==================== design 1
**Design 1: metal 4**

Supply wires on this layer in gray.
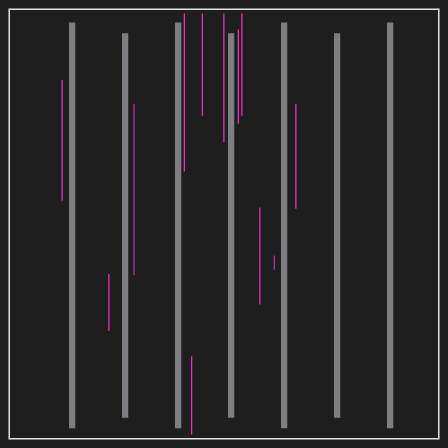

$ cat src/rtl/turf_register_master.sv
// TURF register bus initiator: one command in, one bus cycle with ack timeout, one response out.
// Optional TURF_MASTER_STATS_EN adds transaction/timeout counters.
module turf_register_master #(
  parameter int unsigned TIMEOUT  = 256,
  parameter logic [31:0] ERR_DATA = 32'hFFFFFFFF
) (
  input  logic        clk,
  input  logic        rst_n,
  input  logic        cmd_valid,
  output logic        cmd_ready,
  input  logic        cmd_wr,
  input  logic [27:0] cmd_adr,
  input  logic [31:0] cmd_dat,
  output logic        rsp_valid,
  input  logic        rsp_ready,
  output logic [31:0] rsp_dat,
  output logic        rsp_err,
  output logic        en_o,
  output logic        wr_o,
  output logic [27:0] adr_o,
  output logic [31:0] dat_o,
  input  logic        ack_i,
  input  logic [31:0] dat_i
`ifdef TURF_MASTER_STATS_EN
  ,
  output logic [31:0] stat_txn_o,
  output logic [31:0] stat_tmo_o
`endif
);

  typedef enum logic [1:0] {
    IDLE = 2'd0,
    BUS  = 2'd1,
    RESP = 2'd2
  } state_t;

  localparam logic [15:0] TMO_LAST = 16'(TIMEOUT - 1);

  state_t      state_q;
  state_t      state_d;
  logic        wr_q;
  logic [15:0] timer_q;
  logic        accept;
  logic        tmo_hit;

  assign accept  = (state_q == IDLE) && cmd_valid;
  assign tmo_hit = (timer_q == TMO_LAST);

  always_ff @(posedge clk or negedge rst_n) begin
    if (!rst_n) state_q <= IDLE;
    else        state_q <= state_d;
  end

  always_comb begin
    state_d = state_q;
    unique case (state_q)
      IDLE:    if (cmd_valid) state_d = BUS;
      BUS:     if (ack_i || tmo_hit) state_d = RESP;
      RESP:    if (rsp_ready) state_d = IDLE;
      default: state_d = IDLE;
    endcase
  end

  // Bus strobes decode straight from the state register so reset kills them at once.
  always_comb begin
    cmd_ready = rst_n && (state_q == IDLE);
    en_o      = (state_q == BUS);
    wr_o      = (state_q == BUS) && wr_q;
    rsp_valid = (state_q == RESP);
  end

  always_ff @(posedge clk or negedge rst_n) begin
    if (!rst_n) begin
      wr_q    <= 1'b0;
      adr_o   <= '0;
      dat_o   <= '0;
      timer_q <= '0;
      rsp_dat <= '0;
      rsp_err <= 1'b0;
    end else if (accept) begin
      wr_q    <= cmd_wr;
      adr_o   <= cmd_adr;
      dat_o   <= cmd_dat;
      timer_q <= '0;
    end else if (state_q == BUS) begin
      if (ack_i) begin
        rsp_dat <= wr_q ? dat_o : dat_i;
        rsp_err <= 1'b0;
      end else if (tmo_hit) begin
        rsp_dat <= ERR_DATA;
        rsp_err <= 1'b1;
      end else begin
        timer_q <= timer_q + 16'd1;
      end
    end
  end

`ifdef TURF_MASTER_STATS_EN
  logic done;
  assign done = (state_q == BUS) && (ack_i || tmo_hit);

  always_ff @(posedge clk or negedge rst_n) begin
    if (!rst_n) begin
      stat_txn_o <= '0;
      stat_tmo_o <= '0;
    end else if (done) begin
      stat_txn_o <= stat_txn_o + 32'd1;
      if (!ack_i) stat_tmo_o <= stat_tmo_o + 32'd1;
    end
  end
`endif

endmodule
$ cat config.mk
export PLATFORM = sky130hd
export DESIGN_NAME = turf_register_master
export DESIGN_NICKNAME = d
export VERILOG_FILES = /design/src/rtl/turf_register_master.sv
export SDC_FILE = /design/constraint.sdc
export NUM_CORES = 1
export LEC_CHECK = 0
export CAP_MARGIN = 10
export CORE_MARGIN = 2
export CORE_UTILIZATION = 43
export DETAILED_ROUTE_END_ITERATION = 16
export PLACE_DENSITY = 0.85
export SYNTH_ARGS = -nofsm -noshare
export SYNTH_HDL_FRONTEND = slang
export SYNTH_SLANG_ARGS = --single-unit
$ cat constraint.sdc
create_clock -name clk -period 2.2 [get_ports clk]
set_input_delay 0.33 -clock clk [delete_from_list [all_inputs] [get_ports clk]]
set_output_delay 0.33 -clock clk [all_outputs]
set_load 0.005 [all_outputs]
==================== design 2
File: src/rtl/alu_share_ctrl_pkg.sv
// Shared definitions for the two-requester ALU sharing controller:
// ALU operation codes, the extended SRLN command, FSM states and sizes.
package alu_share_ctrl_pkg;

  localparam int DATA_WIDTH = 32;
  localparam int SHIFT_BITS = 5;
  localparam int OP_WIDTH   = 4;

  localparam logic [2:0] ALU_AND = 3'b000;
  localparam logic [2:0] ALU_OR  = 3'b001;
  localparam logic [2:0] ALU_ADD = 3'b010;
  localparam logic [2:0] ALU_XOR = 3'b011;
  localparam logic [2:0] ALU_NOR = 3'b100;
  localparam logic [2:0] ALU_SRL = 3'b101;
  localparam logic [2:0] ALU_SUB = 3'b110;
  localparam logic [2:0] ALU_SLT = 3'b111;

  localparam logic [OP_WIDTH-1:0] OP_SRLN = 4'b1101;

  typedef enum logic [1:0] {
    ST_IDLE = 2'b00,
    ST_EXEC = 2'b01,
    ST_RESP = 2'b10
  } state_t;

  // True for the multi-cycle shift-right-by-N command.
  function automatic logic is_srln(input logic [OP_WIDTH-1:0] op);
    return (op == OP_SRLN);
  endfunction

endpackage

File: src/rtl/alu_share_ctrl_if.sv
// One requester's link to the controller: request handshake plus the
// registered response returned to that requester.
interface alu_share_ctrl_if
  import alu_share_ctrl_pkg::*;
#(
  parameter int WIDTH = DATA_WIDTH
);

  logic                valid;
  logic                ready;
  logic [OP_WIDTH-1:0] op;
  logic [WIDTH-1:0]    a;
  logic [WIDTH-1:0]    b;
  logic                rsp_valid;
  logic [WIDTH-1:0]    rsp_result;
  logic                rsp_zero;

  modport master (
    output valid, op, a, b,
    input  ready, rsp_valid, rsp_result, rsp_zero
  );

  modport slave (
    input  valid, op, a, b,
    output ready, rsp_valid, rsp_result, rsp_zero
  );

endinterface

File: src/rtl/alu_share_ctrl_rr_arb2.sv
// Two-way round-robin arbiter: a lone requester always wins, and when both
// ask at once the one that did not win last time gets the grant.
module rr_arb2 (
  input  logic valid0,
  input  logic valid1,
  input  logic last_grant,
  output logic grant,
  output logic gnt_valid
);

  // Pick the winner; grant is only meaningful while gnt_valid is high.
  always_comb begin
    gnt_valid = valid0 | valid1;
    if (valid0 && valid1) begin
      grant = ~last_grant;
    end else begin
      grant = valid1;
    end
  end

endmodule

File: src/rtl/alu_share_ctrl.sv
// Sequencer that time-shares one combinational ALU between two requesters,
// one transaction at a time, and builds SRLN out of repeated srl-by-1 passes.
module alu_share_ctrl
  import alu_share_ctrl_pkg::*;
#(
  parameter int WIDTH = DATA_WIDTH,
  parameter int SHW   = SHIFT_BITS
) (
  input  logic             clk,
  input  logic             rst_n,
  alu_share_ctrl_if.slave  req0,
  alu_share_ctrl_if.slave  req1,
  output logic [2:0]       alu_op,
  output logic [WIDTH-1:0] alu_a,
  output logic [WIDTH-1:0] alu_b,
  input  logic [WIDTH-1:0] alu_result,
  input  logic             alu_zero
);

  state_t              state;
  state_t              state_nxt;
  logic [OP_WIDTH-1:0] op_reg;
  logic [WIDTH-1:0]    a_reg;
  logic [WIDTH-1:0]    b_reg;
  logic [SHW-1:0]      cnt_reg;
  logic [WIDTH-1:0]    res_reg;
  logic                zero_reg;
  logic                owner;
  logic                last_grant;
  logic                grant;
  logic                gnt_valid;
  logic                exec_done;
  logic [OP_WIDTH-1:0] sel_op;
  logic [WIDTH-1:0]    sel_a;
  logic [WIDTH-1:0]    sel_b;

  rr_arb2 u_arb (
    .valid0     (req0.valid),
    .valid1     (req1.valid),
    .last_grant (last_grant),
    .grant      (grant),
    .gnt_valid  (gnt_valid)
  );

  assign sel_op = grant ? req1.op : req0.op;
  assign sel_a  = grant ? req1.a  : req0.a;
  assign sel_b  = grant ? req1.b  : req0.b;

  assign req0.ready = (state == ST_IDLE) && gnt_valid && !grant;
  assign req1.ready = (state == ST_IDLE) && gnt_valid &&  grant;

  assign req0.rsp_valid  = (state == ST_RESP) && !owner;
  assign req1.rsp_valid  = (state == ST_RESP) &&  owner;
  assign req0.rsp_result = res_reg;
  assign req1.rsp_result = res_reg;
  assign req0.rsp_zero   = zero_reg;
  assign req1.rsp_zero   = zero_reg;

  // State register; reset drops any transaction in flight.
  always_ff @(posedge clk or negedge rst_n) begin
    if (!rst_n) begin
      state <= ST_IDLE;
    end else begin
      state <= state_nxt;
    end
  end

  // Next state and ALU drive; the ALU idles on add 0+0 outside EXEC.
  always_comb begin
    state_nxt = state;
    alu_op    = ALU_ADD;
    alu_a     = '0;
    alu_b     = '0;
    exec_done = 1'b0;
    case (state)
      ST_IDLE: begin
        if (gnt_valid) begin
          state_nxt = ST_EXEC;
        end
      end
      ST_EXEC: begin
        if (is_srln(op_reg)) begin
          alu_b = b_reg;
          if (cnt_reg == '0) begin
            alu_op    = ALU_OR;
            exec_done = 1'b1;
          end else begin
            alu_op    = ALU_SRL;
            exec_done = (cnt_reg == SHW'(1));
          end
        end else begin
          alu_op    = op_reg[3] ? ALU_ADD : op_reg[2:0];
          alu_a     = a_reg;
          alu_b     = b_reg;
          exec_done = 1'b1;
        end
        if (exec_done) begin
          state_nxt = ST_RESP;
        end
      end
      ST_RESP: begin
        state_nxt = ST_IDLE;
      end
      default: begin
        state_nxt = ST_IDLE;
      end
    endcase
  end

  // Operand capture, SRLN iteration and result latching.
  always_ff @(posedge clk or negedge rst_n) begin
    if (!rst_n) begin
      op_reg     <= '0;
      a_reg      <= '0;
      b_reg      <= '0;
      cnt_reg    <= '0;
      res_reg    <= '0;
      zero_reg   <= 1'b0;
      owner      <= 1'b0;
      last_grant <= 1'b1;
    end else begin
      case (state)
        ST_IDLE: begin
          if (gnt_valid) begin
            op_reg     <= sel_op;
            a_reg      <= sel_a;
            b_reg      <= sel_b;
            cnt_reg    <= sel_a[SHW-1:0];
            owner      <= grant;
            last_grant <= grant;
          end
        end
        ST_EXEC: begin
          if (exec_done) begin
            res_reg  <= alu_result;
            zero_reg <= alu_zero;
          end else begin
            b_reg   <= alu_result;
            cnt_reg <= cnt_reg - SHW'(1);
          end
        end
        default: begin
        end
      endcase
    end
  end

endmodule

File: src/flat_wrapper.sv
// flat-port wrapper written by rule: the top's interface ports become plain ports
module alu_share_ctrl_flat import alu_share_ctrl_pkg::*;
#(
  parameter int WIDTH = DATA_WIDTH,
  parameter int SHW   = SHIFT_BITS
)
  (clk, rst_n, alu_op, alu_a, alu_b, alu_result, alu_zero, req0_valid, req0_op, req0_a, req0_b, req0_ready, req0_rsp_valid, req0_rsp_result, req0_rsp_zero, req1_valid, req1_op, req1_a, req1_b, req1_ready, req1_rsp_valid, req1_rsp_result, req1_rsp_zero);
  alu_share_ctrl_if #(.WIDTH(WIDTH)) req0_i ();
  alu_share_ctrl_if #(.WIDTH(WIDTH)) req1_i ();
  input  logic clk;
  input  logic rst_n;
  output logic [2:0] alu_op;
  output logic [WIDTH-1:0] alu_a;
  output logic [WIDTH-1:0] alu_b;
  input  logic [WIDTH-1:0] alu_result;
  input  logic alu_zero;
  input wire logic [$bits(req0_i.valid)-1:0] req0_valid;
  input wire logic [$bits(req0_i.op)-1:0] req0_op;
  input wire logic [$bits(req0_i.a)-1:0] req0_a;
  input wire logic [$bits(req0_i.b)-1:0] req0_b;
  output wire logic [$bits(req0_i.ready)-1:0] req0_ready;
  output wire logic [$bits(req0_i.rsp_valid)-1:0] req0_rsp_valid;
  output wire logic [$bits(req0_i.rsp_result)-1:0] req0_rsp_result;
  output wire logic [$bits(req0_i.rsp_zero)-1:0] req0_rsp_zero;
  input wire logic [$bits(req1_i.valid)-1:0] req1_valid;
  input wire logic [$bits(req1_i.op)-1:0] req1_op;
  input wire logic [$bits(req1_i.a)-1:0] req1_a;
  input wire logic [$bits(req1_i.b)-1:0] req1_b;
  output wire logic [$bits(req1_i.ready)-1:0] req1_ready;
  output wire logic [$bits(req1_i.rsp_valid)-1:0] req1_rsp_valid;
  output wire logic [$bits(req1_i.rsp_result)-1:0] req1_rsp_result;
  output wire logic [$bits(req1_i.rsp_zero)-1:0] req1_rsp_zero;
  assign req0_i.valid = req0_valid;
  assign req0_i.op = req0_op;
  assign req0_i.a = req0_a;
  assign req0_i.b = req0_b;
  assign req0_ready = req0_i.ready;
  assign req0_rsp_valid = req0_i.rsp_valid;
  assign req0_rsp_result = req0_i.rsp_result;
  assign req0_rsp_zero = req0_i.rsp_zero;
  assign req1_i.valid = req1_valid;
  assign req1_i.op = req1_op;
  assign req1_i.a = req1_a;
  assign req1_i.b = req1_b;
  assign req1_ready = req1_i.ready;
  assign req1_rsp_valid = req1_i.rsp_valid;
  assign req1_rsp_result = req1_i.rsp_result;
  assign req1_rsp_zero = req1_i.rsp_zero;
  alu_share_ctrl #(.WIDTH(WIDTH), .SHW(SHW)) u_core (.clk(clk), .rst_n(rst_n), .req0(req0_i), .req1(req1_i), .alu_op(alu_op), .alu_a(alu_a), .alu_b(alu_b), .alu_result(alu_result), .alu_zero(alu_zero));
endmodule
File: config.mk
export PLATFORM = sky130hd
export DESIGN_NAME = alu_share_ctrl_flat
export DESIGN_NICKNAME = d
export VERILOG_FILES = /design/src/rtl/alu_share_ctrl_pkg.sv /design/src/rtl/alu_share_ctrl_if.sv /design/src/rtl/alu_share_ctrl_rr_arb2.sv /design/src/rtl/alu_share_ctrl.sv /design/src/flat_wrapper.sv
export SDC_FILE = /design/constraint.sdc
export NUM_CORES = 1
export LEC_CHECK = 0
export CAP_MARGIN = 20
export CORE_AREA = 4 4 118 120
export DETAILED_ROUTE_END_ITERATION = 10
export DIE_AREA = 0 0 122 124
export DONT_BUFFER_PORTS = 1
export HOLD_SLACK_MARGIN = 0.05
export PLACE_DENSITY = 0.65
export SYNTH_ARGS = -nofsm -noshare
export SYNTH_HDL_FRONTEND = slang
export SYNTH_SLANG_ARGS = --single-unit
File: constraint.sdc
create_clock -name clk -period 2.15 [get_ports clk]
set_input_delay 0.43 -clock clk [delete_from_list [all_inputs] [get_ports clk]]
set_output_delay 0.43 -clock clk [all_outputs]
set_load 0.05 [all_outputs]
==================== design 3
[src/rtl/mul_pkg.sv]
// Shared definitions for the multiplier-side pipeline stages: derived
// width helpers and the accumulator state encoding.
package mul_pkg;

  // Accumulator width that holds max_len full-width products without wrapping.
  function automatic int acc_bits(input int n_bits, input int max_len);
    return 2 * n_bits + $clog2(max_len);
  endfunction

  function automatic int cnt_bits(input int max_len);
    return $clog2(max_len + 1);
  endfunction

  typedef enum logic {
    ST_IDLE = 1'b0,
    ST_ACC  = 1'b1
  } acc_state_t;

endpackage

[src/rtl/mul_result_reg.sv]
// Output holding register with a valid/ready handshake; the data is held
// stable until transferred, and a same-cycle load replaces a departing result.
module mul_result_reg #(
  parameter int W = 8
) (
  input  logic         clk,
  input  logic         rst,
  input  logic         load,
  input  logic [W-1:0] load_data,
  input  logic         out_ready,
  output logic         out_valid,
  output logic [W-1:0] out_data
);

  logic         valid_reg;
  logic [W-1:0] data_reg;

  always_ff @(posedge clk) begin
    if (rst) begin
      valid_reg <= 1'b0;
      data_reg  <= '0;
    end else if (load) begin
      valid_reg <= 1'b1;
      data_reg  <= load_data;
    end else if (valid_reg && out_ready) begin
      valid_reg <= 1'b0;
    end
  end

  assign out_valid = valid_reg;
  assign out_data  = data_reg;

endmodule

[src/rtl/mul_dot_accumulator.sv]
// Sums bursts of multiplier products (delimited by in_last) into a wide
// accumulator and hands one registered dot-product result out per burst.
module mul_dot_accumulator
  import mul_pkg::*;
#(
  parameter  int N_BITS   = 15,
  parameter  int MAX_LEN  = 16,
  localparam int CNT_BITS = cnt_bits(MAX_LEN),
  localparam int ACC_BITS = acc_bits(N_BITS, MAX_LEN)
) (
  input  logic                clk,
  input  logic                rst,
  input  logic                flush,
  input  logic                in_valid,
  output logic                in_ready,
  input  logic [2*N_BITS-1:0] in_prod,
  input  logic                in_last,
  output logic                out_valid,
  input  logic                out_ready,
  output logic [ACC_BITS-1:0] out_sum,
  output logic [CNT_BITS-1:0] out_count,
  output logic                out_overflow
);

  localparam int RES_W = ACC_BITS + CNT_BITS + 1;
  localparam logic [CNT_BITS-1:0] CNT_MAX = CNT_BITS'(MAX_LEN);

  acc_state_t          state_reg, state_next;
  logic [ACC_BITS-1:0] acc_reg, acc_next;
  logic [CNT_BITS-1:0] cnt_reg, cnt_next;
  logic                ovf_reg, ovf_next;

  logic                beat;
  logic                load;
  logic [ACC_BITS-1:0] load_sum;
  logic [CNT_BITS-1:0] load_cnt;
  logic                load_ovf;
  logic [ACC_BITS-1:0] prod_ext;
  logic [ACC_BITS-1:0] sum_plus;
  logic [CNT_BITS-1:0] cnt_plus;
  logic                at_max;
  logic [RES_W-1:0]    res_data;

  assign in_ready = !out_valid || out_ready;
  // A flushed cycle drops the beat even when the handshake itself completes.
  assign beat     = in_valid && in_ready && !flush;
  assign prod_ext = ACC_BITS'(in_prod);
  assign sum_plus = acc_reg + prod_ext;
  assign at_max   = (cnt_reg == CNT_MAX);
  assign cnt_plus = at_max ? cnt_reg : cnt_reg + CNT_BITS'(1);

  always_ff @(posedge clk) begin
    if (rst) begin
      state_reg <= ST_IDLE;
      acc_reg   <= '0;
      cnt_reg   <= '0;
      ovf_reg   <= 1'b0;
    end else begin
      state_reg <= state_next;
      acc_reg   <= acc_next;
      cnt_reg   <= cnt_next;
      ovf_reg   <= ovf_next;
    end
  end

  always_comb begin
    state_next = state_reg;
    acc_next   = acc_reg;
    cnt_next   = cnt_reg;
    ovf_next   = ovf_reg;
    load       = 1'b0;
    load_sum   = '0;
    load_cnt   = '0;
    load_ovf   = 1'b0;
    if (flush) begin
      state_next = ST_IDLE;
      acc_next   = '0;
      cnt_next   = '0;
      ovf_next   = 1'b0;
    end else if (beat) begin
      unique case (state_reg)
        ST_IDLE: begin
          if (in_last) begin
            load     = 1'b1;
            load_sum = prod_ext;
            load_cnt = CNT_BITS'(1);
          end else begin
            state_next = ST_ACC;
            acc_next   = prod_ext;
            cnt_next   = CNT_BITS'(1);
          end
        end
        ST_ACC: begin
          if (in_last) begin
            load       = 1'b1;
            load_sum   = sum_plus;
            load_cnt   = cnt_plus;
            load_ovf   = ovf_reg || at_max;
            state_next = ST_IDLE;
            acc_next   = '0;
            cnt_next   = '0;
            ovf_next   = 1'b0;
          end else begin
            acc_next = sum_plus;
            cnt_next = cnt_plus;
            ovf_next = ovf_reg || at_max;
          end
        end
        default: state_next = ST_IDLE;
      endcase
    end
  end

  assign res_data = {load_ovf, load_cnt, load_sum};

  mul_result_reg #(.W(RES_W)) u_result (
    .clk       (clk),
    .rst       (rst),
    .load      (load),
    .load_data (res_data),
    .out_ready (out_ready),
    .out_valid (out_valid),
    .out_data  ({out_overflow, out_count, out_sum})
  );

endmodule

[config.mk]
export PLATFORM = sky130hd
export DESIGN_NAME = mul_dot_accumulator
export DESIGN_NICKNAME = d
export VERILOG_FILES = /design/src/rtl/mul_pkg.sv /design/src/rtl/mul_result_reg.sv /design/src/rtl/mul_dot_accumulator.sv
export SDC_FILE = /design/constraint.sdc
export NUM_CORES = 1
export LEC_CHECK = 0
export CORE_MARGIN = 2
export CORE_UTILIZATION = 45
export DETAILED_ROUTE_END_ITERATION = 6
export PLACE_DENSITY = 0.72
export SKIP_CTS_REPAIR_TIMING = 1
export SYNTH_ARGS = -nofsm -noshare
export SYNTH_HDL_FRONTEND = slang
export SYNTH_SLANG_ARGS = --single-unit
[constraint.sdc]
create_clock -name clk -period 3.9 [get_ports clk]
set_clock_uncertainty 0.15 [all_clocks]
set_input_delay 0.975 -clock clk [delete_from_list [all_inputs] [get_ports clk]]
set_output_delay 0.975 -clock clk [all_outputs]
set_load 0.02 [all_outputs]
==================== design 4
## config.mk

```make
export PLATFORM = sky130hd
export DESIGN_NAME = modular_subtractor
export DESIGN_NICKNAME = d
export VERILOG_FILES = /design/src/rtl/modadd_pkg.sv /design/src/rtl/prefix_borrow_subtractor.sv /design/src/rtl/modular_subtractor.sv
export SDC_FILE = /design/constraint.sdc
export NUM_CORES = 1
export LEC_CHECK = 0
export CAP_MARGIN = 0
export CORE_UTILIZATION = 30
export CTS_CLUSTER_DIAMETER = 40
export DETAILED_ROUTE_END_ITERATION = 7
export GPL_TIMING_DRIVEN = 0
export MAX_ROUTING_LAYER = met4
export PLACE_DENSITY = 0.58
export RECOVER_POWER = 25
export SLEW_MARGIN = 20
export SYNTH_ARGS = -nofsm -noshare
export SYNTH_HDL_FRONTEND = slang
export SYNTH_SLANG_ARGS = --single-unit
```

## constraint.sdc

```tcl
create_clock -name clk -period 1.4 [get_ports clk]
set_input_delay 0.21 -clock clk [delete_from_list [all_inputs] [get_ports clk]]
set_output_delay 0.21 -clock clk [all_outputs]
set_load 0.05 [all_outputs]
```

## src/rtl/modadd_pkg.sv

```systemverilog
// Shared definitions for the modular add/subtract datapaths: default width,
// pipeline depth and the generate/propagate combine used by the prefix networks.
package modadd_pkg;

    localparam int WIDTH_DEF  = 4;
    localparam int PIPE_DEPTH = 2;

    typedef struct packed {
        logic g;
        logic p;
    } gp_t;

    // Black-node operator: (hi) o (lo) for a higher-order span over a lower one.
    function automatic gp_t gp_combine(input gp_t hi, input gp_t lo);
        gp_t res;
        res.g = hi.g | (hi.p & lo.g);
        res.p = hi.p & lo.p;
        return res;
    endfunction

endpackage

```

## src/rtl/prefix_borrow_subtractor.sv

```systemverilog
// Combinational WIDTH-bit a - b built on a Kogge-Stone borrow prefix network.
module prefix_borrow_subtractor
    import modadd_pkg::*;
#(
    parameter int WIDTH = WIDTH_DEF
) (
    input  logic [WIDTH-1:0] a_i,
    input  logic [WIDTH-1:0] b_i,
    output logic [WIDTH-1:0] diff_o,
    output logic             borrow_o
);

    localparam int LEVELS = (WIDTH > 1) ? $clog2(WIDTH) : 1;

    gp_t              lv [LEVELS+1][WIDTH];
    logic [WIDTH-1:0] bin;

    // A bit generates a borrow when a=0,b=1 and passes one through when a==b.
    always_comb begin
        for (int i = 0; i < WIDTH; i++) begin
            lv[0][i].g = ~a_i[i] & b_i[i];
            lv[0][i].p = ~(a_i[i] ^ b_i[i]);
        end
        for (int k = 0; k < LEVELS; k++) begin
            for (int i = 0; i < WIDTH; i++) begin
                if (i >= (1 << k)) begin
                    lv[k+1][i] = gp_combine(lv[k][i], lv[k][i-(1<<k)]);
                end else begin
                    lv[k+1][i] = lv[k][i];
                end
            end
        end
        bin[0] = 1'b0;
        for (int i = 1; i < WIDTH; i++) begin
            bin[i] = lv[LEVELS][i-1].g;
        end
    end

    assign diff_o   = a_i ^ b_i ^ bin;
    assign borrow_o = lv[LEVELS][WIDTH-1].g;

endmodule

```

## src/rtl/modular_subtractor.sv

```systemverilog
// Two-stage pipelined (a - b) mod m with valid/ready on both sides:
// stage 1 registers the raw difference and borrow, stage 2 adds m back on borrow.
module modular_subtractor
    import modadd_pkg::*;
#(
    parameter int WIDTH = WIDTH_DEF
) (
    input  logic             clk,
    input  logic             rst_n,
    input  logic             in_valid,
    output logic             in_ready,
    input  logic [WIDTH-1:0] a,
    input  logic [WIDTH-1:0] b,
    input  logic [WIDTH-1:0] m,
    output logic             out_valid,
    input  logic             out_ready,
    output logic [WIDTH-1:0] r,
    output logic             range_err
);

    logic [WIDTH-1:0] diff;
    logic             borrow;

    logic             vld_p1_q, vld_p1_d;
    logic [WIDTH-1:0] d_p1_q, d_p1_d;
    logic [WIDTH-1:0] m_p1_q, m_p1_d;
    logic             borrow_p1_q, borrow_p1_d;
    logic             err_p1_q, err_p1_d;

    logic             vld_p2_q, vld_p2_d;
    logic [WIDTH-1:0] r_p2_q, r_p2_d;
    logic             err_p2_q, err_p2_d;

    logic             stage2_load;
    logic             in_fire;

    prefix_borrow_subtractor #(.WIDTH(WIDTH)) u_sub (
        .a_i      (a),
        .b_i      (b),
        .diff_o   (diff),
        .borrow_o (borrow)
    );

    // in_ready depends combinationally on out_ready so a full pipe still streams.
    assign stage2_load = vld_p1_q && (!vld_p2_q || out_ready);
    assign in_ready    = !vld_p1_q || stage2_load;
    assign in_fire     = in_valid && in_ready;

    always_comb begin
        vld_p1_d    = vld_p1_q;
        d_p1_d      = d_p1_q;
        m_p1_d      = m_p1_q;
        borrow_p1_d = borrow_p1_q;
        err_p1_d    = err_p1_q;
        if (in_fire) begin
            vld_p1_d    = 1'b1;
            d_p1_d      = diff;
            m_p1_d      = m;
            borrow_p1_d = borrow;
            err_p1_d    = (a >= m) | (b >= m) | (m == '0);
        end else if (stage2_load) begin
            vld_p1_d    = 1'b0;
        end
    end

    // Stage 1 -> stage 2: for legal operands d + m lands in [0, m-1], so truncation is exact.
    always_comb begin
        vld_p2_d = vld_p2_q;
        r_p2_d   = r_p2_q;
        err_p2_d = err_p2_q;
        if (stage2_load) begin
            vld_p2_d = 1'b1;
            err_p2_d = err_p1_q;
            if (err_p1_q) begin
                r_p2_d = '0;
            end else if (borrow_p1_q) begin
                r_p2_d = d_p1_q + m_p1_q;
            end else begin
                r_p2_d = d_p1_q;
            end
        end else if (out_ready) begin
            vld_p2_d = 1'b0;
        end
    end

    always_ff @(posedge clk or negedge rst_n) begin
        if (!rst_n) begin
            vld_p1_q    <= 1'b0;
            d_p1_q      <= '0;
            m_p1_q      <= '0;
            borrow_p1_q <= 1'b0;
            err_p1_q    <= 1'b0;
            vld_p2_q    <= 1'b0;
            r_p2_q      <= '0;
            err_p2_q    <= 1'b0;
        end else begin
            vld_p1_q    <= vld_p1_d;
            d_p1_q      <= d_p1_d;
            m_p1_q      <= m_p1_d;
            borrow_p1_q <= borrow_p1_d;
            err_p1_q    <= err_p1_d;
            vld_p2_q    <= vld_p2_d;
            r_p2_q      <= r_p2_d;
            err_p2_q    <= err_p2_d;
        end
    end

    assign out_valid = vld_p2_q;
    assign r         = r_p2_q;
    assign range_err = err_p2_q;

endmodule

```

**Design 1: signal wires on met1**

Supply wires on this layer in gray.
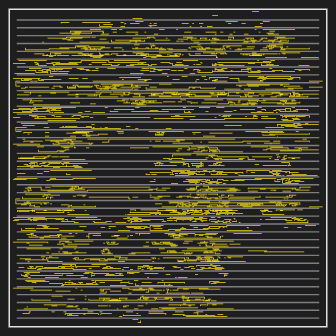
wire length on this layer = 5470 um
longest straight run = 43.7 um
main direction = horizontal
nets with wire on the layer = 662
met1 GRT Util: 0.283
Post-Route WL: 13.2 mm
vias: 4260

Notes on 'metal 4' of design 1 above:
main direction = vertical
nets with wire on the layer = 9

==> summary.txt, design 1 <==
run metrics: largest net degree at the start of global routing 58, Worst R2R Setup Slack 0.19 ns, synth unique cells 38, invs w/o clock 2, Flops 112, Hold WS 0.339 ns, post-route setup slack 0.140 ns, synthesized flop and latch total 112, crit path time final just over 2 ns, Wirelength per Cell 16.1 um, fa+ha+maj area frac 0.00261, biggest regs dat_o: 32 flops, rsp_dat: 32 flops, adr_o: 28 flops, antenna violations before repair 0, fin cells 818, Data buffer area share 0.297, critical path type flop to output pin, GR Util met2 0.377, Placed Instances 803, max-slew violations 0, MUX share of area 0.0753, fin area 0.00712 mm2, I/O Buffers 194, most common logic cell in the routed design nand2_1, sequential fraction of total cell area 0.394, worst path required time 1.87 ns, CTS clk-pin slew, worst paths 0.09 ns, EDFF count, synth 0, Layout Utilization 0.657, final-layout clock buffer total 11, Max Clock Freq 0.485 GHz, RSZ-0062 raised after global routing no, clock network area share 0.0239, CP endpoint wr_o, aoi share 0.0862, syn avg cell area 9.98 um2, RR Startpoint timer_q[12], most frequent cells in the layout 197 x nand2_1, 193 x clkdlybuf4s50_1, 111 x dfrtp_1, outcome complete, no violations, # fillers 903, antenna cells 0, yosys xor share 0.00366, CTS Sinks between 100 and 150, Synth Seq Share 0.585, met3 Usage GRT 0.0504, hold crit path type input port to asynchronous set/reset pin
==> design 1: kinds of logic (layout without fill, tap and decap cells) <==
| kind of cell | count (synthesis) | in the layout |
|---|---|---|
| AOI/OAI and AO/OA | 52 | 52 |
| xor gates and xnor gates | 2 | 2 |
| adders and majority gates | 1 | 1 |
| buffers and inverters | 32 | 230 |
| DFF | 112 | 112 |
| muxes | 36 | 36 |
| and+or+nand+nor | 245 | 245 |
==> design 1: worst max-delay path, stage by stage, from the launching register on <==
cell and delay [ns]:
dfrtp_1 0.40, nor2b_1 0.29, and2_1 0.17, clkdlybuf4s50_1 0.51
**Design 3: metal 4**

Supply wires on this layer in gray.
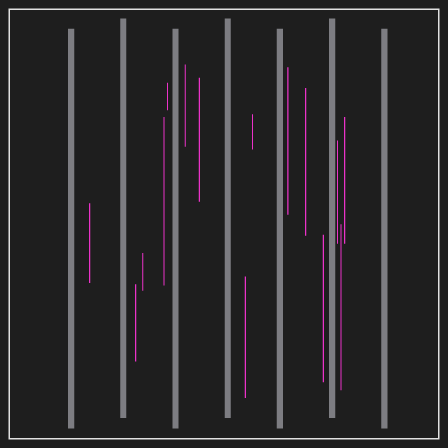
wire length on this layer = 409 um
longest straight run = 43.5 um
vias: 5562
Post-Route WL: 15.9 mm

**Design 3: routed metal, one color a layer**

Two of the layers only.
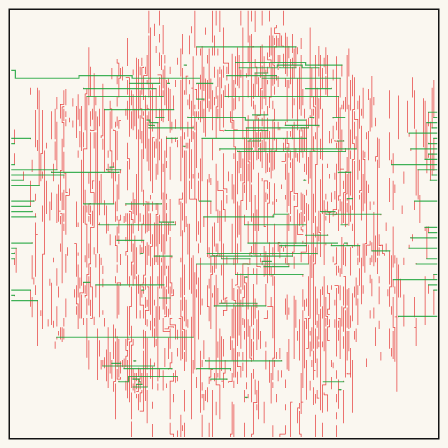
M3 -> green  # wire length 1130 um
M2 -> red  # wire length 7360 um
Wirelength per Cell: 17.1 um
Total GRT Usage: 0.253

==> summary.txt, design 3 <==
run metrics: CP max stage delay 0.45 ns, syn avg cell area 7.66 um2, fin nets 852, DR top layer met4, # Cells Yosys 675, syn_nets roughly 740, Worst Setup SP in_prod[3], ys async rst share 0, Crit Reg-Reg Endpoint u_result.out_data[31], yosys xor share 0.0440, r2r worst-path depth 11, n_taps 143, area delta synth->final 31.1%, Max Clock Freq 0.267 GHz, router iterations before antenna repair 5, RR Startpoint acc_reg[1], Most Crowded Layer GR met2, Slew HR 0.285, CTS Sinks 82, Latency at later pin 0.35 ns, max reg flops 40, WL met1 6.97 mm, Core Footprint 0.0113 mm2, largest net degree at the start of global routing 50, synthesized instance count 675, GR Util met2 0.416, Hold Path End u_result.out_data[39], row cnt 39, CTS tree done, Cell area leaders dfxtp_1 32%, ha_1 7.7%, nor2_1 6.1%, worst path cell trace clkdlybuf4s50_1, ha_1, o21a_1, a211o_4, a31oi_4, nor2_1, a41o_1, a221o_2, buf_4, a22oi_2, mux2i_1, nand2_1, fp util 0.457, synth unique cells 60, Setup Total Neg Slack 0 ns, Hold WS 0.301 ns, Simple-Gate Area Share 0.215, YS chip area 0.00517 mm2, CTS clk-pin slew, worst paths 0.06 ns, Data buffer area share 0.180, CP endpoint u_result.out_data[31], post-DP HPWL 11.3 mm, Reg area 0.00164 mm2, antenna violations before repair 0, DRC 0, outcome complete, no violations, Final period util 0.959, Setup violations, final 0, sequential fraction of total cell area 0.242, aoi share 0.288, met1 GRT Util 0.330, OpenROAD warnings 27
[design 3: worst register-to-register path, delay by kind of cell, from the launching register on]
family,cells,cell delay (ns)
DFF,1,0.32
and+or+nand+nor,2,0.12
muxes,1,0.23
AOI/OAI and AO/OA,6,1.74
buffers and inverters,1,0.18
adders and majority gates,1,0.31
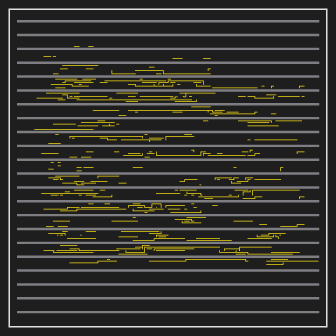
**Above:** design 4 (signal wires on met1).
Supply wires on this layer in gray.
longest straight run = 22.5 um
nets with wire on the layer = 138
vias: 824
met1 GRT Util: 0.140

==> summary.txt, design 4 <==
run metrics: YS chip area 0.00108 mm2, Worst Setup SP d_p1_q[0], Layout Utilization 0.432, Placed Instances roughly 180, Crit path depth 5, outcome complete, but fails checks, Arrival @ worst endpoint around 1.8 ns, crit path time final 1.59 ns, post-route setup slack -0.189 ns, htree depth 1, Flops 17, I/O Pins 23, dpl ws -0.604 ns, failing checks setup timing, RSZ-0062 raised after global routing yes, Setup violations, final 3, Crit Reg-Reg Endpoint r[1], Max-Cap Viols 0, Yosys top cell by instances dfrtp_1, row cnt 21, deepest clock path buffer count 2, worst path cell trace ha_2, inv_2, fa_2, mux2_4, o31ai_1
## design 4: worst min-delay path by stage
stage,from,end,slack [ns],cells past startpoint
2_1_floorplan,rst_n,borrow_p1_q,-0.09,0
3_3_place_gp,r[2],r[2],0.46,2
3_5_place_dp,r[1],r[1],0.47,2
4_1_cts,m[1],m_p1_q[1],0.35,3
5_1_grt,m[2],m_p1_q[2],0.27,3
6_report,m[2],m_p1_q[2],0.25,3
**Design 2: metal 4**

Supply wires on this layer in gray.
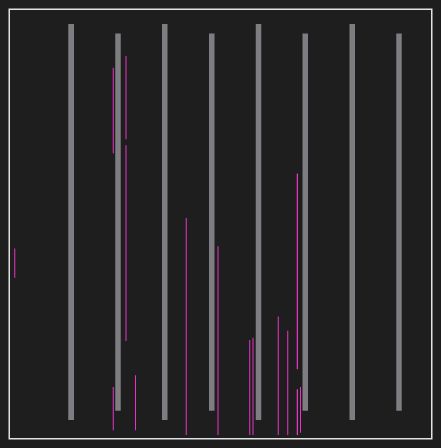
wire length on this layer = 459 um
longest straight run = 62.6 um
nets with wire on the layer = 14
main direction = vertical
Post-Route WL: 16.2 mm
vias: 4319

==> summary.txt, design 2 <==
run metrics: Post-DRT Antenna Nets 0, syn avg cell area 10.5 um2, worst slew pin tran about 0.94 ns, synthesized area 0.00598 mm2, antenna cells 0, Die ar. 0.0151 mm2, sequential fraction of total cell area 0.390, Synth Seq Share 0.461, critical path peak fanout 27, post-cts resize count 50, Setup Total Neg Slack 0 ns, antenna violations before repair 1, Total GRT Usage 0.200, failing checks hold timing, ys async rst share 1.00, Vias/cell 5.57, # Cells Yosys 571, Flops 110, Most Crowded Layer GR met2, Latency at later pin ~0.34 ns, WL met1 6.10 mm, drt initial violations ~220, Hold WS -0.222 ns, fin nets about 770, clock network area share 0.0411, I/O Pins approximately 310, RR Startpoint u_core.cnt_reg[0], CP endpoint alu_a[29], DR top layer met4, Max-Cap Viols 0, largest net degree at the start of global routing 111, logic share of the area 0.396, worst path required time roughly 1.7 ns, metal2 WL 8.30 mm, critical path endpoint category output pin, final hold violations ~110, fin area approximately 0.0071 mm2, Crit path depth 5, Setup violations, final 0, outcome complete, but fails checks, Top logic family multiplexers, vias in the first global route approximately 4600, RSZ-0062 raised after global routing no, met1 GRT Util 0.232, fin cells 775, Placed Instances ~760, YS chip area 0.00598 mm2, area delta synth->final 18.2%
-- design 2: synthesized netlist by cell type, types with 4 or more instances --
cell type	number	area (um2)
buf_4	37	278
mux2_2	39	439
and3_1	34	213
mux2i_1	37	370
nand2_1	99	372
nor2_1	7	26.3
mux2_4	27	405
o21ai_0	38	190
buf_2	7	35.0
and2_1	33	206
a21oi_1	6	30.0
clkbuf_1	28	105
a22oi_1	31	233
nor2b_1	4	25.0
dfrtp_1	109	2730

==================== design 5
**Design 5: zoomed window**

Scale bar: 10 um. Region (166, 166) to (196, 196) um. Cells in gray, sequential cells in the stronger gray; small squares are vias.
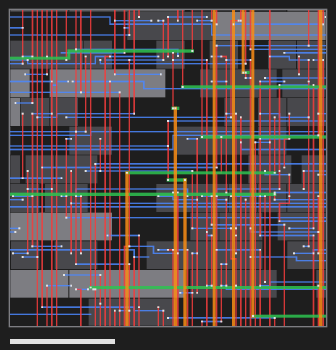

[config.mk]
export PLATFORM = sky130hd
export DESIGN_NAME = regfile_mp
export DESIGN_NICKNAME = d
export VERILOG_FILES = /design/src/rtl/regfile_pkg.sv /design/src/rtl/rf_scoreboard.sv /design/src/rtl/regfile_mp.sv
export SDC_FILE = /design/constraint.sdc
export NUM_CORES = 1
export LEC_CHECK = 0
export CAP_MARGIN = 20
export CORE_MARGIN = 3
export CORE_UTILIZATION = 40
export CTS_CLUSTER_SIZE = 14
export DETAILED_ROUTE_END_ITERATION = 10
export SETUP_SLACK_MARGIN = 0.1
export SLEW_MARGIN = 20
export SYNTH_ARGS = -nofsm -noshare
export SYNTH_HDL_FRONTEND = slang
export SYNTH_SLANG_ARGS = --single-unit
[constraint.sdc]
create_clock -name clk -period 4.2 [get_ports clk]
set_input_delay 0.42 -clock clk [delete_from_list [all_inputs] [get_ports clk]]
set_output_delay 0.42 -clock clk [all_outputs]
set_load 0.01 [all_outputs]
[src/rtl/regfile_pkg.sv]
// Shared types and helpers for the parametrised multi-port register file.
package regfile_pkg;

    localparam int XLEN_DEF  = 32;
    localparam int DEPTH_DEF = 32;

    function automatic int rf_addr_width(input int depth);
        return $clog2(depth);
    endfunction

    localparam int AW_DEF = rf_addr_width(DEPTH_DEF);

    typedef enum logic {
        RF_INIT,
        RF_RUN
    } rf_state_t;

    typedef struct packed {
        logic                en;
        logic [AW_DEF-1:0]   addr;
        logic [XLEN_DEF-1:0] data;
    } rf_wr_port_t;

    typedef struct packed {
        logic [XLEN_DEF-1:0] data;
        logic                pend;
    } rf_rd_port_t;

endpackage

[src/rtl/rf_scoreboard.sv]
// Pending-write scoreboard: one bit per register, set on issue, cleared on writeback.
module rf_scoreboard #(
    parameter int DEPTH    = 32,
    parameter int NR       = 2,
    parameter int NW       = 1,
    parameter int AW       = 5,
    parameter bit ZERO_REG = 1'b1
) (
    input  logic                   clk,
    input  logic                   rst_n,
    input  logic [NW-1:0]          we,
    input  logic [NW-1:0][AW-1:0]  waddr,
    input  logic                   iss_valid,
    input  logic [AW-1:0]          iss_addr,
    input  logic                   flush,
    input  logic [NR-1:0][AW-1:0]  raddr,
    output logic [NR-1:0]          rpend
);

    logic [DEPTH-1:0] pending;
    logic [DEPTH-1:0] pending_nxt;
    logic [NR-1:0]    wr_hit;

    // Order encodes priority: flush, then writeback clears, then a new issue wins.
    always_comb begin
        pending_nxt = flush ? '0 : pending;
        for (int j = 0; j < NW; j++) begin
            if (we[j]) pending_nxt[waddr[j]] = 1'b0;
        end
        if (iss_valid) pending_nxt[iss_addr] = 1'b1;
        if (ZERO_REG) pending_nxt[0] = 1'b0;
    end

    always_ff @(posedge clk or negedge rst_n) begin
        if (!rst_n) pending <= '0;
        else        pending <= pending_nxt;
    end

    always_comb begin
        wr_hit = '0;
        rpend  = '0;
        for (int i = 0; i < NR; i++) begin
            for (int j = 0; j < NW; j++) begin
                if (we[j] && waddr[j] == raddr[i]) wr_hit[i] = 1'b1;
            end
            rpend[i] = pending[raddr[i]] && !wr_hit[i];
        end
    end

endmodule

[src/rtl/regfile_mp.sv]
// Multi-port register file with post-reset sequential clear, write bypass and
// a pending-write scoreboard for the issue stage.
module regfile_mp
    import regfile_pkg::*;
#(
    parameter int XLEN     = 32,
    parameter int DEPTH    = 32,
    parameter int NR       = 2,
    parameter int NW       = 1,
    parameter bit ZERO_REG = 1'b1,
    localparam int AW      = rf_addr_width(DEPTH)
) (
    input  logic                    clk,
    input  logic                    rst_n,
    input  logic [NW-1:0]           we,
    input  logic [NW-1:0][AW-1:0]   waddr,
    input  logic [NW-1:0][XLEN-1:0] wdata,
    input  logic [NR-1:0][AW-1:0]   raddr,
    output logic [NR-1:0][XLEN-1:0] rdata,
    output logic [NR-1:0]           rpend,
    input  logic                    iss_valid,
    input  logic [AW-1:0]           iss_addr,
    input  logic                    flush,
    output logic                    ready
);

    localparam logic [AW:0] CNT_LAST = (AW+1)'(DEPTH - 1);

    rf_state_t       state;
    logic [AW:0]     cnt;
    logic [XLEN-1:0] mem [DEPTH];
    logic [NW-1:0]   we_run;
    logic [NR-1:0]   rpend_raw;

    assign we_run = (state == RF_RUN) ? we : '0;

    always_ff @(posedge clk or negedge rst_n) begin
        if (!rst_n) begin
            state <= RF_INIT;
            cnt   <= '0;
            ready <= 1'b0;
        end else begin
            case (state)
                RF_INIT: begin
                    cnt <= cnt + (AW+1)'(1);
                    if (cnt == CNT_LAST) begin
                        state <= RF_RUN;
                        ready <= 1'b1;
                    end
                end
                RF_RUN:  ;
                default: state <= RF_INIT;
            endcase
        end
    end

    // NOTE: storage is deliberately not reset; the INIT sweep clears it so it can map to RAM.
    always_ff @(posedge clk) begin
        if (state == RF_INIT) begin
            mem[cnt[AW-1:0]] <= '0;
        end else begin
            for (int j = 0; j < NW; j++) begin
                if (we[j] && !(ZERO_REG && waddr[j] == '0)) mem[waddr[j]] <= wdata[j];
            end
        end
    end

    // NOTE: blocking assignments here let the last matching port override, so the highest index wins.
    always_comb begin
        rdata = '0;
        for (int i = 0; i < NR; i++) begin
            rdata[i] = mem[raddr[i]];
            for (int j = 0; j < NW; j++) begin
                if (we_run[j] && waddr[j] == raddr[i]) rdata[i] = wdata[j];
            end
            if (!ready || (ZERO_REG && raddr[i] == '0)) rdata[i] = '0;
        end
    end

    rf_scoreboard #(
        .DEPTH    (DEPTH),
        .NR       (NR),
        .NW       (NW),
        .AW       (AW),
        .ZERO_REG (ZERO_REG)
    ) u_scoreboard (
        .clk       (clk),
        .rst_n     (rst_n),
        .we        (we_run),
        .waddr     (waddr),
        .iss_valid (iss_valid && state == RF_RUN),
        .iss_addr  (iss_addr),
        .flush     (flush && state == RF_RUN),
        .raddr     (raddr),
        .rpend     (rpend_raw)
    );

    assign rpend = ready ? rpend_raw : '0;

endmodule

==================== design 6
===== src/rtl/rc_pwm_pulse_decoder.sv =====
// -----------------------------------------------------------------------------
// rc_pwm_pulse_decoder
//   Receive side of an RC-servo PWM link. Measures the high time of an incoming
//   1-2 ms servo pulse (20 ms frame) in whole microseconds and converts it to a
//   position code using counters only (no divider). Malformed pulses raise a
//   one-cycle error strobe; a missing rising edge for TIMEOUT_US raises a level
//   timeout flag that clears on the next accepted pulse. One instance per axis.
//
//   Optional build macro:
//     RC_PWM_GLITCH_FILTER_EN - inserts a 3-sample majority filter between the
//     synchronizer and the edge detector; single-cycle spikes are ignored and
//     every event latency grows by 2 cycles.
//
// Ports
//   clk_i        in   1      system clock
//   reset_i      in   1      asynchronous, active-high reset
//   pwm_async_i  in   1      asynchronous servo PWM input
//   position_o   out  POS_W  last accepted position; held between updates
//   width_us_o   out  16     raw width (us) of the last accepted pulse
//   valid_o      out  1      1-cycle strobe: position_o/width_us_o updated
//   error_o      out  1      1-cycle strobe: pulse rejected (too short/long)
//   timeout_o    out  1      level: no rising edge within TIMEOUT_US
// -----------------------------------------------------------------------------
module rc_pwm_pulse_decoder #(
  parameter int TICK_DIV   = 50,
  parameter int MIN_US     = 1000,
  parameter int MAX_US     = 2000,
  parameter int STEP_US    = 4,
  parameter int TOL_US     = 50,
  parameter int TIMEOUT_US = 25000,
  parameter int POS_W      = 8
) (
  input  logic             clk_i,
  input  logic             reset_i,
  input  logic             pwm_async_i,
  output logic [POS_W-1:0] position_o,
  output logic [15:0]      width_us_o,
  output logic             valid_o,
  output logic             error_o,
  output logic             timeout_o
);

  localparam int PRE_W   = (TICK_DIV > 1) ? $clog2(TICK_DIV) : 1;
  localparam int STEP_W  = $clog2(STEP_US + 1);
  localparam int FRAME_W = $clog2(TIMEOUT_US + 1);

  localparam logic [PRE_W-1:0]   PRE_LAST   = PRE_W'(TICK_DIV - 1);
  localparam logic [STEP_W-1:0]  STEP_END   = STEP_W'(STEP_US - 1);
  localparam logic [POS_W-1:0]   POS_FULL   = POS_W'((MAX_US - MIN_US) / STEP_US);
  localparam logic [FRAME_W-1:0] FRAME_LAST = FRAME_W'(TIMEOUT_US);
  localparam logic [FRAME_W-1:0] FRAME_PRE  = FRAME_W'(TIMEOUT_US - 1);
  localparam logic [15:0]        W_MIN      = 16'(MIN_US);
  localparam logic [15:0]        W_LO       = 16'(MIN_US - TOL_US);
  localparam logic [15:0]        W_HI       = 16'(MAX_US + TOL_US);

  typedef enum logic [1:0] {
    S_ARM  = 2'd0,
    S_IDLE = 2'd1,
    S_HIGH = 2'd2
  } state_t;

  function automatic logic [15:0] sat_inc_width(input logic [15:0] v);
    return (v == 16'hFFFF) ? v : v + 16'd1;
  endfunction

  function automatic logic [POS_W-1:0] sat_inc_pos(input logic [POS_W-1:0] v);
    return (v >= POS_FULL) ? POS_FULL : v + POS_W'(1);
  endfunction

  // Synchronizer and edge-detect flops reset to 1: after reset the line is
  // treated as high, so a pulse already in progress never produces a rise and
  // the FSM only leaves ARM once a genuine low has travelled through.
  logic sync_p0, sync_p1;
  logic lvl_src;

  // ---- stage 0/1: two-flop synchronizer ----
  always_ff @(posedge clk_i or posedge reset_i) begin
    if (reset_i) begin
      sync_p0 <= 1'b1;
      sync_p1 <= 1'b1;
    end else begin
      sync_p0 <= pwm_async_i;
      sync_p1 <= sync_p0;
    end
  end

`ifdef RC_PWM_GLITCH_FILTER_EN
  logic hist_p2, hist_p3, filt_p3;

  // ---- filter stage: majority of the current and two previous samples ----
  always_ff @(posedge clk_i or posedge reset_i) begin
    if (reset_i) begin
      hist_p2 <= 1'b1;
      hist_p3 <= 1'b1;
      filt_p3 <= 1'b1;
    end else begin
      hist_p2 <= sync_p1;
      hist_p3 <= hist_p2;
      filt_p3 <= (sync_p1 & hist_p2) | (sync_p1 & hist_p3) | (hist_p2 & hist_p3);
    end
  end

  assign lvl_src = filt_p3;
`else
  assign lvl_src = sync_p1;
`endif

  logic lvl_p2, rise_p2, fall_p2;

  // ---- edge stage: registered rise/fall events aligned with lvl_p2 ----
  always_ff @(posedge clk_i or posedge reset_i) begin
    if (reset_i) begin
      lvl_p2  <= 1'b1;
      rise_p2 <= 1'b0;
      fall_p2 <= 1'b0;
    end else begin
      lvl_p2  <= lvl_src;
      rise_p2 <= lvl_src & ~lvl_p2;
      fall_p2 <= ~lvl_src & lvl_p2;
    end
  end

  logic [PRE_W-1:0]   pre_q;
  logic [FRAME_W-1:0] frame_q;
  logic [15:0]        width_q, width_nxt;
  logic [STEP_W-1:0]  step_q, step_nxt;
  logic [POS_W-1:0]   pos_q, pos_nxt;
  state_t             state_q;
  logic               tick, too_long, accept;

  // Next-value view of the measurement counters: a tick landing on the same
  // cycle as the fall still counts, so a pulse of N*TICK_DIV cycles reads N us.
  always_comb begin
    tick      = (pre_q == PRE_LAST);
    width_nxt = tick ? sat_inc_width(width_q) : width_q;
    step_nxt  = step_q;
    pos_nxt   = pos_q;
    if (tick && (width_q >= W_MIN)) begin
      if (step_q == STEP_END) begin
        step_nxt = '0;
        pos_nxt  = sat_inc_pos(pos_q);
      end else begin
        step_nxt = step_q + STEP_W'(1);
      end
    end
    too_long = (state_q == S_HIGH) && (width_nxt > W_HI);
    accept   = (state_q == S_HIGH) && !too_long && fall_p2 && (width_nxt >= W_LO);
  end

  // ---- tick stage: 1 us prescaler and rise-to-rise frame counter ----
  always_ff @(posedge clk_i or posedge reset_i) begin
    if (reset_i) begin
      pre_q     <= '0;
      frame_q   <= '0;
      timeout_o <= 1'b0;
    end else begin
      if (rise_p2 || tick) pre_q <= '0;
      else                 pre_q <= pre_q + PRE_W'(1);

      if (rise_p2)                           frame_q <= '0;
      else if (tick && frame_q != FRAME_LAST) frame_q <= frame_q + FRAME_W'(1);

      // A timeout reached on the same cycle as a rise still sets the flag.
      if (tick && frame_q == FRAME_PRE) timeout_o <= 1'b1;
      else if (accept)                  timeout_o <= 1'b0;
    end
  end

  // ---- measurement FSM and registered outputs ----
  always_ff @(posedge clk_i or posedge reset_i) begin
    if (reset_i) begin
      state_q    <= S_ARM;
      width_q    <= '0;
      step_q     <= '0;
      pos_q      <= '0;
      position_o <= '0;
      width_us_o <= '0;
      valid_o    <= 1'b0;
      error_o    <= 1'b0;
    end else begin
      valid_o <= 1'b0;
      error_o <= 1'b0;
      case (state_q)
        S_ARM: begin
          if (!lvl_p2) state_q <= S_IDLE;
        end
        S_IDLE: begin
          if (rise_p2) begin
            state_q <= S_HIGH;
            width_q <= '0;
            step_q  <= '0;
            pos_q   <= '0;
          end
        end
        S_HIGH: begin
          width_q <= width_nxt;
          step_q  <= step_nxt;
          pos_q   <= pos_nxt;
          if (too_long) begin
            // Abort while still high; ARM waits for the line to drop.
            error_o <= 1'b1;
            state_q <= S_ARM;
          end else if (fall_p2) begin
            if (accept) begin
              valid_o    <= 1'b1;
              position_o <= pos_nxt;
              width_us_o <= width_nxt;
            end else begin
              error_o <= 1'b1;
            end
            state_q <= S_IDLE;
          end
        end
        default: state_q <= S_ARM;
      endcase
    end
  end

endmodule


===== config.mk =====
export PLATFORM = sky130hd
export DESIGN_NAME = rc_pwm_pulse_decoder
export DESIGN_NICKNAME = d
export VERILOG_FILES = /design/src/rtl/rc_pwm_pulse_decoder.sv
export SDC_FILE = /design/constraint.sdc
export NUM_CORES = 1
export LEC_CHECK = 0
export CORE_MARGIN = 1
export CORE_UTILIZATION = 40
export CTS_CLUSTER_DIAMETER = 200
export DETAILED_ROUTE_END_ITERATION = 7
export GPL_TIMING_DRIVEN = 0
export PLACE_DENSITY = 0.57
export SLEW_MARGIN = 20
export SYNTH_ARGS = -nofsm -noshare
export SYNTH_HDL_FRONTEND = slang
export SYNTH_SLANG_ARGS = --single-unit

===== constraint.sdc =====
create_clock -name clk_i -period 4.2 [get_ports clk_i]
set_input_delay 1.05 -clock clk_i [delete_from_list [all_inputs] [get_ports clk_i]]
set_output_delay 1.05 -clock clk_i [all_outputs]
set_load 0.05 [all_outputs]

==================== design 7
$ cat src/rtl/lsm_pkg.sv
// Shared definitions for the LM/SM multi-register sequencer.
// Holds the opcode constants, the FSM state encoding and an opcode decode helper.
// Only types and constants live here, so it adds no logic and no latency.
package lsm_pkg;

  localparam logic [3:0] OP_LM = 4'b1100;
  localparam logic [3:0] OP_SM = 4'b1101;

  typedef enum logic [1:0] {
    IDLE = 2'd0,
    RUN  = 2'd1,
    FIN  = 2'd2
  } state_e;

  // True for the two opcodes this sequencer executes.
  function automatic logic is_lsm_op(input logic [3:0] op);
    return (op == OP_LM) || (op == OP_SM);
  endfunction

endpackage

$ cat src/rtl/lsm_pri_enc.sv
// Lowest-set-bit priority encoder over the register-ordered mask remainder.
// Purely combinational, so it adds no cycles of latency.
// It has no handshake; the caller decides when the result is used.
module lsm_pri_enc #(
  parameter int MASK_W = 8,
  parameter int IDX_W  = (MASK_W > 1) ? $clog2(MASK_W) : 1
) (
  input  logic [MASK_W-1:0] mask_i,
  output logic [IDX_W-1:0]  idx_o,
  output logic              any_o
);

  // Scan from the top down so the lowest set bit is the last one written.
  always_comb begin
    idx_o = '0;
    for (int i = MASK_W - 1; i >= 0; i--) begin
      if (mask_i[i]) idx_o = IDX_W'(i);
    end
  end

  assign any_o = |mask_i;

endmodule

$ cat src/rtl/lsm_sequencer.sv
// LM/SM sequencer: one memory micro-op per selected register, ascending r, sequential addresses.
// Latency: first micro-op one cycle after accept; one micro-op per cycle when uop_ready is high.
// Backpressure: uop_* outputs hold while uop_valid & !uop_ready; new starts are taken only in IDLE.
module lsm_sequencer
  import lsm_pkg::*;
#(
  parameter int MASK_W    = 8,
  parameter int ADDR_W    = 16,
  parameter int ADDR_STEP = 1,
  parameter int REG_IDX_W = (MASK_W > 1) ? $clog2(MASK_W) : 1
) (
  input  logic                 clk,
  input  logic                 rst_n,
  input  logic                 start_valid,
  output logic                 start_ready,
  input  logic [15:0]          instr,
  input  logic [ADDR_W-1:0]    base_addr,
  input  logic                 flush,
  output logic                 uop_valid,
  input  logic                 uop_ready,
  output logic                 uop_is_load,
  output logic [REG_IDX_W-1:0] uop_reg,
  output logic [ADDR_W-1:0]    uop_addr,
  output logic                 mem_rd_en,
  output logic                 mem_wr_en,
  output logic                 rf_wr_en,
  output logic                 busy,
  output logic                 done
);

  state_e                 state_q, state_d;
  logic [MASK_W-1:0]      rmask_q, rmask_d;   // registers still to issue, bit r = register r
  logic [ADDR_W-1:0]      addr_q, addr_d;
  logic [REG_IDX_W-1:0]   reg_q, reg_d;
  logic                   vld_q, vld_d;
  logic                   ld_q, ld_d;
  logic                   done_q, done_d;
  logic                   busy_q;

  logic [MASK_W-1:0]      mask_in;            // instruction mask reordered so bit r = register r
  logic [MASK_W-1:0]      enc_in;
  logic [REG_IDX_W-1:0]   enc_idx;
  logic                   enc_any;
  logic [MASK_W-1:0]      enc_onehot;
  logic [11:0]            unused_instr_bits;

  assign unused_instr_bits = instr[11:0];

  // The instruction's mask is MSB-first: register r sits at bit MASK_W-1-r.
  always_comb begin
    mask_in = '0;
    for (int r = 0; r < MASK_W; r++) begin
      mask_in[r] = instr[MASK_W-1-r];
    end
  end

  // In IDLE the encoder looks at the incoming mask to pick the first register;
  // afterwards it looks at what remains after the register currently presented.
  assign enc_in     = (state_q == IDLE) ? mask_in : rmask_q;
  assign enc_onehot = MASK_W'(1) << enc_idx;

  lsm_pri_enc #(
    .MASK_W (MASK_W),
    .IDX_W  (REG_IDX_W)
  ) u_pri_enc (
    .mask_i (enc_in),
    .idx_o  (enc_idx),
    .any_o  (enc_any)
  );

  // Next-state and next-output logic; flush overrides everything.
  always_comb begin
    state_d = state_q;
    rmask_d = rmask_q;
    addr_d  = addr_q;
    reg_d   = reg_q;
    vld_d   = vld_q;
    ld_d    = ld_q;
    done_d  = 1'b0;
    if (flush) begin
      state_d = IDLE;
      vld_d   = 1'b0;
      rmask_d = '0;
    end else begin
      case (state_q)
        IDLE: begin
          if (start_valid && is_lsm_op(instr[15:12])) begin
            ld_d   = (instr[15:12] == OP_LM);
            addr_d = base_addr;
            if (enc_any) begin
              state_d = RUN;
              vld_d   = 1'b1;
              reg_d   = enc_idx;
              rmask_d = mask_in & ~enc_onehot;
            end else begin
              state_d = FIN;
              done_d  = 1'b1;
              rmask_d = '0;
            end
          end
        end
        RUN: begin
          if (uop_ready) begin
            addr_d = addr_q + ADDR_W'(ADDR_STEP);
            if (enc_any) begin
              reg_d   = enc_idx;
              rmask_d = rmask_q & ~enc_onehot;
            end else begin
              state_d = FIN;
              vld_d   = 1'b0;
              done_d  = 1'b1;
            end
          end
        end
        FIN: begin
          state_d = IDLE;
        end
        default: begin
          state_d = IDLE;
          vld_d   = 1'b0;
          rmask_d = '0;
        end
      endcase
    end
  end

  // State and output registers.
  always_ff @(posedge clk or negedge rst_n) begin
    if (!rst_n) begin
      state_q <= IDLE;
      rmask_q <= '0;
      addr_q  <= '0;
      reg_q   <= '0;
      vld_q   <= 1'b0;
      ld_q    <= 1'b0;
      done_q  <= 1'b0;
      busy_q  <= 1'b0;
    end else begin
      state_q <= state_d;
      rmask_q <= rmask_d;
      addr_q  <= addr_d;
      reg_q   <= reg_d;
      vld_q   <= vld_d;
      ld_q    <= ld_d;
      done_q  <= done_d;
      busy_q  <= (state_d != IDLE);
    end
  end

  assign start_ready = (state_q == IDLE);
  assign uop_valid   = vld_q;
  assign uop_is_load = ld_q;
  assign uop_reg     = reg_q;
  assign uop_addr    = addr_q;
  assign mem_rd_en   = vld_q & ld_q;
  assign rf_wr_en    = vld_q & ld_q;
  assign mem_wr_en   = vld_q & ~ld_q;
  assign busy        = busy_q;
  assign done        = done_q;

endmodule
$ cat config.mk
export PLATFORM = sky130hd
export DESIGN_NAME = lsm_sequencer
export DESIGN_NICKNAME = d
export VERILOG_FILES = /design/src/rtl/lsm_pkg.sv /design/src/rtl/lsm_pri_enc.sv /design/src/rtl/lsm_sequencer.sv
export SDC_FILE = /design/constraint.sdc
export NUM_CORES = 1
export LEC_CHECK = 0
export CORE_ASPECT_RATIO = 0.9
export CORE_MARGIN = 5
export CORE_UTILIZATION = 40
export CTS_CLUSTER_DIAMETER = 150
export CTS_CLUSTER_SIZE = 20
export DETAILED_ROUTE_END_ITERATION = 10
export GPL_TIMING_DRIVEN = 0
export MAX_ROUTING_LAYER = met4
export PLACE_DENSITY = 0.69
export SLEW_MARGIN = 0
export SYNTH_ARGS = -nofsm -noshare
export SYNTH_HDL_FRONTEND = slang
export SYNTH_HIERARCHICAL = 1
export SYNTH_SLANG_ARGS = --single-unit
$ cat constraint.sdc
create_clock -name clk -period 3.6 [get_ports clk]
set_clock_uncertainty 0.1 [all_clocks]
set_input_delay 0.9 -clock clk [delete_from_list [all_inputs] [get_ports clk]]
set_output_delay 0.9 -clock clk [all_outputs]
set_load 0.03 [all_outputs]
==================== design 8
$ cat src/rtl/nor_sweep.sv
// rtl/nor_sweep.sv - exhaustive 16-vector sweep of a three-stage NOR chain with mismatch tally
// Drives a..d from a 4-bit vector, waits SETTLE_CYC cycles, then checks e,f,g against the ideal chain.
module nor_sweep #(
  parameter int SETTLE_CYC = 1
) (
  input  logic       clk,
  input  logic       rst,
  input  logic       start,
  output logic       a,
  output logic       b,
  output logic       c,
  output logic       d,
  input  logic       e,
  input  logic       f,
  input  logic       g,
  output logic       busy,
  output logic       done,
  output logic       pass,
  output logic [4:0] err_cnt,
  output logic [3:0] fail_vec
);

  typedef enum logic [1:0] {IDLE, SETTLE, CHECK, DONE} state_t;

  localparam logic [3:0] RELOAD = 4'(SETTLE_CYC);

  state_t     state;
  logic [3:0] vec;
  logic [3:0] cnt;
  logic       first_seen;
  logic       ee;
  logic       ef;
  logic       eg;
  logic       mismatch;

  // a..d trail vec by one cycle; at least one SETTLE edge always separates them from CHECK
  always_comb begin
    ee       = ~(vec[3] | vec[2]);
    ef       = ~(ee | vec[1]);
    eg       = ~(ef | vec[0]);
    mismatch = ({e, f, g} != {ee, ef, eg});
  end

  always_ff @(posedge clk) begin
    if (rst) begin
      state      <= IDLE;
      vec        <= 4'd0;
      cnt        <= 4'd0;
      first_seen <= 1'b0;
      {a, b, c, d} <= 4'd0;
      busy       <= 1'b0;
      done       <= 1'b0;
      pass       <= 1'b0;
      err_cnt    <= 5'd0;
      fail_vec   <= 4'd0;
    end else begin
      {a, b, c, d} <= vec;
      done         <= 1'b0;
      case (state)
        IDLE: begin
          if (start) begin
            vec        <= 4'd0;
            cnt        <= RELOAD;
            err_cnt    <= 5'd0;
            fail_vec   <= 4'd0;
            pass       <= 1'b0;
            first_seen <= 1'b0;
            busy       <= 1'b1;
            state      <= SETTLE;
          end
        end
        SETTLE: begin
          cnt <= cnt - 4'd1;
          if (cnt <= 4'd1) state <= CHECK;
        end
        CHECK: begin
          if (mismatch) begin
            err_cnt <= err_cnt + 5'd1;
            if (!first_seen) begin
              fail_vec   <= vec;
              first_seen <= 1'b1;
            end
          end
          if (vec == 4'd15) begin
            state <= DONE;
          end else begin
            vec   <= vec + 4'd1;
            cnt   <= RELOAD;
            state <= SETTLE;
          end
        end
        DONE: begin
          done  <= 1'b1;
          pass  <= (err_cnt == 5'd0);
          busy  <= 1'b0;
          state <= IDLE;
        end
        default: state <= IDLE;
      endcase
    end
  end

endmodule

$ cat config.mk
export PLATFORM = sky130hd
export DESIGN_NAME = nor_sweep
export DESIGN_NICKNAME = d
export VERILOG_FILES = /design/src/rtl/nor_sweep.sv
export SDC_FILE = /design/constraint.sdc
export NUM_CORES = 1
export LEC_CHECK = 0
export CORE_UTILIZATION = 52
export CTS_CLUSTER_DIAMETER = 40
export DETAILED_ROUTE_END_ITERATION = 8
export GPL_TIMING_DRIVEN = 0
export PLACE_DENSITY_LB_ADDON = 0.25
export SYNTH_ARGS = -nofsm -noshare
export SYNTH_HDL_FRONTEND = slang
export SYNTH_SLANG_ARGS = --single-unit
$ cat constraint.sdc
create_clock -name clk -period 2.4 [get_ports clk]
set_input_delay 0.48 -clock clk [delete_from_list [all_inputs] [get_ports clk]]
set_output_delay 0.48 -clock clk [all_outputs]
set_load 0.01 [all_outputs]
**Design 5: clock wiring as the flow saved it**

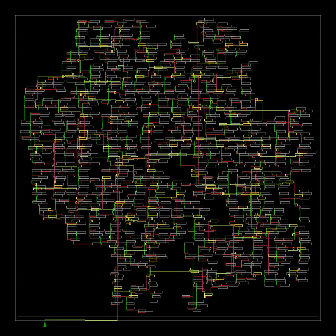
final-layout clock buffer total: 132
Inserted Clock Buffers: 111
Latency at later pin: 0.71 ns
Flops: 1063

**Design 5: signal wires on met1**

Supply wires on this layer in gray.
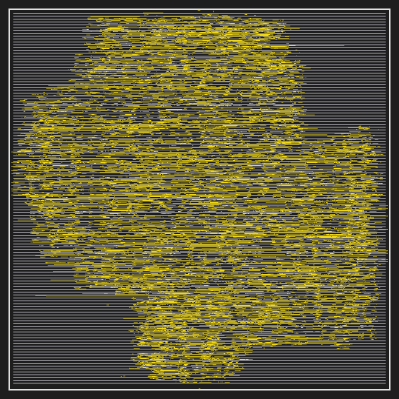
share of all routed wire = 38%
nets with wire on the layer = 3044
main direction = horizontal
wire length on this layer = 62.9 mm
vias: 32100
Post-Route WL: 164 mm

About 'zoomed window' of design 5:
M1 -> blue
M2 -> red
M4 -> orange
M3 -> green
most frequent = buf_4 (18), nor2_4 (12), edfxtp_1 (5)
cells with their middle in the window = 44
netlist names of flops here include = mem (5)
sequential cells in the window = 5

==> summary.txt, design 5 <==
run metrics: outcome complete, no violations, ys async rst share 0.0367, Max IR drop VDD 0.000321 V, MI comb area 0.0182 mm2, RR Startpoint state, post-route setup slack just over 0.2 ns, clk pwr between 0.009 and 0.01 W, Placed Instances 4646, Area after DPL 0.0557 mm2, first-pass GRT wire length 236 mm, drt initial violations 3862, met3 Usage GRT 0.0474, setup repair bufs after CTS 0, max-slew violations 0, # Cells Yosys 2892, area leader, netlist edfxtp_1, I/O Pins 124, CTS tree done, Reg area 0.0317 mm2, sequential fraction of total cell area 0.534, logic share of the area 0.307, Final Wtd Congestion 0.901, Hold WS 0.417 ns, fin area about 0.06 mm2, Arrival @ worst endpoint 3.57 ns, Core Footprint 0.126 mm2, YS chip area 0.0508 mm2, Crit path depth 6, antenna cells 1, met1 GRT Util 0.324, worst path required time between 3 and 4 ns, antenna violations before repair 4, grt ovf 0, vias in the first global route 33400, CP dominant cell by count a211oi_1, router iterations before antenna repair 6, dpl ws -0.00222 ns, Post-DRT Antenna Nets 0, metal2 WL ~79 mm, Max Clock Freq 0.250 GHz, Synth Seq Share 0.625, internal power 0.0182 W, largest net degree at the start of global routing 56, Final period util 0.951, combinational power about 0.0023 W, Worst R2R Setup Slack 0.88 ns, total power 0.0238 W, post-DP HPWL ~100 mm, final hold violations 0, Cell area leaders edfxtp_1 61%, mux4_2 17%, mux2i_1 6.3%, synthesized instance count 2892, CP endpoint rdata[56], NetSw around 0.0056 W, EDFF count, synth 1024, Area leader share 0.605, share of post-route cells with drive strength above 1 0.269, Dominant Register Cell edfxtp_1, sequential power 0.0117 W, max reg flops 1024, area delta synth->final 16.9%, critical path peak fanout 2, synthesized flop and latch total 1063
-- design 5: placed cells by master, fill, tap and decap left out, types with 22 or more instances in the layout --
cell,n
mux4_2,376
buf_4,168
a221oi_1,124
a211o_1,63
buf_12,60
a21oi_1,95
edfxtp_1,1024
mux2i_1,320
clkinv_1,24
a22oi_1,93
mux2_2,33
o21bai_1,32
o21ai_0,37
a32o_1,31
nor2_4,35
nor2b_1,31
clkdlybuf4s50_1,114
and2_1,29
o221ai_1,31
dfrtp_1,38
clkbuf_16,113
nand2_1,57
a31oi_1,32
clkinv_2,22
a211oi_1,62
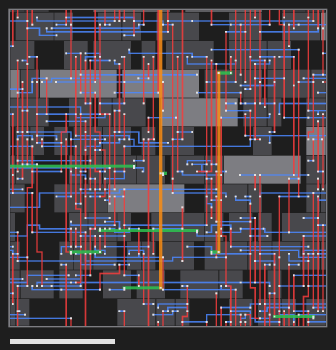
**Above:** design 8 (zoomed window).
Scale bar: 10 um. Region (11, 11) to (41, 41) um. Cells in gray, sequential cells in the stronger gray; small squares are vias.
M2 -> red
M1 -> blue
M4 -> orange
M3 -> green
sequential cells in the window = 5
most frequent = nor2_1 (13), a21oi_1 (7), nand2_1 (7)
cells with their middle in the window = 87
netlist names of flops here include = vec (2)

==> summary.txt, design 8 <==
run metrics: critical path peak fanout 7, final hold violations 0, I/O Pins 22, final-layout clock buffer total 3, # fillers about 190, OpenROAD warnings 28, fin nets 188, Vias/cell 5.63, Crit Reg-Reg Endpoint vec[3], Simple-Gate Area Share 0.251, DR WL met3 a little over 80 um, Data buffer area share 0.173, max reg flops 5, Yosys warning count 0, Cell area leaders dfxtp_1 41%, nor2_1 6.3%, a21oi_1 4.9%, antenna violations before repair 0, hold_buf cts 0, synth unique cells 39, Core Footprint 0.00230 mm2, vias 1149, max-slew violations 0, worst path required time roughly 2.6 ns, GR Util met2 0.418, drt initial violations slightly above 40, Gate power share 0.194, CTS tree done, htree depth 1, Flops 27, Synth Seq Share 0.410, critical path endpoint category flop, area leader, netlist dfxtp_1, MUX share of area 0.00759, invs w/o clock 7, post-cts resize count 0, Hold Path End err_cnt[1], Area leader share 0.410, Crit path depth 7, logic share of the area 0.430, fa+ha+maj area frac 0.0474, critical path type flop to flop, Hold WS 0.520 ns, Worst R2R Setup Slack 0.45 ns, NetSw 0.000249 W, WL met1 1.28 mm, largest power group registers, DR top layer met4, top cells by count 27 x dfxtp_1, 22 x nor2_1, 13 x a21oi_1, leakage 0.616 nW, pwr/cell area 536 mW/mm2, Setup violations, final 0, deepest clock path buffer count 2, slowest CP cell a211oi_1, router iterations before antenna repair 4, most common logic cell in the routed design dfxtp_1, row cnt 17, r2r worst-path depth 7, n_taps 28, antenna cells 0, Setup Total Neg Slack 0 ns, Final period util 0.814, combinational power 0.000166 W, clock network area share 0.0188, outcome complete, no violations, worst hold path depth 2, multi-input gates 110, Inserted Clock Buffers 3
## design 8: metrics by stage
stage | std cells | instance area (um2) | utilization | setup slack [ns] | power [W]
2_1_floorplan | 151 | 1320 | - | 0.679 | 0.000608
3_3_place_gp | 200 | 1560 | 0.681 | 0.165 | 0.000649
3_5_place_dp | 200 | 1560 | 0.681 | 0.115 | 0.000659
4_1_cts | 204 | 1590 | 0.694 | 0.440 | 0.000861
5_1_grt | 204 | 1590 | 0.694 | 0.288 | 0.000900
6_report | 204 | 1590 | 0.694 | 0.446 | 0.000855
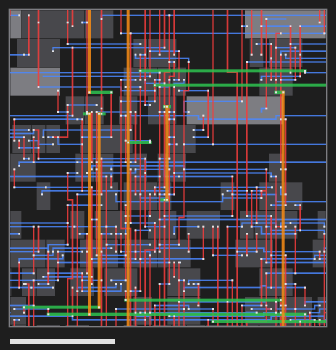
**Above:** design 6 (zoomed window).
Scale bar: 10 um. Region (38, 38) to (68, 68) um. Cells in gray, sequential cells in the stronger gray; small squares are vias.
M2 -> red
M3 -> green
M1 -> blue
M4 -> orange
most frequent = nand2_1 (6), o21ai_0 (5), a21oi_1 (5)
cells with their middle in the window = 61
netlist names of flops here include = width_q (3)
sequential cells in the window = 3

==> summary.txt, design 6 <==
run metrics: fp util 0.419, drt initial violations 175, chip height 107 um, synth unique cells 57, # Cells Yosys 461, fin area 0.00508 mm2, Buffers, non-clock roughly 55, Max-Cap Viols 0, r2r worst-path depth 11, n_taps 136, biggest regs width_q: 16 flops, width_us_o: 16 flops, frame_q: 15 flops, Net Sw Frac 0.279, CP dominant cell by count mux2_2, Hold WS 0.359 ns, dpl ws ~0.15 ns, yosys xor share 0.0419, Vias/cell 5.50, Die Span X 107 um, Post-DRT Antenna Nets 0, top cells by count 79 x dfrtp_1, 51 x nand2_1, 40 x nor2_1, pwr/cell area 317 mW/mm2, post-DP HPWL 7.18 mm, I/O Buffers 29, logic share of the area 0.424, clk root buf clkbuf_8, Reg area 0.00206 mm2, largest net degree at the start of global routing 51, outcome complete, no violations
design 6: per-layer routing:
| layer | global-route usage | vias to the layer above | part of all wire |
|---|---|---|---|
| li1 | - | 1728 | - |
| met1 | 0.285 | 1704 | 0.48 |
| met2 | 0.299 | 93 | 0.45 |
| met3 | 0.0419 | 17 | 0.047 |
| met4 | 0.0626 | 0 | 0.019 |
| met5 | 0 | - | 0 |
design 6: repair_timing:
action                                  CTS  global route
endpoints found under the setup margin    0            13
setup buffers                             0             1
hold buffers                              0             0
gates resized                             0             1
**Design 7: signal wires on met1**

Supply wires on this layer in gray.
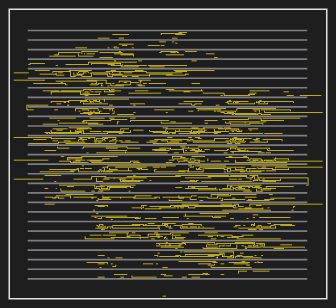
main direction = horizontal
longest straight run = 20.7 um
nets with wire on the layer = 284
wire length on this layer = 2850 um
Post-Route WL: 5.91 mm
vias: 2056

==> summary.txt, design 7 <==
run metrics: vias in the first global route 1990, Biggest Area Class multi-input combinational cells, Dominant Register Cell dfrtp_1, slowest CP cell a221oi_4, CP endpoint rmask_q[0], outcome complete, no violations, Post-DRT Antenna Nets 0, post-cts resize count 0, critical path peak fanout 10, Area leader share 0.359, EDFF count, synth 0, clock network area share 0.0270, met1 GRT Util 0.223, # fillers between 400 and 500, hold crit path type flop to flop, Placed Instances 355, sequential share of power 0.393, # Cells Yosys approximately 230, RSZ-0062 raised after global routing no, Most Crowded Layer GR met2, max reg flops 16, hold_buf cts 0, post-DP HPWL 4.28 mm, Worst R2R Setup Slack between 0.5 and 0.6 ns, clk root buf clkbuf_8
==> design 7: metal layers <==
| metal | share of wire | wire [um] |
|---|---|---|
| met3 | 0.056 | 332 |
| met2 | 0.45 | 2680 |
| met1 | 0.48 | 2850 |
| met5 | 0 | 0 |
| met4 | 0.0081 | 48 |
==> design 7: cell families after synthesis <==
family,count (synthesis),synth area share
buffers and inverters,22,0.0744
adder cells (fa/ha/maj),1,0.00543
AND-OR/OR-AND,80,0.283
multiplexers,11,0.0532
flip-flops,33,0.358
AND/OR/NAND/NOR,79,0.225


==> layout pictures side by side <==
Signal wires on met1.
Supply wires on this layer in gray.
image #1
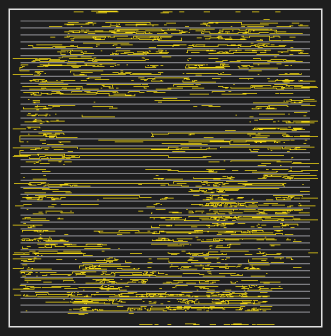
image #2
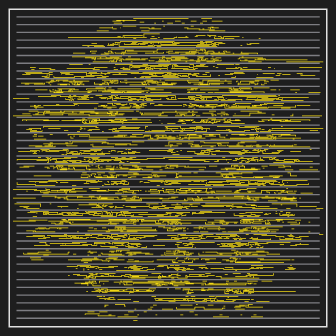
image #3
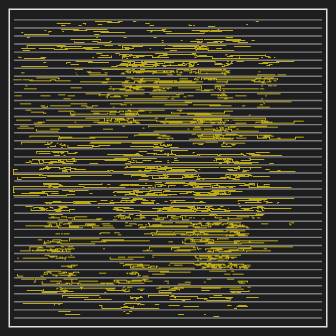
image #4
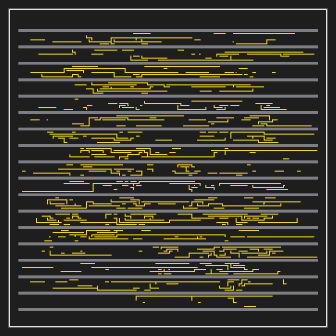
Design 3 is image #2.
Design 6 is image #3.
Design 2 is image #1.
Design 8 is image #4.

Key to image #4:
share of all routed wire = 45%
wire length on this layer = 1280 um


==> gallery <==
Routed metal, one color a layer.
Two of the layers only.
Plate I
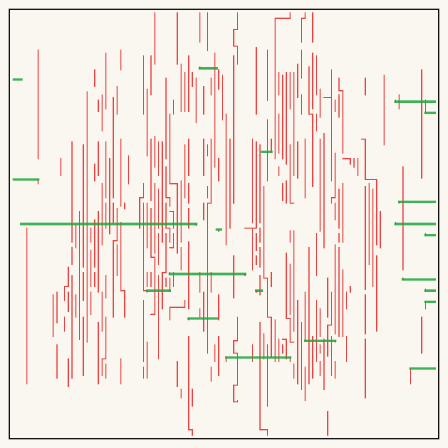
Plate II
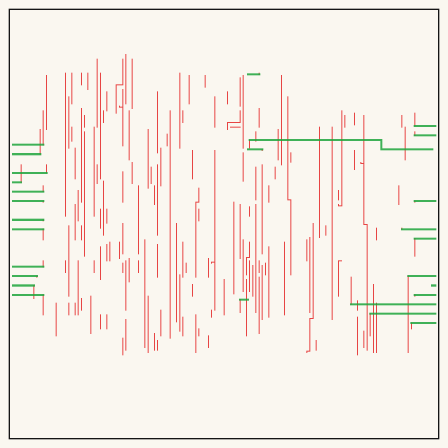
Plate III
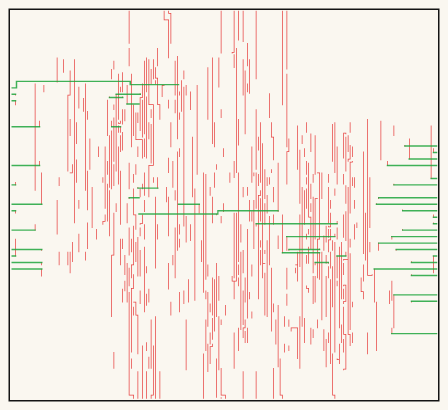
Plate IV
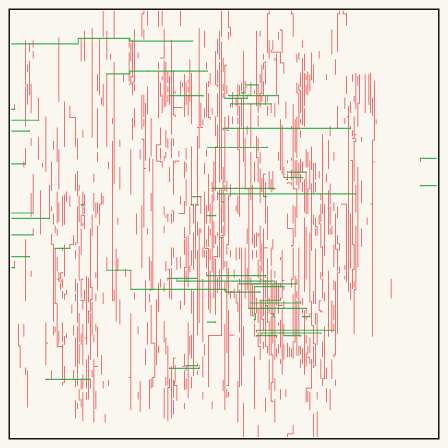
Plate V
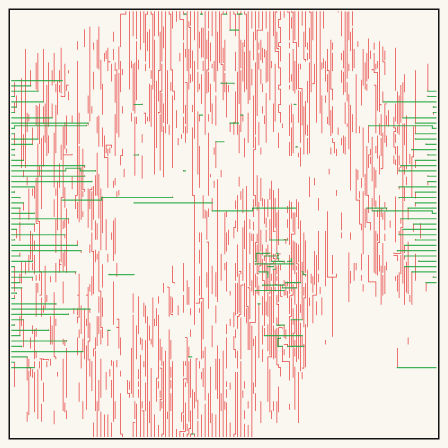
Plate VI
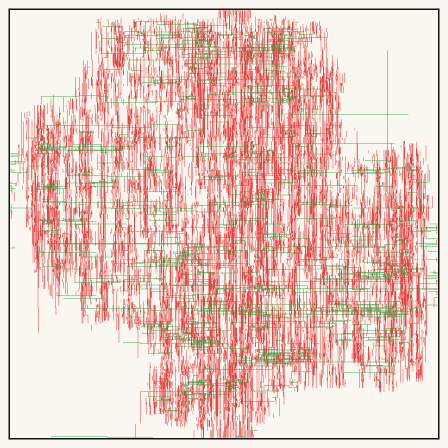
For design 5, see Plate VI.
For design 8, see Plate I.
For design 7, see Plate III.
For design 4, see Plate II.
For design 6, see Plate IV.
For design 1, see Plate V.
- least wire: Plate II

Power is estimated from default activity; no workload was simulated.
